==================== udma_spim_reg_if_mch
udma_spim_reg_if_mch/layers.png
Scale: 1.5 px per µm. Only two layers are drawn.
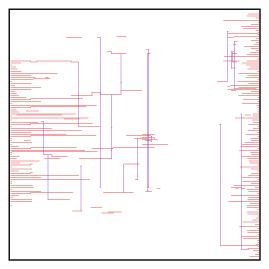

File: src/rtl/udma_spim_reg_if_mch.sv
// Multi-channel uDMA SPI-master register file: per-channel config, command-stream setups,
// collision hold buffer. Optional per-channel EOT counters are built when SPIM_EOT_CNT_EN is defined.
module udma_spim_reg_if_mch #(
   parameter int L2_AWIDTH_NOAL = 12,
   parameter int TRANS_SIZE     = 16,
   parameter int N_CH           = 3,
   parameter int RX_CH          = 1,
   parameter int TX_CH          = 2
) (
   input  logic                           clk_i,
   input  logic                           rstn_i,
   input  logic [31:0]                    cfg_data_i,
   input  logic [4:0]                     cfg_addr_i,
   input  logic                           cfg_valid_i,
   input  logic                           cfg_rwn_i,
   output logic [31:0]                    cfg_data_o,
   output logic                           cfg_ready_o,
   output logic [N_CH*L2_AWIDTH_NOAL-1:0] cfg_startaddr_o,
   output logic [N_CH*TRANS_SIZE-1:0]     cfg_size_o,
   output logic [N_CH*2-1:0]              cfg_datasize_o,
   output logic [N_CH-1:0]                cfg_continuous_o,
   output logic [N_CH-1:0]                cfg_en_o,
   output logic [N_CH-1:0]                cfg_clr_o,
   input  logic [N_CH-1:0]                cfg_en_i,
   input  logic [N_CH-1:0]                cfg_pending_i,
   input  logic [N_CH*L2_AWIDTH_NOAL-1:0] cfg_curr_addr_i,
   input  logic [N_CH*TRANS_SIZE-1:0]     cfg_bytes_left_i,
   output logic                           cfg_avs_o,
   input  logic [1:0]                     status_i,
   input  logic [31:0]                    udma_cmd_i,
   input  logic                           udma_cmd_valid_i,
   input  logic                           udma_cmd_ready_i
);

   localparam int AW = L2_AWIDTH_NOAL;
   localparam int TS = TRANS_SIZE;
   localparam logic [3:0] SPI_CMD_SETUP_UCA = 4'hD;
   localparam logic [3:0] SPI_CMD_SETUP_UCS = 4'hE;
   localparam logic [4:0] ADDR_STATUS = 5'h18;
   localparam logic [4:0] ADDR_AVS    = 5'h19;

   typedef enum logic {IDLE, HOLD} state_t;
   state_t state_q, state_d;

   logic [AW-1:0] startaddr_q [N_CH];
   logic [AW-1:0] startaddr_d [N_CH];
   logic [TS-1:0] size_q      [N_CH];
   logic [TS-1:0] size_d      [N_CH];
   logic [1:0]    datasize_q  [N_CH];
   logic [1:0]    datasize_d  [N_CH];
   logic [N_CH-1:0] cont_q, cont_d, en_q, en_d, clr_q, clr_d;
   logic avs_q, avs_d;

   logic [4:0]  hold_addr_q;
   logic [31:0] hold_data_q;

   logic        is_uca, is_ucs, setup;
   logic [2:0]  cmd_ch;
   logic        wr_en;
   logic [4:0]  wr_addr;
   logic [31:0] wr_data;

   assign is_uca = udma_cmd_i[31:28] == SPI_CMD_SETUP_UCA;
   assign is_ucs = udma_cmd_i[31:28] == SPI_CMD_SETUP_UCS;
   assign setup  = udma_cmd_valid_i & udma_cmd_ready_i & (is_uca | is_ucs);
   assign cmd_ch = udma_cmd_i[27] ? 3'(TX_CH) : 3'(RX_CH);

   // FSM: state register
   always_ff @(posedge clk_i) begin
      if (!rstn_i) state_q <= IDLE;
      else         state_q <= state_d;
   end

   always_comb begin
      state_d = state_q;
      case (state_q)
         IDLE:    if (cfg_valid_i && !cfg_rwn_i && setup) state_d = HOLD;
         HOLD:    if (!setup) state_d = IDLE;
         default: state_d = IDLE;
      endcase
   end

   always_comb begin
      cfg_ready_o = (state_q == IDLE);
   end

   // A write colliding with a setup is parked here; it is applied on the first setup-free cycle
   always_ff @(posedge clk_i) begin
      if (state_q == IDLE && state_d == HOLD) begin
         hold_addr_q <= cfg_addr_i;
         hold_data_q <= cfg_data_i;
      end
   end

   always_comb begin
      wr_en   = 1'b0;
      wr_addr = cfg_addr_i;
      wr_data = cfg_data_i;
      if (state_q == IDLE && cfg_valid_i && !cfg_rwn_i && !setup) begin
         wr_en = 1'b1;
      end else if (state_q == HOLD && !setup) begin
         wr_en   = 1'b1;
         wr_addr = hold_addr_q;
         wr_data = hold_data_q;
      end
   end

   always_comb begin
      cont_d = cont_q;
      en_d   = '0;
      clr_d  = '0;
      avs_d  = avs_q;
      for (int n = 0; n < N_CH; n++) begin
         startaddr_d[n] = startaddr_q[n];
         size_d[n]      = size_q[n];
         datasize_d[n]  = datasize_q[n];
         if (setup && cmd_ch == 3'(n)) begin
            if (is_uca) begin
               startaddr_d[n] = udma_cmd_i[AW-1:0];
            end else begin
               size_d[n] = udma_cmd_i[TS-1:0];
               if (n != 0) datasize_d[n] = udma_cmd_i[26:25];
               en_d[n] = 1'b1;
            end
         end
         if (wr_en && wr_addr[4:2] == 3'(n)) begin
            case (wr_addr[1:0])
               2'd0: startaddr_d[n] = wr_data[AW-1:0];
               2'd1: size_d[n]      = wr_data[TS-1:0];
               2'd2: begin
                  clr_d[n]  = wr_data[6];
                  en_d[n]   = wr_data[4];
                  cont_d[n] = wr_data[0];
                  if (n != 0) datasize_d[n] = wr_data[2:1];
               end
               default: ;
            endcase
         end
      end
      if (wr_en && wr_addr == ADDR_AVS) avs_d = wr_data[0];
   end

   always_ff @(posedge clk_i) begin
      if (!rstn_i) begin
         for (int n = 0; n < N_CH; n++) begin
            startaddr_q[n] <= '0;
            size_q[n]      <= '0;
            datasize_q[n]  <= 2'b10;
         end
         cont_q <= '0;
         en_q   <= '0;
         clr_q  <= '0;
         avs_q  <= 1'b0;
      end else begin
         for (int n = 0; n < N_CH; n++) begin
            startaddr_q[n] <= startaddr_d[n];
            size_q[n]      <= size_d[n];
            datasize_q[n]  <= datasize_d[n];
         end
         cont_q <= cont_d;
         en_q   <= en_d;
         clr_q  <= clr_d;
         avs_q  <= avs_d;
      end
   end

   for (genvar g = 0; g < N_CH; g++) begin : g_out
      assign cfg_startaddr_o[g*AW +: AW] = startaddr_q[g];
      assign cfg_size_o[g*TS +: TS]      = size_q[g];
      assign cfg_datasize_o[g*2 +: 2]    = datasize_q[g];
   end
   assign cfg_continuous_o = cont_q;
   assign cfg_en_o         = en_q;
   assign cfg_clr_o        = clr_q;
   assign cfg_avs_o        = avs_q;

`ifdef SPIM_EOT_CNT_EN
   logic [N_CH-1:0] en_prev_q;
   logic [N_CH-1:0] eot_fall;
   logic [N_CH-1:0] eot_rd_clr;
   logic [7:0]      eot_cnt_q [N_CH];

   always_comb begin
      for (int n = 0; n < N_CH; n++) begin
         eot_fall[n]   = en_prev_q[n] & ~cfg_en_i[n];
         eot_rd_clr[n] = cfg_valid_i & cfg_ready_o & cfg_rwn_i & (cfg_addr_i == 5'(4*n+3));
      end
   end

   // A clearing read that coincides with an EOT leaves the counter at 1 so the event is not lost
   always_ff @(posedge clk_i) begin
      if (!rstn_i) begin
         en_prev_q <= '0;
         for (int n = 0; n < N_CH; n++) eot_cnt_q[n] <= '0;
      end else begin
         en_prev_q <= cfg_en_i;
         for (int n = 0; n < N_CH; n++) begin
            if (eot_rd_clr[n])
               eot_cnt_q[n] <= {7'd0, eot_fall[n]};
            else if (eot_fall[n] && eot_cnt_q[n] != 8'hFF)
               eot_cnt_q[n] <= eot_cnt_q[n] + 8'd1;
         end
      end
   end
`endif

   always_comb begin
      cfg_data_o = '0;
      if (cfg_addr_i == ADDR_STATUS) begin
         cfg_data_o = {30'd0, status_i};
      end else if (cfg_addr_i == ADDR_AVS) begin
         cfg_data_o = {31'd0, avs_q};
      end else begin
         for (int n = 0; n < N_CH; n++) begin
            if (cfg_addr_i[4:2] == 3'(n)) begin
               case (cfg_addr_i[1:0])
                  2'd0: cfg_data_o[AW-1:0] = cfg_curr_addr_i[n*AW +: AW];
                  2'd1: cfg_data_o[TS-1:0] = cfg_bytes_left_i[n*TS +: TS];
                  2'd2: cfg_data_o = {26'd0, cfg_pending_i[n], cfg_en_i[n], 1'b0,
                                      datasize_q[n], cont_q[n]};
`ifdef SPIM_EOT_CNT_EN
                  2'd3: cfg_data_o[7:0] = eot_cnt_q[n];
`endif
                  default: ;
               endcase
            end
         end
      end
   end

   logic unused_inputs;
   assign unused_inputs = ^{cfg_data_i, udma_cmd_i, cfg_en_i};

endmodule

File: config.mk
export PLATFORM = sky130hd
export DESIGN_NAME = udma_spim_reg_if_mch
export DESIGN_NICKNAME = d
export VERILOG_FILES = /design/src/rtl/udma_spim_reg_if_mch.sv
export SDC_FILE = /design/constraint.sdc
export NUM_CORES = 1
export LEC_CHECK = 0
export CAP_MARGIN = 20
export CORE_MARGIN = 2
export CORE_UTILIZATION = 24
export DETAILED_ROUTE_END_ITERATION = 10
export PLACE_DENSITY_LB_ADDON = 0.3
export SYNTH_ARGS = -nofsm -noshare
export SYNTH_HDL_FRONTEND = slang
export SYNTH_SLANG_ARGS = --single-unit
File: constraint.sdc
create_clock -name clk_i -period 4.5 [get_ports clk_i]
set_input_delay 1.125 -clock clk_i [delete_from_list [all_inputs] [get_ports clk_i]]
set_output_delay 1.125 -clock clk_i [all_outputs]
set_load 0.02 [all_outputs]
==================== memory_arbiter_rr
--- src/rtl/memory_arbiter_rr.sv ---
// memory_arbiter_rr: fixed/round-robin arbiter with bounded bus locking, N word accessors onto one memory port
//   clock, reset                 : clock, synchronous active-high reset
//   memory_*                     : single shared memory port (enable/operation/ready/byte_mask/word_address/data)
//   accessor_memory_*            : flat per-accessor request buses; data_in is broadcast, ready goes to the granted one
//   accessor_grant               : one-hot current owner, zero while idle
module memory_arbiter_rr #(
  parameter int SIZE = 32,
  parameter int ACCESSOR_COUNT = 2,
  parameter int ROUND_ROBIN = 1,
  parameter int LOCK_TIMEOUT = 16,
  localparam int SIZE_BYTES = SIZE / 8,
  localparam int WADDR = SIZE - $clog2(SIZE_BYTES)
) (
  input  logic                                   clock,
  input  logic                                   reset,
  output logic                                   memory_enable,
  output logic                                   memory_operation,
  input  logic                                   memory_ready,
  output logic [SIZE_BYTES-1:0]                  memory_byte_mask,
  output logic [WADDR-1:0]                       memory_word_address,
  input  logic [SIZE-1:0]                        memory_data_in,
  output logic [SIZE-1:0]                        memory_data_out,
  input  logic [ACCESSOR_COUNT-1:0]              accessor_memory_enable,
  input  logic [ACCESSOR_COUNT-1:0]              accessor_memory_operation,
  input  logic [ACCESSOR_COUNT-1:0]              accessor_memory_lock,
  output logic [ACCESSOR_COUNT-1:0]              accessor_memory_ready,
  input  logic [ACCESSOR_COUNT*SIZE_BYTES-1:0]   accessor_memory_byte_mask,
  input  logic [ACCESSOR_COUNT*WADDR-1:0]        accessor_memory_word_address,
  output logic [ACCESSOR_COUNT*SIZE-1:0]         accessor_memory_data_in,
  input  logic [ACCESSOR_COUNT*SIZE-1:0]         accessor_memory_data_out,
  output logic [ACCESSOR_COUNT-1:0]              accessor_grant
);
  localparam int N = ACCESSOR_COUNT;
  localparam int IW = N > 1 ? $clog2(N) : 1;
  localparam int CW = LOCK_TIMEOUT > 1 ? $clog2(LOCK_TIMEOUT) : 1;
  localparam logic [IW-1:0] LAST_IDX = IW'(N - 1);
  localparam logic [CW-1:0] LAST_CNT = CW'(LOCK_TIMEOUT == 0 ? 0 : LOCK_TIMEOUT - 1);
  typedef enum logic [1:0] {IDLE, ACTIVE, LOCKED} state_t;
  state_t state, state_n;
  logic [IW-1:0] g, g_n, rr_ptr, rr_n, w, next_ptr;
  logic [CW-1:0] lock_cnt, lock_cnt_n;
  logic done;
  int idx;
  assign next_ptr = g == LAST_IDX ? '0 : g + IW'(1);
  assign done = !accessor_memory_enable[g] && !memory_ready;
  // Scan from the highest offset down so the lowest offset from the search start is the final winner.
  always_comb begin
    w = '0;
    idx = 0;
    for (int i = N - 1; i >= 0; i--) begin
      idx = (ROUND_ROBIN != 0) ? int'(rr_ptr) + i : i;
      idx = idx >= N ? idx - N : idx;
      if (accessor_memory_enable[idx]) w = IW'(idx);
    end
  end
  always_comb begin
    state_n = state;
    g_n = g;
    rr_n = rr_ptr;
    lock_cnt_n = lock_cnt;
    case (state)
      IDLE: if (|accessor_memory_enable) begin
        state_n = ACTIVE;
        g_n = w;
      end
      ACTIVE: if (done) begin
        if (accessor_memory_lock[g] && LOCK_TIMEOUT != 0) begin
          state_n = LOCKED;
          lock_cnt_n = '0;
        end else begin
          state_n = IDLE;
          rr_n = next_ptr;
        end
      end
      LOCKED: if (accessor_memory_enable[g]) state_n = ACTIVE;
        else if (!accessor_memory_lock[g] || lock_cnt == LAST_CNT) begin
          state_n = IDLE;
          rr_n = next_ptr;
        end else lock_cnt_n = lock_cnt + CW'(1);
      default: state_n = IDLE;
    endcase
  end
  always_ff @(posedge clock) begin
    if (reset) begin
      state <= IDLE;
      g <= '0;
      rr_ptr <= '0;
      lock_cnt <= '0;
    end else begin
      state <= state_n;
      g <= g_n;
      rr_ptr <= rr_n;
      lock_cnt <= lock_cnt_n;
    end
  end
  assign memory_enable = state == ACTIVE && accessor_memory_enable[g];
  assign memory_operation = accessor_memory_operation[g];
  assign memory_byte_mask = accessor_memory_byte_mask[g*SIZE_BYTES +: SIZE_BYTES];
  assign memory_word_address = accessor_memory_word_address[g*WADDR +: WADDR];
  assign memory_data_out = accessor_memory_data_out[g*SIZE +: SIZE];
  assign accessor_memory_data_in = {N{memory_data_in}};
  assign accessor_memory_ready = (state == ACTIVE && memory_ready) ? N'(1) << g : '0;
  assign accessor_grant = state != IDLE ? N'(1) << g : '0;
endmodule

--- config.mk ---
export PLATFORM = sky130hd
export DESIGN_NAME = memory_arbiter_rr
export DESIGN_NICKNAME = d
export VERILOG_FILES = /design/src/rtl/memory_arbiter_rr.sv
export SDC_FILE = /design/constraint.sdc
export NUM_CORES = 1
export LEC_CHECK = 0
export ABC_AREA = 1
export ABC_CLOCK_PERIOD_IN_PS = 1400
export CORE_AREA = 3 3 119 121
export CTS_CLUSTER_DIAMETER = 60
export CTS_CLUSTER_SIZE = 28
export DETAILED_ROUTE_END_ITERATION = 8
export DIE_AREA = 0 0 122 124
export GPL_ROUTABILITY_DRIVEN = 0
export PLACE_DENSITY = 0.66
export SLEW_MARGIN = 20
export SYNTH_ARGS = -nofsm -noshare
export SYNTH_HDL_FRONTEND = slang
export SYNTH_SLANG_ARGS = --single-unit
--- constraint.sdc ---
create_clock -name clock -period 1.4 [get_ports clock]
set_clock_uncertainty 0.2 [all_clocks]
set_input_delay 0.42 -clock clock [delete_from_list [all_inputs] [get_ports clock]]
set_output_delay 0.42 -clock clock [all_outputs]
set_load 0.01 [all_outputs]
==================== ram_arbiter
**config.mk**
```make
export PLATFORM = sky130hd
export DESIGN_NAME = ram_arbiter
export DESIGN_NICKNAME = d
export VERILOG_FILES = /design/src/rtl/ram_arbiter.sv
export SDC_FILE = /design/constraint.sdc
export NUM_CORES = 1
export LEC_CHECK = 0
export ABC_AREA = 1
export CELL_PAD_IN_SITES_DETAIL_PLACEMENT = 0
export CELL_PAD_IN_SITES_GLOBAL_PLACEMENT = 1
export CORE_UTILIZATION = 25
export CTS_CLUSTER_SIZE = 8
export DETAILED_ROUTE_END_ITERATION = 6
export PLACE_DENSITY_LB_ADDON = 0.1
export SYNTH_ARGS = -nofsm -noshare
export SYNTH_HDL_FRONTEND = slang
export SYNTH_SLANG_ARGS = --single-unit
```
**constraint.sdc**
```tcl
create_clock -name clk -period 1.3 [get_ports clk]
set_input_delay 0.13 -clock clk [delete_from_list [all_inputs] [get_ports clk]]
set_output_delay 0.13 -clock clk [all_outputs]
set_load 0.01 [all_outputs]
```
**src/rtl/ram_arbiter.sv**
```systemverilog
// Two-port arbiter/sequencer in front of a single-port synchronous RAM.
// One transaction at a time: grant in IDLE, one enable cycle, optional data capture, one-cycle ack.
module ram_arbiter #(
  parameter int ADDR_W    = 8,
  parameter int DATA_W    = 8,
  parameter int FIXED_PRI = 0
) (
  input  logic              clk,
  input  logic              rst,
  input  logic              m0_req,
  input  logic              m0_we,
  input  logic [ADDR_W-1:0] m0_addr,
  input  logic [DATA_W-1:0] m0_wdata,
  output logic              m0_ack,
  output logic [DATA_W-1:0] m0_rdata,
  input  logic              m1_req,
  input  logic              m1_we,
  input  logic [ADDR_W-1:0] m1_addr,
  input  logic [DATA_W-1:0] m1_wdata,
  output logic              m1_ack,
  output logic [DATA_W-1:0] m1_rdata,
  output logic [ADDR_W-1:0] ram_addr,
  output logic              ram_rEN,
  output logic              ram_wEN,
  output logic [DATA_W-1:0] ram_wdata,
  input  logic [DATA_W-1:0] ram_rdata,
  output logic              busy
);

  typedef enum logic [2:0] {IDLE, WR, RD, RD_DATA, DONE} state_t;

  state_t            state_reg, state_next;
  logic              grant_reg;
  logic              last_grant_reg;
  logic              winner;
  logic [ADDR_W-1:0] addr_reg;
  logic [DATA_W-1:0] wdata_reg;
  logic [DATA_W-1:0] rdata_reg [2];
  logic [1:0]        req;
  logic [1:0]        we_in;
  logic [ADDR_W-1:0] addr_in  [2];
  logic [DATA_W-1:0] wdata_in [2];

  assign req         = {m1_req, m0_req};
  assign we_in       = {m1_we, m0_we};
  assign addr_in[0]  = m0_addr;
  assign addr_in[1]  = m1_addr;
  assign wdata_in[0] = m0_wdata;
  assign wdata_in[1] = m1_wdata;

  // On a tie, round-robin favours the port that was not granted last.
  always_comb begin
    winner = req[1];
    if (req == 2'b11) begin
      winner = (FIXED_PRI != 0) ? 1'b0 : ~last_grant_reg;
    end
  end

  always_comb begin
    state_next = state_reg;
    ram_rEN    = 1'b0;
    ram_wEN    = 1'b0;
    busy       = 1'b1;
    m0_ack     = 1'b0;
    m1_ack     = 1'b0;
    case (state_reg)
      IDLE: begin
        busy = 1'b0;
        if (|req) begin
          state_next = we_in[winner] ? WR : RD;
        end
      end
      WR: begin
        ram_wEN    = 1'b1;
        state_next = DONE;
      end
      RD: begin
        ram_rEN    = 1'b1;
        state_next = RD_DATA;
      end
      RD_DATA: state_next = DONE;
      DONE: begin
        m0_ack     = ~grant_reg;
        m1_ack     = grant_reg;
        state_next = IDLE;
      end
      default: state_next = IDLE;
    endcase
  end

  always_ff @(posedge clk) begin
    if (rst) begin
      state_reg      <= IDLE;
      grant_reg      <= 1'b0;
      last_grant_reg <= 1'b1;
      addr_reg       <= '0;
      wdata_reg      <= '0;
    end else begin
      state_reg <= state_next;
      if (state_reg == IDLE && (|req)) begin
        grant_reg      <= winner;
        last_grant_reg <= winner;
        addr_reg       <= addr_in[winner];
        wdata_reg      <= wdata_in[winner];
      end
    end
  end

  // Each port's read register only changes when its own read reaches RD_DATA.
  for (genvar gi = 0; gi < 2; gi++) begin : g_rdata
    always_ff @(posedge clk) begin
      if (rst) begin
        rdata_reg[gi] <= '0;
      end else if (state_reg == RD_DATA && grant_reg == 1'(gi)) begin
        rdata_reg[gi] <= ram_rdata;
      end
    end
  end

  assign ram_addr  = addr_reg;
  assign ram_wdata = wdata_reg;
  assign m0_rdata  = rdata_reg[0];
  assign m1_rdata  = rdata_reg[1];

endmodule
```

==> screenshots <==
Gate-type map.
image #1
Scale: 2 px per µm.
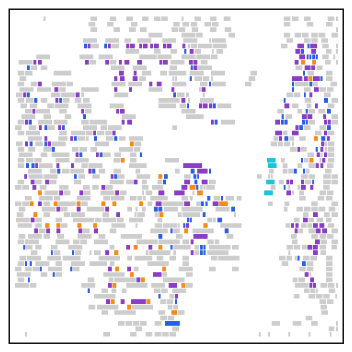
image #2
Scale: 4 px per µm.
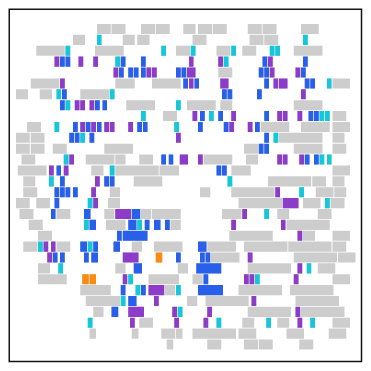
image #3
Scale: 3 px per µm.
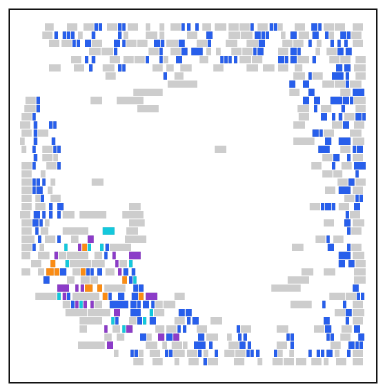
Image #3 comes from memory_arbiter_rr.
Image #2 comes from ram_arbiter.
Image #1 comes from udma_spim_reg_if_mch.

Key to image #2:
nand cells: shown in blue, cells 90, most used nand2_1. aoi and oai cells: shown in orange, cells 3, most used a21oi_1. inv cells: shown in cyan, cells 49, most used inv_1, where all over the die. nor cells: shown in purple, cells 73, most used nor2_1, where all over the die.

ram_arbiter/pinout.png
Scale: 4 px per µm. Pins as bars across the die edge, other pins in gray.
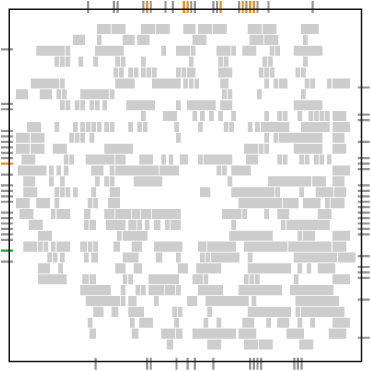
m0_addr: shown in orange, pins 8, direction input, edge 7 top, 1 left. m0_we: shown in green, pins 1, direction input, edge left.
Die Wd: 87.7 µm
Die Y: 87.7 µm
count of input and output buffers: 82

==> results.py, ram_arbiter <==
# Synthesis and PnR figures
metrics = {
    "synth": {
        "yosys.area.top_type": "edfxtp_1",
        "syn_area_um2": 1840,
    },
    "global_route": {
        "grt_pass1_vias": 1714,
        "met3_usage_pct": 3.68,
        "grt_overflow_total": 0,
    },
    "final_layout": {
        "comb_cells": 166,
        "area_growth_pct": 67.5,
        "final_cell_mix": "nand2_1 (75), nor2_1 (64), inv_1 (47)",
        "clkCellAreaFrac_pct": 4.47,
    },
    "run_status": {
        "status": "finished, final reports clean",
    },
    "clocking": {
        "h-tree-depth": 2,
        "cts_tree": "yes",
        "clock-sinks": 37,
    },
    "placement": {
        "pre_cts_ws_ns": -0.180,
        "gp_congestion": 0.716,
    },
    "pwr": {
        "p_total_mw": 4.13,
    },
    "setup_path": {
        "crit_buf_inv": 1,
        "crit_start": "state_reg[0]$_SDFFE_PP0P_",
        "critPathMaxStageDelay_ns": 0.36,
    },
    "detailed_routing": {
        "dr_total_vias": 1781,
        "wl_met1_um": 2110,
        "dr_wl_met2_um": 2130,
    },
    "job": {
        "warnings": 28,
    },
}
ram_arbiter: synthesized netlist by cell type:
master     n
a21oi_1    3
buf_1      1
buf_2      1
buf_4      2
buf_6      2
clkbuf_1   1
dfxtp_1   21
edfxtp_1  16
inv_1     47
inv_2      2
nand2_1   77
nand2_2    2
nand3_1    7
nand3_2    2
nand3_4    1
nand4_1    1
nor2_1    66
nor2_2     4
nor2_4     3
ram_arbiter: power breakdown:
part,internal [mW],switching [mW],leakage (nW)
clock,0.773,0.457,0.0687
combinational,0.681,0.738,1.27
sequential,1.40,0.0881,0.341
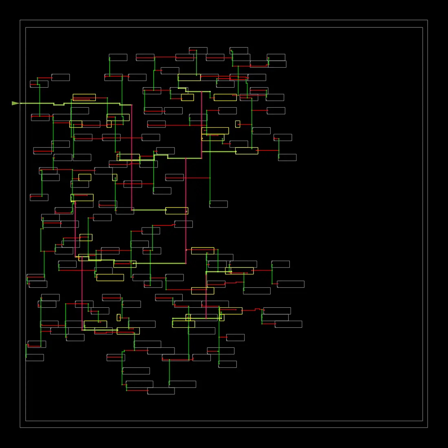
udma_spim_reg_if_mch/clock_nets.png
clock sinks: 120
clk latency of the worst-skew pair: 0.42 ns

About udma_spim_reg_if_mch/layers.png:
M4: shown in purple, wire length 780 µm. M3: shown in red, wire length 2620 µm.
drt wl/cell: 20.5 µm
WL final: 26400 µm
vias: 6415
Total GRT Usage: 18.8%

==> results.py, udma_spim_reg_if_mch <==
# Synthesis and PnR figures
metrics = {
    "pwr": {
        "power_frac_seq_pct": 38.2,
        "p_int_mw": 2.20,
        "power_clock_mw": 1.39,
        "p_comb_share_pct": 13.8,
    },
    "die": {
        "fp_util_pct": 24.3,
        "rows": 59,
        "core_area_um2": 26000,
    },
    "detailed_routing": {
        "dr_wl_met2_um": 12800,
        "wl_met1_um": 10200,
        "highest_layer": "met4",
    },
    "synth": {
        "synthAoiAreaFrac_pct": 21.0,
        "yosys_warnings": 0,
        "edf_count": 21,
    },
    "run_status": {
        "status": "finished, final reports clean",
    },
    "worst_hold_path": {
        "hold_class": "register to register",
        "hold_depth": 2,
    },
    "final_layout": {
        "largest_register_ffs": 48,
        "final_layout_size_suffix_gt1_share_pct": 14.1,
        "top_regs": "size_q: 48 flops, startaddr_q: 36 flops, hold_data_q: 16 flops",
        "final_area_um2": 9970,
    },
    "placement": {
        "hpwl_um": 19700,
    },
    "global_route": {
        "grt_start_max_net_pins": 80,
        "met3_usage_pct": 7.48,
    },
    "setup_path": {
        "cp_slowest_cell": "clkdlybuf4s50_1",
        "worstSetupPathType": "input pin to primary output",
        "crit_end": "cfg_data_o[10]",
        "path_depth": 8,
    },
    "clocking": {
        "cts_tree": "yes",
        "root_buffer": "clkbuf_16",
    },
    "sta": {
        "rsz0062_at_grt": "no",
    },
}
udma_spim_reg_if_mch: stage by stage:
step           cells  hold WS, ns  setup slack, ns  TNS (ns)
5_1_grt         1286        0.472           0.0727         0
3_5_place_dp    1254        0.450           -0.154     -1.09
2_1_floorplan    686        0.533            0.694         0
6_report        1287        0.455            0.203         0
4_1_cts         1285        0.460           0.0802         0
3_3_place_gp    1254        0.443           -0.117    -0.857
memory_arbiter_rr/layers.png
Scale: 2 px per µm. Only two layers are drawn.
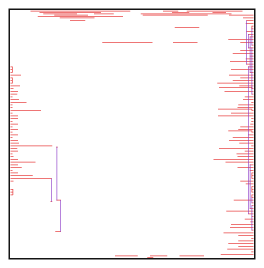
M4: shown in purple, wire length 241 µm. M3: shown in red, wire length 1150 µm.
drt wl/cell: 13.4 µm
WL final: 9650 µm
Total GRT Usage: 11.3%

==> results.py, memory_arbiter_rr <==
# Synthesis and PnR figures
metrics = {
    "final_layout": {
        "inverters": 13,
        "regArea_um2": 166,
        "dominant_cells": "non-clock buffers",
        "final_cell_mix": "nand2_1 (146), clkdlybuf4s50_1 (131), nand2_2 (66)",
        "layout.cells.most_common": "nand2_1",
    },
    "global_route": {
        "grt_pass1_vias": 2503,
        "grt_overflow_total": 0,
        "grt_pass1_wl_um": 13500,
        "grt_antenna_before_repair": 0,
    },
    "placement": {
        "hpwl_um": 7210,
    },
    "run_status": {
        "status": "finished, violations left",
        "violations": "negative setup slack",
    },
    "clocking": {
        "clk_latency_ns": 0.23,
        "postCtsHoldBufs": 0,
        "cts_inserted_buffers": 3,
        "clk_path_buf_depth": 2,
        "cts_tree": "yes",
    },
    "setup_path": {
        "worst_setup_path_end_kind": "primary output",
        "crit_start": "g$_SDFFE_PP0P_",
    },
    "die": {
        "ios": 309,
        "fp_util_pct": 13.9,
    },
    "sta": {
        "setup_viol": 79,
        "setup_slack_ns": -0.495,
        "totalNegativeSetupSlack_ns": -30.29,
    },
    "pwr": {
        "power_frac_seq_pct": 10.5,
    },
}
## memory_arbiter_rr: critical path: stages, from the launching register on
cell	delay [ns]
dfxtp_4	0.42
buf_6	0.15
buf_12	0.14
buf_6	0.11
nand2_2	0.04
nand2_1	0.05
buf_2	0.12
## memory_arbiter_rr: power by group through the flow
stage / logic (mW) / registers (mW) / clock network (mW)
after floorplan: 0.795 / 0.262 / 0
after detailed placement: 1.63 / 0.270 / 0
after CTS: 1.80 / 0.270 / 0.501
after global placement: 1.63 / 0.270 / 0
final: 1.80 / 0.270 / 0.486
after global routing: 1.96 / 0.273 / 0.507

==================== calc_sequencer
calc_sequencer/clock_nets.png
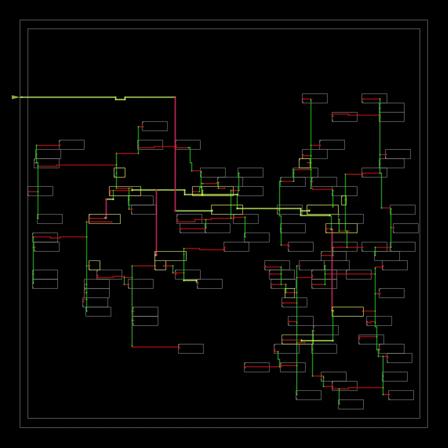

===== config.mk =====
export PLATFORM = sky130hd
export DESIGN_NAME = calc_sequencer
export DESIGN_NICKNAME = d
export VERILOG_FILES = /design/src/rtl/calc_pkg.sv /design/src/rtl/calc_sequencer_bin2bcd.sv /design/src/rtl/calc_sequencer.sv
export SDC_FILE = /design/constraint.sdc
export NUM_CORES = 1
export LEC_CHECK = 0
export CAP_MARGIN = 20
export CORE_MARGIN = 2
export CORE_UTILIZATION = 40
export CTS_CLUSTER_DIAMETER = 150
export DETAILED_ROUTE_END_ITERATION = 8
export PLACE_DENSITY = 0.69
export SLEW_MARGIN = 20
export SYNTH_ARGS = -nofsm -noshare
export SYNTH_HDL_FRONTEND = slang
export SYNTH_SLANG_ARGS = --single-unit

===== constraint.sdc =====
create_clock -name clk_in -period 5 [get_ports clk_in]
set_input_delay 1 -clock clk_in [delete_from_list [all_inputs] [get_ports clk_in]]
set_output_delay 1 -clock clk_in [all_outputs]
set_load 0.03 [all_outputs]

===== src/rtl/calc_pkg.sv =====
// calc_pkg: shared definitions for the keypad calculator sequencer.
//   - raw key-code constants (row*4+col)
//   - calc_state_t (sequencer states), calc_op_t (latched operator)
//   - key_kind_t / key_t and decode_key(), which classifies a raw key code
package calc_pkg;

  localparam logic [4:0] KEY_D1    = 5'd0;
  localparam logic [4:0] KEY_D2    = 5'd1;
  localparam logic [4:0] KEY_D3    = 5'd2;
  localparam logic [4:0] KEY_PLUS  = 5'd3;
  localparam logic [4:0] KEY_D4    = 5'd4;
  localparam logic [4:0] KEY_D5    = 5'd5;
  localparam logic [4:0] KEY_D6    = 5'd6;
  localparam logic [4:0] KEY_EQUAL = 5'd7;
  localparam logic [4:0] KEY_D7    = 5'd8;
  localparam logic [4:0] KEY_D8    = 5'd9;
  localparam logic [4:0] KEY_D9    = 5'd10;
  localparam logic [4:0] KEY_MINUS = 5'd11;
  localparam logic [4:0] KEY_D0    = 5'd13;
  localparam logic [4:0] KEY_CLEAR = 5'd15;

  typedef enum logic [1:0] {
    ST_ENTER_A,
    ST_ENTER_B,
    ST_SHOW,
    ST_CONVERT
  } calc_state_t;

  typedef enum logic {
    OP_ADD,
    OP_SUB
  } calc_op_t;

  typedef enum logic [2:0] {
    K_NONE,
    K_DIGIT,
    K_PLUS,
    K_MINUS,
    K_EQUAL,
    K_CLEAR
  } key_kind_t;

  typedef struct packed {
    key_kind_t  kind;
    logic [3:0] digit;
  } key_t;

  function automatic key_t decode_key(input logic [4:0] code);
    key_t k;
    k.kind  = K_DIGIT;
    k.digit = 4'd0;
    case (code)
      KEY_D1:    k.digit = 4'd1;
      KEY_D2:    k.digit = 4'd2;
      KEY_D3:    k.digit = 4'd3;
      KEY_D4:    k.digit = 4'd4;
      KEY_D5:    k.digit = 4'd5;
      KEY_D6:    k.digit = 4'd6;
      KEY_D7:    k.digit = 4'd7;
      KEY_D8:    k.digit = 4'd8;
      KEY_D9:    k.digit = 4'd9;
      KEY_D0:    k.digit = 4'd0;
      KEY_PLUS:  k.kind  = K_PLUS;
      KEY_MINUS: k.kind  = K_MINUS;
      KEY_EQUAL: k.kind  = K_EQUAL;
      KEY_CLEAR: k.kind  = K_CLEAR;
      default:   k.kind  = K_NONE;
    endcase
    return k;
  endfunction

endpackage


===== src/rtl/calc_sequencer_bin2bcd.sv =====
// bin2bcd_seq: sequential double-dabble binary-to-BCD converter.
// Ports:
//   clk_in, rst    clock, synchronous active-high reset
//   start          load bin_in (one-cycle pulse)
//   bin_in         binary value, WIDTH bits
//   done           result valid (held until the next clock edge)
//   bcd_out        BCD result, 4*DIGITS bits, MS digit highest
// Timing: load on the start edge, WIDTH shift edges, done high after the
// last shift so the consumer captures one edge later.
module bin2bcd_seq #(
  parameter int WIDTH  = 10,
  parameter int DIGITS = 3
) (
  input  logic                  clk_in,
  input  logic                  rst,
  input  logic                  start,
  input  logic [WIDTH-1:0]      bin_in,
  output logic                  done,
  output logic [4*DIGITS-1:0]   bcd_out
);

  localparam int CW = $clog2(WIDTH + 1);

  logic [WIDTH-1:0]    bin_q, bin_d;
  logic [4*DIGITS-1:0] bcd_q, bcd_d, adj;
  logic [CW-1:0]       cnt_q, cnt_d;
  logic                run_q, run_d;

  always_comb begin
    bin_d = bin_q;
    bcd_d = bcd_q;
    cnt_d = cnt_q;
    run_d = run_q;
    // add-3 correction on every digit >= 5 before the shift
    adj = bcd_q;
    for (int i = 0; i < DIGITS; i++) begin
      if (adj[4*i +: 4] >= 4'd5) adj[4*i +: 4] = adj[4*i +: 4] + 4'd3;
    end
    if (start) begin
      bin_d = bin_in;
      bcd_d = '0;
      cnt_d = CW'(WIDTH);
      run_d = 1'b1;
    end else if (run_q) begin
      if (cnt_q != '0) begin
        {bcd_d, bin_d} = {adj[4*DIGITS-2:0], bin_q, 1'b0};
        cnt_d = cnt_q - 1'b1;
      end else begin
        run_d = 1'b0;
      end
    end
  end

  always_ff @(posedge clk_in) begin
    if (rst) begin
      bin_q <= '0;
      bcd_q <= '0;
      cnt_q <= '0;
      run_q <= 1'b0;
    end else begin
      bin_q <= bin_d;
      bcd_q <= bcd_d;
      cnt_q <= cnt_d;
      run_q <= run_d;
    end
  end

  assign done    = run_q && (cnt_q == '0);
  assign bcd_out = bcd_q;

endmodule


===== src/rtl/calc_sequencer.sv =====
// calc_sequencer: keypad calculator control core. Accepts key events,
// sequences operand entry, add/subtract and BCD conversion for display.
// Ports:
//   clk_in, rst          clock, synchronous active-high reset
//   key_valid/key_code   key event in (raw code row*4+col)
//   key_ready            key can be accepted (= !busy)
//   bcd_out, disp_valid  displayed BCD value and its one-cycle update pulse
//   overflow, negative   result flags
//   busy                 conversion in progress
// Macro CALC_SUB_EN: builds the MINUS key path and the negative flag;
// without it code 11 is ignored and negative is tied to 0.
//
// state      | meaning
// ST_ENTER_A | entering first operand
// ST_ENTER_B | entering second operand, operator latched
// ST_SHOW    | result displayed
// ST_CONVERT | BCD conversion running, returns to ret_q
module calc_sequencer
  import calc_pkg::*;
#(
  parameter int WIDTH  = 10,
  parameter int DIGITS = 3
) (
  input  logic                clk_in,
  input  logic                rst,
  input  logic                key_valid,
  input  logic [4:0]          key_code,
  output logic                key_ready,
  output logic [4*DIGITS-1:0] bcd_out,
  output logic                disp_valid,
  output logic                overflow,
  output logic                negative,
  output logic                busy
);

  localparam int LIMIT = 10**DIGITS - 1;

  calc_state_t         state_q, state_d, ret_q, ret_d, launch_ret;
  logic [WIDTH-1:0]    acc_q, acc_d, cur_q, cur_d, result_q, result_d;
  logic [WIDTH-1:0]    conv_val_q, conv_val_d, launch_val;
  logic [4*DIGITS-1:0] bcd_q, bcd_d, conv_bcd;
  logic                ovf_q, ovf_d, neg_q, neg_d;
  logic                busy_q, busy_d, start_q, start_d, disp_q, disp_d;
  logic                launch, conv_done;
  key_t                key;
  key_kind_t           kind;
  logic [WIDTH+3:0]    entry;
  logic [WIDTH:0]      sum, raw;

  assign sum = {1'b0, acc_q} + {1'b0, cur_q};

`ifdef CALC_SUB_EN
  calc_op_t       op_q, op_d;
  logic [WIDTH:0] diff, sub_mag;
  logic           sub_neg;

  assign diff     = {1'b0, acc_q} - {1'b0, cur_q};
  assign sub_neg  = diff[WIDTH];
  assign sub_mag  = sub_neg ? -diff : diff;
  assign raw      = (op_q == OP_SUB) ? sub_mag : sum;
  assign negative = neg_q;
`else
  assign raw      = sum;
  assign negative = 1'b0;
`endif

  always_comb begin
    state_d    = state_q;
    ret_d      = ret_q;
    acc_d      = acc_q;
    cur_d      = cur_q;
    result_d   = result_q;
    ovf_d      = ovf_q;
    neg_d      = neg_q;
    busy_d     = busy_q;
    start_d    = 1'b0;
    conv_val_d = conv_val_q;
    bcd_d      = bcd_q;
    disp_d     = 1'b0;
`ifdef CALC_SUB_EN
    op_d       = op_q;
`endif
    launch     = 1'b0;
    launch_val = '0;
    launch_ret = ST_ENTER_A;
    key        = decode_key(key_code);
    kind       = key.kind;
`ifndef CALC_SUB_EN
    if (kind == K_MINUS) kind = K_NONE;
`endif
    entry = (WIDTH+4)'(cur_q) * (WIDTH+4)'(10) + (WIDTH+4)'(key.digit);

    case (state_q)
      ST_CONVERT: begin
        if (conv_done) begin
          bcd_d   = conv_bcd;
          disp_d  = 1'b1;
          busy_d  = 1'b0;
          state_d = ret_q;
        end
      end
      default: begin
        if (key_valid) begin
          case (kind)
            K_CLEAR: begin
              acc_d    = '0;
              cur_d    = '0;
              result_d = '0;
              ovf_d    = 1'b0;
              neg_d    = 1'b0;
`ifdef CALC_SUB_EN
              op_d     = OP_ADD;
`endif
              launch   = 1'b1;
            end
            K_DIGIT: begin
              if (state_q == ST_SHOW) begin
                acc_d      = '0;
                ovf_d      = 1'b0;
                neg_d      = 1'b0;
                cur_d      = WIDTH'(key.digit);
                launch     = 1'b1;
                launch_val = WIDTH'(key.digit);
              end else if (entry <= (WIDTH+4)'(LIMIT)) begin
                cur_d      = entry[WIDTH-1:0];
                launch     = 1'b1;
                launch_val = entry[WIDTH-1:0];
                launch_ret = state_q;
              end
            end
            K_PLUS, K_MINUS: begin
              if (state_q == ST_ENTER_A ||
                  (state_q == ST_SHOW && !ovf_q && !neg_q)) begin
                acc_d      = (state_q == ST_SHOW) ? result_q : cur_q;
                cur_d      = '0;
                launch     = 1'b1;
                launch_ret = ST_ENTER_B;
              end
`ifdef CALC_SUB_EN
              if (state_q == ST_ENTER_B || launch)
                op_d = (kind == K_MINUS) ? OP_SUB : OP_ADD;
`endif
            end
            K_EQUAL: begin
              if (state_q == ST_ENTER_B) begin
                ovf_d      = raw > (WIDTH+1)'(LIMIT);
`ifdef CALC_SUB_EN
                neg_d      = (op_q == OP_SUB) && sub_neg;
`else
                neg_d      = 1'b0;
`endif
                result_d   = ovf_d ? WIDTH'(LIMIT) : raw[WIDTH-1:0];
                launch     = 1'b1;
                launch_val = result_d;
                launch_ret = ST_SHOW;
              end
            end
            default: ;
          endcase
        end
      end
    endcase

    if (launch) begin
      state_d    = ST_CONVERT;
      ret_d      = launch_ret;
      busy_d     = 1'b1;
      start_d    = 1'b1;
      conv_val_d = launch_val;
    end
  end

  always_ff @(posedge clk_in) begin
    if (rst) begin
      state_q    <= ST_ENTER_A;
      ret_q      <= ST_ENTER_A;
      acc_q      <= '0;
      cur_q      <= '0;
      result_q   <= '0;
      ovf_q      <= 1'b0;
      neg_q      <= 1'b0;
      busy_q     <= 1'b0;
      start_q    <= 1'b0;
      conv_val_q <= '0;
      bcd_q      <= '0;
      disp_q     <= 1'b0;
`ifdef CALC_SUB_EN
      op_q       <= OP_ADD;
`endif
    end else begin
      state_q    <= state_d;
      ret_q      <= ret_d;
      acc_q      <= acc_d;
      cur_q      <= cur_d;
      result_q   <= result_d;
      ovf_q      <= ovf_d;
      neg_q      <= neg_d;
      busy_q     <= busy_d;
      start_q    <= start_d;
      conv_val_q <= conv_val_d;
      bcd_q      <= bcd_d;
      disp_q     <= disp_d;
`ifdef CALC_SUB_EN
      op_q       <= op_d;
`endif
    end
  end

  bin2bcd_seq #(.WIDTH(WIDTH), .DIGITS(DIGITS)) u_bin2bcd (
    .clk_in  (clk_in),
    .rst     (rst),
    .start   (start_q),
    .bin_in  (conv_val_q),
    .done    (conv_done),
    .bcd_out (conv_bcd)
  );

  assign key_ready  = !busy_q;
  assign busy       = busy_q;
  assign bcd_out    = bcd_q;
  assign disp_valid = disp_q;
  assign overflow   = ovf_q;

endmodule


==================== mmc_chan_cmd_sched_flat
`config.mk`:
```
export PLATFORM = sky130hd
export DESIGN_NAME = mmc_chan_cmd_sched_flat
export DESIGN_NICKNAME = d
export VERILOG_FILES = /design/src/rtl/mmc_chan_cmd_sched_if.sv /design/src/rtl/mmc_chan_cmd_sched.sv /design/src/flat_wrapper.sv
export SDC_FILE = /design/constraint.sdc
export NUM_CORES = 1
export LEC_CHECK = 0
export CAP_MARGIN = 20
export CORE_AREA = 2 2 251 253
export CTS_BUF_LIST = sky130_fd_sc_hd__clkbuf_4 sky130_fd_sc_hd__clkbuf_8 sky130_fd_sc_hd__clkbuf_16
export DETAILED_ROUTE_END_ITERATION = 7
export DIE_AREA = 0 0 253 255
export PLACE_DENSITY = 0.51
export SLEW_MARGIN = 20
export SYNTH_ARGS = -nofsm -noshare
export SYNTH_HDL_FRONTEND = slang
export SYNTH_SLANG_ARGS = --single-unit
```
`constraint.sdc`:
```
create_clock -name clk -period 28.7 [get_ports clk]
set_clock_uncertainty 0.1 [all_clocks]
set_input_delay 4.305 -clock clk [delete_from_list [all_inputs] [get_ports clk]]
set_output_delay 4.305 -clock clk [all_outputs]
set_load 0.005 [all_outputs]
```
`src/rtl/mmc_chan_cmd_sched_if.sv`:
```
// mmc_chan_cmd_sched_if: requester handshakes, DFI command slot and issue
// strobe of one channel scheduler. master = requesters/DFI, slave = scheduler.
interface mmc_chan_cmd_sched_if #(
  parameter int BANK_W = 5,
  parameter int PAGE_W = 12,
  parameter int LINE_W = 6
);
  logic              dfi__mmc__init_done;

  logic              rq0__sched__valid;
  logic              rq0__sched__wr;
  logic [BANK_W-1:0] rq0__sched__bank;
  logic [PAGE_W-1:0] rq0__sched__page;
  logic [LINE_W-1:0] rq0__sched__line;
  logic              sched__rq0__ready;

  logic              rq1__sched__valid;
  logic              rq1__sched__wr;
  logic [BANK_W-1:0] rq1__sched__bank;
  logic [PAGE_W-1:0] rq1__sched__page;
  logic [LINE_W-1:0] rq1__sched__line;
  logic              sched__rq1__ready;

  logic              mmc__dfi__cs;
  logic              mmc__dfi__cmd1;
  logic              mmc__dfi__cmd0;
  logic [BANK_W-1:0] mmc__dfi__bank;
  logic [PAGE_W-1:0] mmc__dfi__addr;

  logic              sched__issue_valid;
  logic              sched__issue_rq;
  logic              sched__issue_wr;

  modport master (
    output dfi__mmc__init_done,
    output rq0__sched__valid, rq0__sched__wr,
    output rq0__sched__bank, rq0__sched__page, rq0__sched__line,
    input  sched__rq0__ready,
    output rq1__sched__valid, rq1__sched__wr,
    output rq1__sched__bank, rq1__sched__page, rq1__sched__line,
    input  sched__rq1__ready,
    input  mmc__dfi__cs, mmc__dfi__cmd1, mmc__dfi__cmd0,
    input  mmc__dfi__bank, mmc__dfi__addr,
    input  sched__issue_valid, sched__issue_rq, sched__issue_wr
  );

  modport slave (
    input  dfi__mmc__init_done,
    input  rq0__sched__valid, rq0__sched__wr,
    input  rq0__sched__bank, rq0__sched__page, rq0__sched__line,
    output sched__rq0__ready,
    input  rq1__sched__valid, rq1__sched__wr,
    input  rq1__sched__bank, rq1__sched__page, rq1__sched__line,
    output sched__rq1__ready,
    output mmc__dfi__cs, mmc__dfi__cmd1, mmc__dfi__cmd0,
    output mmc__dfi__bank, mmc__dfi__addr,
    output sched__issue_valid, sched__issue_rq, sched__issue_wr
  );
endinterface

```
`src/rtl/mmc_chan_cmd_sched.sv`:
```
// mmc_chan_cmd_sched: per-channel DRAM command scheduler. Round-robin over two
// requesters, open-page table per bank, PC/PO/RD/WR sequencing with spacing.
// Ports: clk, reset_poweron (async, active-high), bus (slave modport).
module mmc_chan_cmd_sched #(
  parameter int BANK_W = 5,
  parameter int PAGE_W = 12,
  parameter int LINE_W = 6,
  parameter int T_PO   = 4,
  parameter int T_PC   = 3,
  parameter int T_GAP  = 1
) (
  input  logic                clk,
  input  logic                reset_poweron,
  mmc_chan_cmd_sched_if.slave bus
);
  localparam int NB    = 1 << BANK_W;
  localparam int CNT_W = 8;

  typedef enum logic [2:0] {
    IDLE, CLOSE, PC_WAIT, OPEN, PO_WAIT, ACCESS, GAP
  } state_t;

  typedef struct packed {
    logic              rq;
    logic              wr;
    logic [BANK_W-1:0] bank;
    logic [PAGE_W-1:0] page;
    logic [LINE_W-1:0] line;
  } req_t;

  state_t            st_q, st_d;
  req_t              req_q, req_d, req_in;
  logic [CNT_W-1:0]  cnt_q, cnt_d;
  logic              last_q;
  logic [NB-1:0]     open_q;
  logic [PAGE_W-1:0] page_q [NB];

  logic              v0, v1, g0, g1;
  logic              rdy_en, acc, hit;
  logic              cs_d, iv_d;
  logic [1:0]        cmd_d;
  logic [BANK_W-1:0] bank_d;
  logic [PAGE_W-1:0] addr_d;

  assign v0 = bus.rq0__sched__valid;
  assign v1 = bus.rq1__sched__valid;

  // last_q = 1 means rq1 was served last, so rq0 wins a tie
  assign g0 = v0 & (~v1 | last_q);
  assign g1 = v1 & (~v0 | ~last_q);

  assign rdy_en = (st_q == IDLE) & bus.dfi__mmc__init_done
                & ~reset_poweron;
  assign acc    = rdy_en & (g0 | g1);

  assign bus.sched__rq0__ready = rdy_en & g0;
  assign bus.sched__rq1__ready = rdy_en & g1;

  always_comb begin
    req_in = '0;
    if (g1) begin
      req_in.rq   = 1'b1;
      req_in.wr   = bus.rq1__sched__wr;
      req_in.bank = bus.rq1__sched__bank;
      req_in.page = bus.rq1__sched__page;
      req_in.line = bus.rq1__sched__line;
    end else begin
      req_in.rq   = 1'b0;
      req_in.wr   = bus.rq0__sched__wr;
      req_in.bank = bus.rq0__sched__bank;
      req_in.page = bus.rq0__sched__page;
      req_in.line = bus.rq0__sched__line;
    end
  end

  assign hit = open_q[req_in.bank]
             & (page_q[req_in.bank] == req_in.page);

  always_comb begin
    st_d  = st_q;
    cnt_d = cnt_q;
    req_d = req_q;
    unique case (st_q)
      IDLE: begin
        if (acc) begin
          req_d = req_in;
          if (!open_q[req_in.bank]) st_d = OPEN;
          else if (hit)             st_d = ACCESS;
          else                      st_d = CLOSE;
        end
      end
      CLOSE: begin
        if (T_PC == 0) begin
          st_d = OPEN;
        end else begin
          st_d  = PC_WAIT;
          cnt_d = CNT_W'(T_PC - 1);
        end
      end
      PC_WAIT: begin
        if (cnt_q == '0) st_d = OPEN;
        else             cnt_d = cnt_q - CNT_W'(1);
      end
      OPEN: begin
        if (T_PO == 0) begin
          st_d = ACCESS;
        end else begin
          st_d  = PO_WAIT;
          cnt_d = CNT_W'(T_PO - 1);
        end
      end
      PO_WAIT: begin
        if (cnt_q == '0) st_d = ACCESS;
        else             cnt_d = cnt_q - CNT_W'(1);
      end
      ACCESS: begin
        if (T_GAP == 0) begin
          st_d = IDLE;
        end else begin
          st_d  = GAP;
          cnt_d = CNT_W'(T_GAP - 1);
        end
      end
      GAP: begin
        if (cnt_q == '0) st_d = IDLE;
        else             cnt_d = cnt_q - CNT_W'(1);
      end
      default: st_d = IDLE;
    endcase
  end

  // Outputs are registered, so decode the state being entered
  always_comb begin
    cs_d   = 1'b0;
    iv_d   = 1'b0;
    cmd_d  = 2'b00;
    bank_d = '0;
    addr_d = '0;
    unique case (st_d)
      CLOSE: begin
        cs_d   = 1'b1;
        cmd_d  = 2'b01;
        bank_d = req_d.bank;
      end
      OPEN: begin
        cs_d   = 1'b1;
        cmd_d  = 2'b00;
        bank_d = req_d.bank;
        addr_d = req_d.page;
      end
      ACCESS: begin
        cs_d   = 1'b1;
        iv_d   = 1'b1;
        cmd_d  = {1'b1, req_d.wr};
        bank_d = req_d.bank;
        addr_d = PAGE_W'(req_d.line);
      end
      default: ;
    endcase
  end

  always_ff @(posedge clk or posedge reset_poweron) begin
    if (reset_poweron) begin
      st_q                   <= IDLE;
      cnt_q                  <= '0;
      req_q                  <= '0;
      last_q                 <= 1'b1;
      bus.mmc__dfi__cs       <= 1'b0;
      bus.mmc__dfi__cmd1     <= 1'b0;
      bus.mmc__dfi__cmd0     <= 1'b0;
      bus.mmc__dfi__bank     <= '0;
      bus.mmc__dfi__addr     <= '0;
      bus.sched__issue_valid <= 1'b0;
      bus.sched__issue_rq    <= 1'b0;
      bus.sched__issue_wr    <= 1'b0;
    end else begin
      st_q  <= st_d;
      cnt_q <= cnt_d;
      req_q <= req_d;
      if (acc) last_q <= g1;
      bus.mmc__dfi__cs       <= cs_d;
      bus.mmc__dfi__cmd1     <= cmd_d[1];
      bus.mmc__dfi__cmd0     <= cmd_d[0];
      bus.mmc__dfi__bank     <= bank_d;
      bus.mmc__dfi__addr     <= addr_d;
      bus.sched__issue_valid <= iv_d;
      bus.sched__issue_rq    <= iv_d & req_d.rq;
      bus.sched__issue_wr    <= iv_d & req_d.wr;
    end
  end

  // Page table: PC closes the bank, PO opens it on the held page
  always_ff @(posedge clk or posedge reset_poweron) begin
    if (reset_poweron) begin
      open_q <= '0;
      for (int i = 0; i < NB; i++) page_q[i] <= '0;
    end else begin
      if (st_q == CLOSE) open_q[req_q.bank] <= 1'b0;
      if (st_q == OPEN) begin
        open_q[req_q.bank] <= 1'b1;
        page_q[req_q.bank] <= req_q.page;
      end
    end
  end
endmodule

```
`src/flat_wrapper.sv`:
```
// flat-port wrapper written by rule: the top's interface ports become plain ports
module mmc_chan_cmd_sched_flat 
#(
  parameter int BANK_W = 5,
  parameter int PAGE_W = 12,
  parameter int LINE_W = 6,
  parameter int T_PO   = 4,
  parameter int T_PC   = 3,
  parameter int T_GAP  = 1
)
  (clk, reset_poweron, bus_dfi__mmc__init_done, bus_rq0__sched__valid, bus_rq0__sched__wr, bus_rq0__sched__bank, bus_rq0__sched__page, bus_rq0__sched__line, bus_sched__rq0__ready, bus_rq1__sched__valid, bus_rq1__sched__wr, bus_rq1__sched__bank, bus_rq1__sched__page, bus_rq1__sched__line, bus_sched__rq1__ready, bus_mmc__dfi__cs, bus_mmc__dfi__cmd1, bus_mmc__dfi__cmd0, bus_mmc__dfi__bank, bus_mmc__dfi__addr, bus_sched__issue_valid, bus_sched__issue_rq, bus_sched__issue_wr);
  mmc_chan_cmd_sched_if #(.BANK_W(BANK_W), .PAGE_W(PAGE_W), .LINE_W(LINE_W)) bus_i ();
  input  logic clk;
  input  logic reset_poweron;
  input wire logic [$bits(bus_i.dfi__mmc__init_done)-1:0] bus_dfi__mmc__init_done;
  input wire logic [$bits(bus_i.rq0__sched__valid)-1:0] bus_rq0__sched__valid;
  input wire logic [$bits(bus_i.rq0__sched__wr)-1:0] bus_rq0__sched__wr;
  input wire logic [$bits(bus_i.rq0__sched__bank)-1:0] bus_rq0__sched__bank;
  input wire logic [$bits(bus_i.rq0__sched__page)-1:0] bus_rq0__sched__page;
  input wire logic [$bits(bus_i.rq0__sched__line)-1:0] bus_rq0__sched__line;
  output wire logic [$bits(bus_i.sched__rq0__ready)-1:0] bus_sched__rq0__ready;
  input wire logic [$bits(bus_i.rq1__sched__valid)-1:0] bus_rq1__sched__valid;
  input wire logic [$bits(bus_i.rq1__sched__wr)-1:0] bus_rq1__sched__wr;
  input wire logic [$bits(bus_i.rq1__sched__bank)-1:0] bus_rq1__sched__bank;
  input wire logic [$bits(bus_i.rq1__sched__page)-1:0] bus_rq1__sched__page;
  input wire logic [$bits(bus_i.rq1__sched__line)-1:0] bus_rq1__sched__line;
  output wire logic [$bits(bus_i.sched__rq1__ready)-1:0] bus_sched__rq1__ready;
  output wire logic [$bits(bus_i.mmc__dfi__cs)-1:0] bus_mmc__dfi__cs;
  output wire logic [$bits(bus_i.mmc__dfi__cmd1)-1:0] bus_mmc__dfi__cmd1;
  output wire logic [$bits(bus_i.mmc__dfi__cmd0)-1:0] bus_mmc__dfi__cmd0;
  output wire logic [$bits(bus_i.mmc__dfi__bank)-1:0] bus_mmc__dfi__bank;
  output wire logic [$bits(bus_i.mmc__dfi__addr)-1:0] bus_mmc__dfi__addr;
  output wire logic [$bits(bus_i.sched__issue_valid)-1:0] bus_sched__issue_valid;
  output wire logic [$bits(bus_i.sched__issue_rq)-1:0] bus_sched__issue_rq;
  output wire logic [$bits(bus_i.sched__issue_wr)-1:0] bus_sched__issue_wr;
  assign bus_i.dfi__mmc__init_done = bus_dfi__mmc__init_done;
  assign bus_i.rq0__sched__valid = bus_rq0__sched__valid;
  assign bus_i.rq0__sched__wr = bus_rq0__sched__wr;
  assign bus_i.rq0__sched__bank = bus_rq0__sched__bank;
  assign bus_i.rq0__sched__page = bus_rq0__sched__page;
  assign bus_i.rq0__sched__line = bus_rq0__sched__line;
  assign bus_sched__rq0__ready = bus_i.sched__rq0__ready;
  assign bus_i.rq1__sched__valid = bus_rq1__sched__valid;
  assign bus_i.rq1__sched__wr = bus_rq1__sched__wr;
  assign bus_i.rq1__sched__bank = bus_rq1__sched__bank;
  assign bus_i.rq1__sched__page = bus_rq1__sched__page;
  assign bus_i.rq1__sched__line = bus_rq1__sched__line;
  assign bus_sched__rq1__ready = bus_i.sched__rq1__ready;
  assign bus_mmc__dfi__cs = bus_i.mmc__dfi__cs;
  assign bus_mmc__dfi__cmd1 = bus_i.mmc__dfi__cmd1;
  assign bus_mmc__dfi__cmd0 = bus_i.mmc__dfi__cmd0;
  assign bus_mmc__dfi__bank = bus_i.mmc__dfi__bank;
  assign bus_mmc__dfi__addr = bus_i.mmc__dfi__addr;
  assign bus_sched__issue_valid = bus_i.sched__issue_valid;
  assign bus_sched__issue_rq = bus_i.sched__issue_rq;
  assign bus_sched__issue_wr = bus_i.sched__issue_wr;
  mmc_chan_cmd_sched #(.BANK_W(BANK_W), .PAGE_W(PAGE_W), .LINE_W(LINE_W), .T_PO(T_PO), .T_PC(T_PC), .T_GAP(T_GAP)) u_core (.clk(clk), .reset_poweron(reset_poweron), .bus(bus_i));
endmodule
```
==================== daq_tx_sequencer
`config.mk`:
```
export PLATFORM = sky130hd
export DESIGN_NAME = daq_tx_sequencer
export DESIGN_NICKNAME = d
export VERILOG_FILES = /design/src/rtl/daq_pkg.sv /design/src/rtl/daq_byte_handshake.sv /design/src/rtl/daq_tx_sequencer.sv
export SDC_FILE = /design/constraint.sdc
export NUM_CORES = 1
export LEC_CHECK = 0
export ABC_AREA = 0
export CAP_MARGIN = 5
export CORE_ASPECT_RATIO = 0.8
export CORE_UTILIZATION = 30
export DETAILED_ROUTE_END_ITERATION = 12
export PLACE_DENSITY = 0.65
export SYNTH_ARGS = -nofsm -noshare
export SYNTH_HDL_FRONTEND = slang
export SYNTH_SLANG_ARGS = --single-unit
export TNS_END_PERCENT = 50
```
`constraint.sdc`:
```
create_clock -name tx_clk -period 4.4 [get_ports tx_clk]
set_clock_uncertainty 0.05 [all_clocks]
set_input_delay 0.66 -clock tx_clk [delete_from_list [all_inputs] [get_ports tx_clk]]
set_output_delay 0.66 -clock tx_clk [all_outputs]
set_load 0.005 [all_outputs]
```
`src/rtl/daq_pkg.sv`:
```
// daq_pkg: shared definitions for the DAQ transmit sequencer.
//   seq_state_t      sequencer FSM states (S_TRAILER only with DAQ_SEQ_TRAILER_EN)
//   hs_state_t       byte-handshake engine states
//   DAQ_HDR_PREFIX   top three bits of a channel header byte (bit 7 = 0: control)
//   DAQ_TRAILER_BYTE byte sent after the last channel when DAQ_SEQ_TRAILER_EN is defined
//   DAQ_MAX_CH       upper bound on channel count
//   lowest_set()     priority encoder, index of the lowest set bit
package daq_pkg;

  localparam int unsigned DAQ_MAX_CH       = 32;
  localparam logic [2:0]  DAQ_HDR_PREFIX   = 3'b000;
  localparam logic [7:0]  DAQ_TRAILER_BYTE = 8'h7F;

  typedef enum logic [2:0] {
    S_IDLE,
    S_HDR,
    S_STREAM,
    S_RELEASE,
    S_DONE
`ifdef DAQ_SEQ_TRAILER_EN
    ,
    S_TRAILER
`endif
  } seq_state_t;

  typedef enum logic [1:0] {
    HS_IDLE,
    HS_ACK,
    HS_REL
  } hs_state_t;

  function automatic logic [4:0] lowest_set(input logic [DAQ_MAX_CH-1:0] v);
    logic [4:0] idx;
    idx = '0;
    for (int unsigned i = DAQ_MAX_CH; i > 0; i--) begin
      if (v[i-1]) idx = 5'(i - 1);
    end
    return idx;
  endfunction

endpackage

```
`src/rtl/daq_byte_handshake.sv`:
```
// daq_byte_handshake: four-phase ready/loaded handshake for bytes the
// sequencer originates itself (channel header, trailer).
//   tx_clk, reset  clock, asynchronous active-high reset
//   send_i         request: a byte is waiting to go out
//   byte_i         byte to send, captured when the handshake starts
//   loaded_s_i     synchronised UART loaded flag
//   ready_o        byte valid (registered)
//   data_o         byte (registered, stable while ready_o = 1)
//   sent_o         high in the cycle the UART has released the byte
module daq_byte_handshake
  import daq_pkg::*;
(
  input  logic       tx_clk,
  input  logic       reset,
  input  logic       send_i,
  input  logic [7:0] byte_i,
  input  logic       loaded_s_i,
  output logic       ready_o,
  output logic [7:0] data_o,
  output logic       sent_o
);

  hs_state_t  st_q;
  logic       ready_q;
  logic [7:0] data_q;

  always_ff @(posedge tx_clk or posedge reset) begin
    if (reset) begin
      st_q    <= HS_IDLE;
      ready_q <= 1'b0;
      data_q  <= '0;
    end else begin
      case (st_q)
        HS_IDLE: if (send_i && !loaded_s_i) begin
          ready_q <= 1'b1;
          data_q  <= byte_i;
          st_q    <= HS_ACK;
        end
        HS_ACK: if (loaded_s_i) begin
          ready_q <= 1'b0;
          st_q    <= HS_REL;
        end
        HS_REL: if (!loaded_s_i) st_q <= HS_IDLE;
        default: st_q <= HS_IDLE;
      endcase
    end
  end

  // Combinational so the sequencer leaves its header state on the same edge
  // the engine returns to idle, and the engine never re-arms on a stale send.
  assign sent_o  = (st_q == HS_REL) && !loaded_s_i;
  assign ready_o = ready_q;
  assign data_o  = data_q;

endmodule

```
`src/rtl/daq_tx_sequencer.sv`:
```
// daq_tx_sequencer: shares one UART between N_CH DAQ RAM channels.
// On start, walks enabled channels in ascending order: header byte
// {0,00,ch}, then grants the channel and forwards its byte stream until it
// reports complete. Optional 0x7F trailer with DAQ_SEQ_TRAILER_EN defined.
//   tx_clk, reset      clock, asynchronous active-high reset
//   start, ch_mask     readout request (IDLE only), channel enables
//   busy, done         readout in progress, one-cycle end pulse
//   tx_en              one-hot grant to the streaming channel
//   ch_data_ready, ch_data, ch_complete  per-channel stream inputs
//   ch_data_loaded     raw uart_loaded routed to the granted channel
//   uart_data_ready, uart_data, uart_loaded  UART side
module daq_tx_sequencer
  import daq_pkg::*;
#(
  parameter int unsigned N_CH = 4
) (
  input  logic              tx_clk,
  input  logic              reset,
  input  logic              start,
  input  logic [N_CH-1:0]   ch_mask,
  output logic              busy,
  output logic              done,
  output logic [N_CH-1:0]   tx_en,
  input  logic [N_CH-1:0]   ch_data_ready,
  input  logic [8*N_CH-1:0] ch_data,
  input  logic [N_CH-1:0]   ch_complete,
  output logic [N_CH-1:0]   ch_data_loaded,
  output logic              uart_data_ready,
  output logic [7:0]        uart_data,
  input  logic              uart_loaded
);

  logic [1:0]            sync_q;
  logic                  loaded_s;
  seq_state_t            state_q;
  logic [4:0]            ch_q;
  logic [N_CH-1:0]       mask_q;
  logic [N_CH-1:0]       tx_en_q;
  logic                  busy_q;
  logic                  done_q;
  logic                  uart_rdy_q;
  logic [7:0]            uart_dat_q;

  logic [DAQ_MAX_CH-1:0] req_w;
  logic [DAQ_MAX_CH-1:0] above_w;
  logic [N_CH-1:0]       grant_oh;
  logic                  sel_ready;
  logic                  sel_complete;
  logic [7:0]            sel_data;
  logic                  hs_send;
  logic [7:0]            hs_byte;
  logic                  hs_ready;
  logic [7:0]            hs_data;
  logic                  hs_sent;

  always_ff @(posedge tx_clk or posedge reset) begin
    if (reset) sync_q <= '0;
    else       sync_q <= {sync_q[0], uart_loaded};
  end
  assign loaded_s = sync_q[1];

  always_comb begin
    logic [DAQ_MAX_CH-1:0] mask_w;
    mask_w               = '0;
    mask_w[N_CH-1:0]     = mask_q;
    req_w                = '0;
    req_w[N_CH-1:0]      = ch_mask;
    // Enabled channels strictly above the current one.
    above_w      = mask_w & ~((32'd2 << ch_q) - 32'd1);
    grant_oh     = '0;
    sel_ready    = 1'b0;
    sel_complete = 1'b0;
    sel_data     = '0;
    for (int unsigned i = 0; i < N_CH; i++) begin
      grant_oh[i] = (ch_q == 5'(i));
      if (grant_oh[i]) begin
        sel_ready    = ch_data_ready[i];
        sel_complete = ch_complete[i];
        sel_data     = ch_data[8*i +: 8];
      end
    end
    hs_send = (state_q == S_HDR);
    hs_byte = {DAQ_HDR_PREFIX, ch_q};
`ifdef DAQ_SEQ_TRAILER_EN
    if (state_q == S_TRAILER) begin
      hs_send = 1'b1;
      hs_byte = DAQ_TRAILER_BYTE;
    end
`endif
  end

  daq_byte_handshake u_hs (
    .tx_clk     (tx_clk),
    .reset      (reset),
    .send_i     (hs_send),
    .byte_i     (hs_byte),
    .loaded_s_i (loaded_s),
    .ready_o    (hs_ready),
    .data_o     (hs_data),
    .sent_o     (hs_sent)
  );

  always_ff @(posedge tx_clk or posedge reset) begin
    if (reset) begin
      state_q    <= S_IDLE;
      ch_q       <= '0;
      mask_q     <= '0;
      tx_en_q    <= '0;
      busy_q     <= 1'b0;
      done_q     <= 1'b0;
      uart_rdy_q <= 1'b0;
      uart_dat_q <= '0;
    end else begin
      done_q <= 1'b0;
      case (state_q)
        S_IDLE: begin
          tx_en_q    <= '0;
          uart_rdy_q <= 1'b0;
          uart_dat_q <= '0;
          if (start) begin
            if (|ch_mask) begin
              mask_q  <= ch_mask;
              ch_q    <= lowest_set(req_w);
              busy_q  <= 1'b1;
              state_q <= S_HDR;
            end else begin
              done_q  <= 1'b1;
            end
          end
        end
        S_HDR: begin
          uart_rdy_q <= hs_ready;
          uart_dat_q <= hs_data;
          if (hs_sent) begin
            tx_en_q <= grant_oh;
            state_q <= S_STREAM;
          end
        end
        S_STREAM: begin
          uart_rdy_q <= sel_ready;
          uart_dat_q <= sel_data;
          if (sel_complete) begin
            tx_en_q <= '0;
            state_q <= S_RELEASE;
          end
        end
        S_RELEASE: begin
          uart_rdy_q <= 1'b0;
          if (!sel_complete) begin
            if (|above_w) begin
              ch_q    <= lowest_set(above_w);
              state_q <= S_HDR;
            end else begin
`ifdef DAQ_SEQ_TRAILER_EN
              state_q <= S_TRAILER;
`else
              state_q <= S_DONE;
`endif
            end
          end
        end
`ifdef DAQ_SEQ_TRAILER_EN
        S_TRAILER: begin
          uart_rdy_q <= hs_ready;
          uart_dat_q <= hs_data;
          if (hs_sent) state_q <= S_DONE;
        end
`endif
        S_DONE: begin
          uart_rdy_q <= 1'b0;
          uart_dat_q <= '0;
          busy_q     <= 1'b0;
          done_q     <= 1'b1;
          state_q    <= S_IDLE;
        end
        default: state_q <= S_IDLE;
      endcase
    end
  end

  assign busy            = busy_q;
  assign done            = done_q;
  assign tx_en           = tx_en_q;
  assign uart_data_ready = uart_rdy_q;
  assign uart_data       = uart_dat_q;
  // Left unsynchronised on purpose: each channel synchronises it itself.
  assign ch_data_loaded  = tx_en_q & {N_CH{uart_loaded}};

endmodule
```

==> gallery <==
I/O pins on the die edge.
Plate I
Scale: 3 px per µm. Pins as bars across the die edge, other pins in gray.
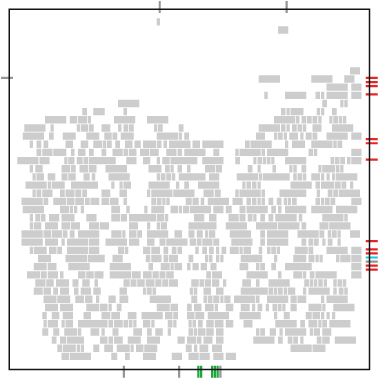
Plate II
Scale: 1.5 px per µm. Pins as bars across the die edge, other pins in gray.
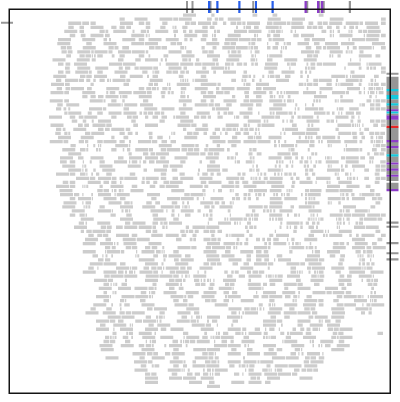
Plate III
Scale: 4 px per µm. Pins as bars across the die edge, other pins in gray.
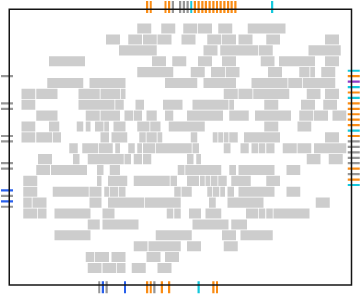
| picture | from |
|---|---|
| Plate III | daq_tx_sequencer |
| Plate I | calc_sequencer |
| Plate II | mmc_chan_cmd_sched_flat |

calc_sequencer/layers.png
Scale: 2 px per µm. Only two layers are drawn.
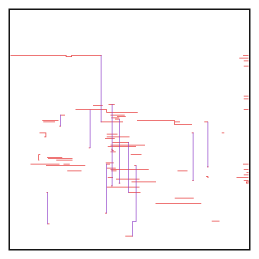
M3: shown in red, wire length 474 µm. M4: shown in purple, wire length 279 µm.
drt wl/cell: 14.8 µm
vias: 4935

## Picture notes: calc_sequencer/clock_nets.png
clk latency of the worst-skew pair: 0.34 ns
power in the clock group: 0.629 mW
Num CTS Buffers: 9
flop count: 87
Setup Skew: 0.00772 ns

==> results.py, calc_sequencer <==
# Synthesis and PnR figures
metrics = {
    "run_status": {
        "status": "finished, final reports clean",
    },
    "sta": {
        "finalHoldViolations": 0,
        "period_used_pct": 92.2,
        "worst_pin_slew_ns": 0.809,
        "timing.fmax_mhz": 217,
    },
    "final_layout": {
        "comb_cells": 518,
        "fillers": 1286,
        "final_cell_mix": "dfxtp_1 (87), nand2_1 (85), a21oi_1 (84)",
        "final_cells": 877,
    },
    "synth": {
        "yosys.area.top_type": "dfxtp_1",
        "synth_adder_area_share_pct": 9.79,
    },
    "worst_hold_path": {
        "min_to": "bcd_out[3]$_SDFFE_PP0P_",
    },
    "setup_path": {
        "r2r.worst_path.cells": 14,
        "crit_start": "key_code[0]",
    },
    "clocking": {
        "clock-sinks": 87,
        "clk_path_buf_depth": 2,
        "postCtsHoldBufs": 0,
    },
    "pwr": {
        "p_int_mw": 1.08,
    },
}
-- calc_sequencer: power groups by stage --
stage	Combinational, mW	Clock, mW	Sequential (mW)
floorplan	0.0830	0	0.718
global placement	0.111	0	0.722
global route	0.126	0.667	0.708
CTS	0.114	0.644	0.707
finish	0.115	0.629	0.707
detailed placement	0.113	0	0.723
-- calc_sequencer: timing repair --
item	in CTS	in global routing
setup endpoints to repair	6	24
cloned	0	1
buffers inserted	0	1
pin swaps	0	2
resized	1	1
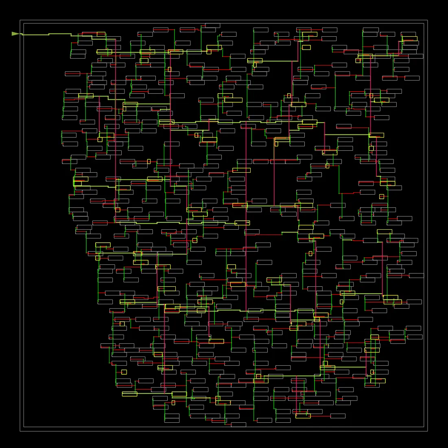
mmc_chan_cmd_sched_flat/clock_nets.png
Num CTS Buffers: 53
# clk buffers: 76
clock sinks: 475

mmc_chan_cmd_sched_flat/m4.png
Scale: 1.5 px per µm.
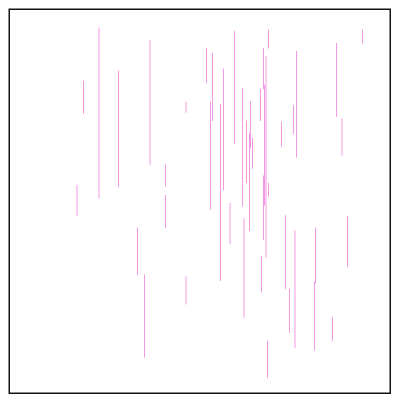
26 nets have wire on it. The layer carries 2060 µm of wire. The longest straight run is 134 µm.
vias: 17200
WL final: 78400 µm

==> results.py, mmc_chan_cmd_sched_flat <==
# Synthesis and PnR figures
metrics = {
    "detailed_routing": {
        "wl_met1_um": 35300,
        "drtIter0Drc": 1388,
    },
    "clocking": {
        "cts_resized": 0,
        "clk_path_buf_depth": 3,
        "root_buffer": "clkbuf_16",
    },
    "pwr": {
        "power_density_nw_per_um2": 77.8,
        "pg_seq_mw": 0.905,
    },
    "synth": {
        "yosys_warnings": 0,
        "area_leaders": "dfrtp_1 (50%), mux2_2 (18%), mux2i_1 (5.6%)",
        "synthSimpleGateAreaFrac_pct": 8.81,
    },
    "setup_path": {
        "cpMostUsedCell": "clkdlybuf4s50_1",
        "critPathMaxFanout": 37,
        "r2r.worst_path.cells": 13,
        "reg2reg_setup_slack_ns": 22.96,
    },
    "final_layout": {
        "final_layout_size_suffix_gt1_share_pct": 29.5,
        "seq-cell-share_pct": 44.0,
        "final_util_pct": 43.5,
    },
    "run_status": {
        "status": "finished, final reports clean",
    },
    "sta": {
        "timing.fmax_mhz": 92.5,
    },
}
-- mmc_chan_cmd_sched_flat: cells in the mapped netlist, drive strengths merged, types with 5 or more instances --
cell     number
nand3b        9
clkbuf      108
mux2i       136
o22ai        24
mux2        380
buf          72
a22oi         9
a211oi       23
mux4         15
or4           8
nand2b        5
a32oi         9
o221ai       14
o21ai       105
a221o         5
nor3         15
nand3        50
a21boi        7
o221a        16
nor3b         7
nand4         7
and3         13
and2         17
a2111oi       8
o211ai        8
a221oi       25
nor2         76
nand2       205
dfrtp       474
inv          27
nor4         15
nor2b         8
xnor2         8
a21oi        83
a31oi        24
daq_tx_sequencer/clock_nets.png
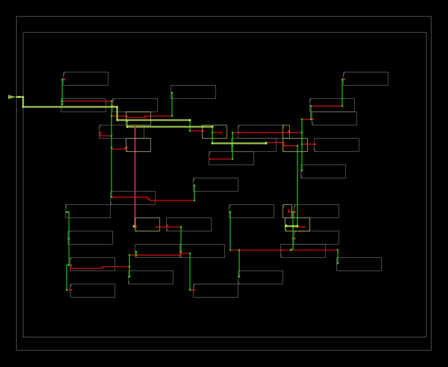
# clk buffers: 7
clock sinks: 30
flop count: 30
clk latency of the worst-skew pair: 0.28 ns

==> results.py, daq_tx_sequencer <==
# Synthesis and PnR figures
metrics = {
    "final_layout": {
        "dominant_cells": "combinational gates",
        "final_cell_mix": "clkdlybuf4s50_1 (66), dfrtp_1 (30), a21oi_1 (11)",
        "fillers": 501,
        "inverters": 5,
    },
    "pwr": {
        "p_sw_share_pct": 37.5,
    },
    "run_status": {
        "status": "finished, final reports clean",
    },
    "sta": {
        "setup_slack_ns": 1.84,
        "period_used_pct": 58.1,
    },
    "die": {
        "rows": 23,
        "die-area_um2": 5840,
        "core_area_um2": 5180,
        "taps": 62,
    },
    "clocking": {
        "h-tree-depth": 2,
        "cts_tree": "yes",
        "cts_resized": 0,
        "root_buffer": "clkbuf_8",
    },
    "synth": {
        "yosys.area.top_type": "dfrtp_1",
        "ys_seq_share_pct": 45.2,
        "synthTopCellsByCount": "dfrtp_1 (30), a21oi_1 (11), nor2_1 (10), o21ai_0 (8), mux4_2 (7)",
        "synth_area_per_cell_um2": 11.7,
    },
    "global_route": {
        "grt_use_met2_pct": 23.2,
    },
    "placement": {
        "dpl_cell_area_um2": 2360,
    },
    "detailed_routing": {
        "wl_um": 4270,
    },
    "setup_path": {
        "critPathLaunchType": "input pin",
    },
}
daq_tx_sequencer: critical path: stages:
cell             delay, ns
clkdlybuf4s50_1       0.54
and2_1                0.15
clkdlybuf4s50_1       0.49
daq_tx_sequencer: flip-flops by register name (all words and copies together), names as in the netlist:
register	cells
busy	1
ch_q	2
done	1
mask_q	3
state_q	3
sync_q	2
tx_en	4
u_hs.data_o	2
u_hs.ready_o	1
u_hs.st_q	2
uart_data	8
uart_data_ready	1


==> gallery <==
Metal layers overlaid.
picture 1
Scale: 3 px per µm. Only two layers are drawn.
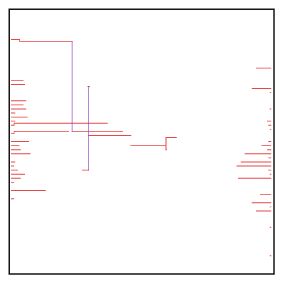
picture 2
Scale: 3 px per µm. Only two layers are drawn.
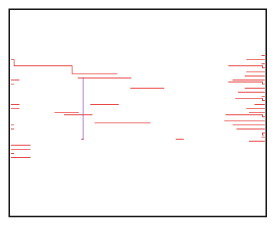
picture 3
Scale: 1 px per µm. Only two layers are drawn.
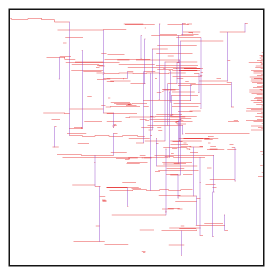
- most wire: picture 3
- smallest die: picture 2
Picture 3 is mmc_chan_cmd_sched_flat.
Picture 1 is ram_arbiter.
Picture 2 is daq_tx_sequencer.

Key to picture 1:
M3: shown in red, wire length 273 µm. M4: shown in purple, wire length 57.8 µm.


==> screenshots <==
Met4 routing.
panel A
Scale: 3 px per µm.
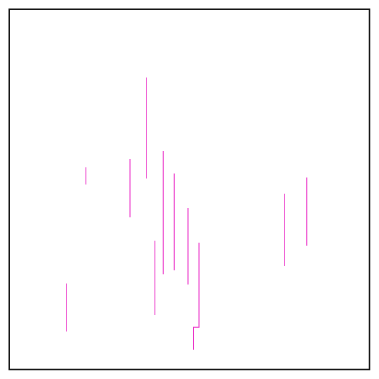
panel B
Scale: 3 px per µm.
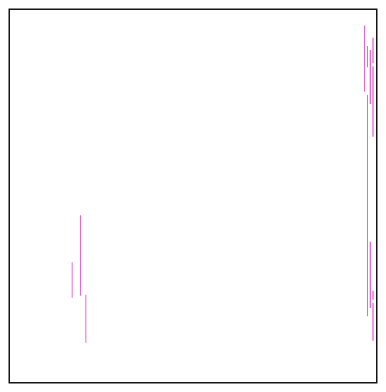
panel C
Scale: 2 px per µm.
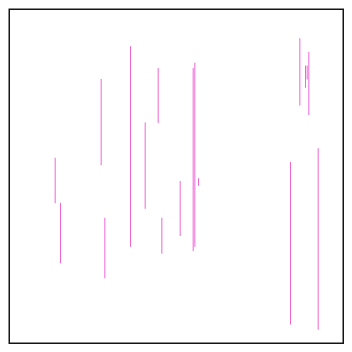
| from | picture |
|---|---|
| udma_spim_reg_if_mch | panel C |
| memory_arbiter_rr | panel B |
| calc_sequencer | panel A |

Power is estimated from default activity; no workload was simulated.
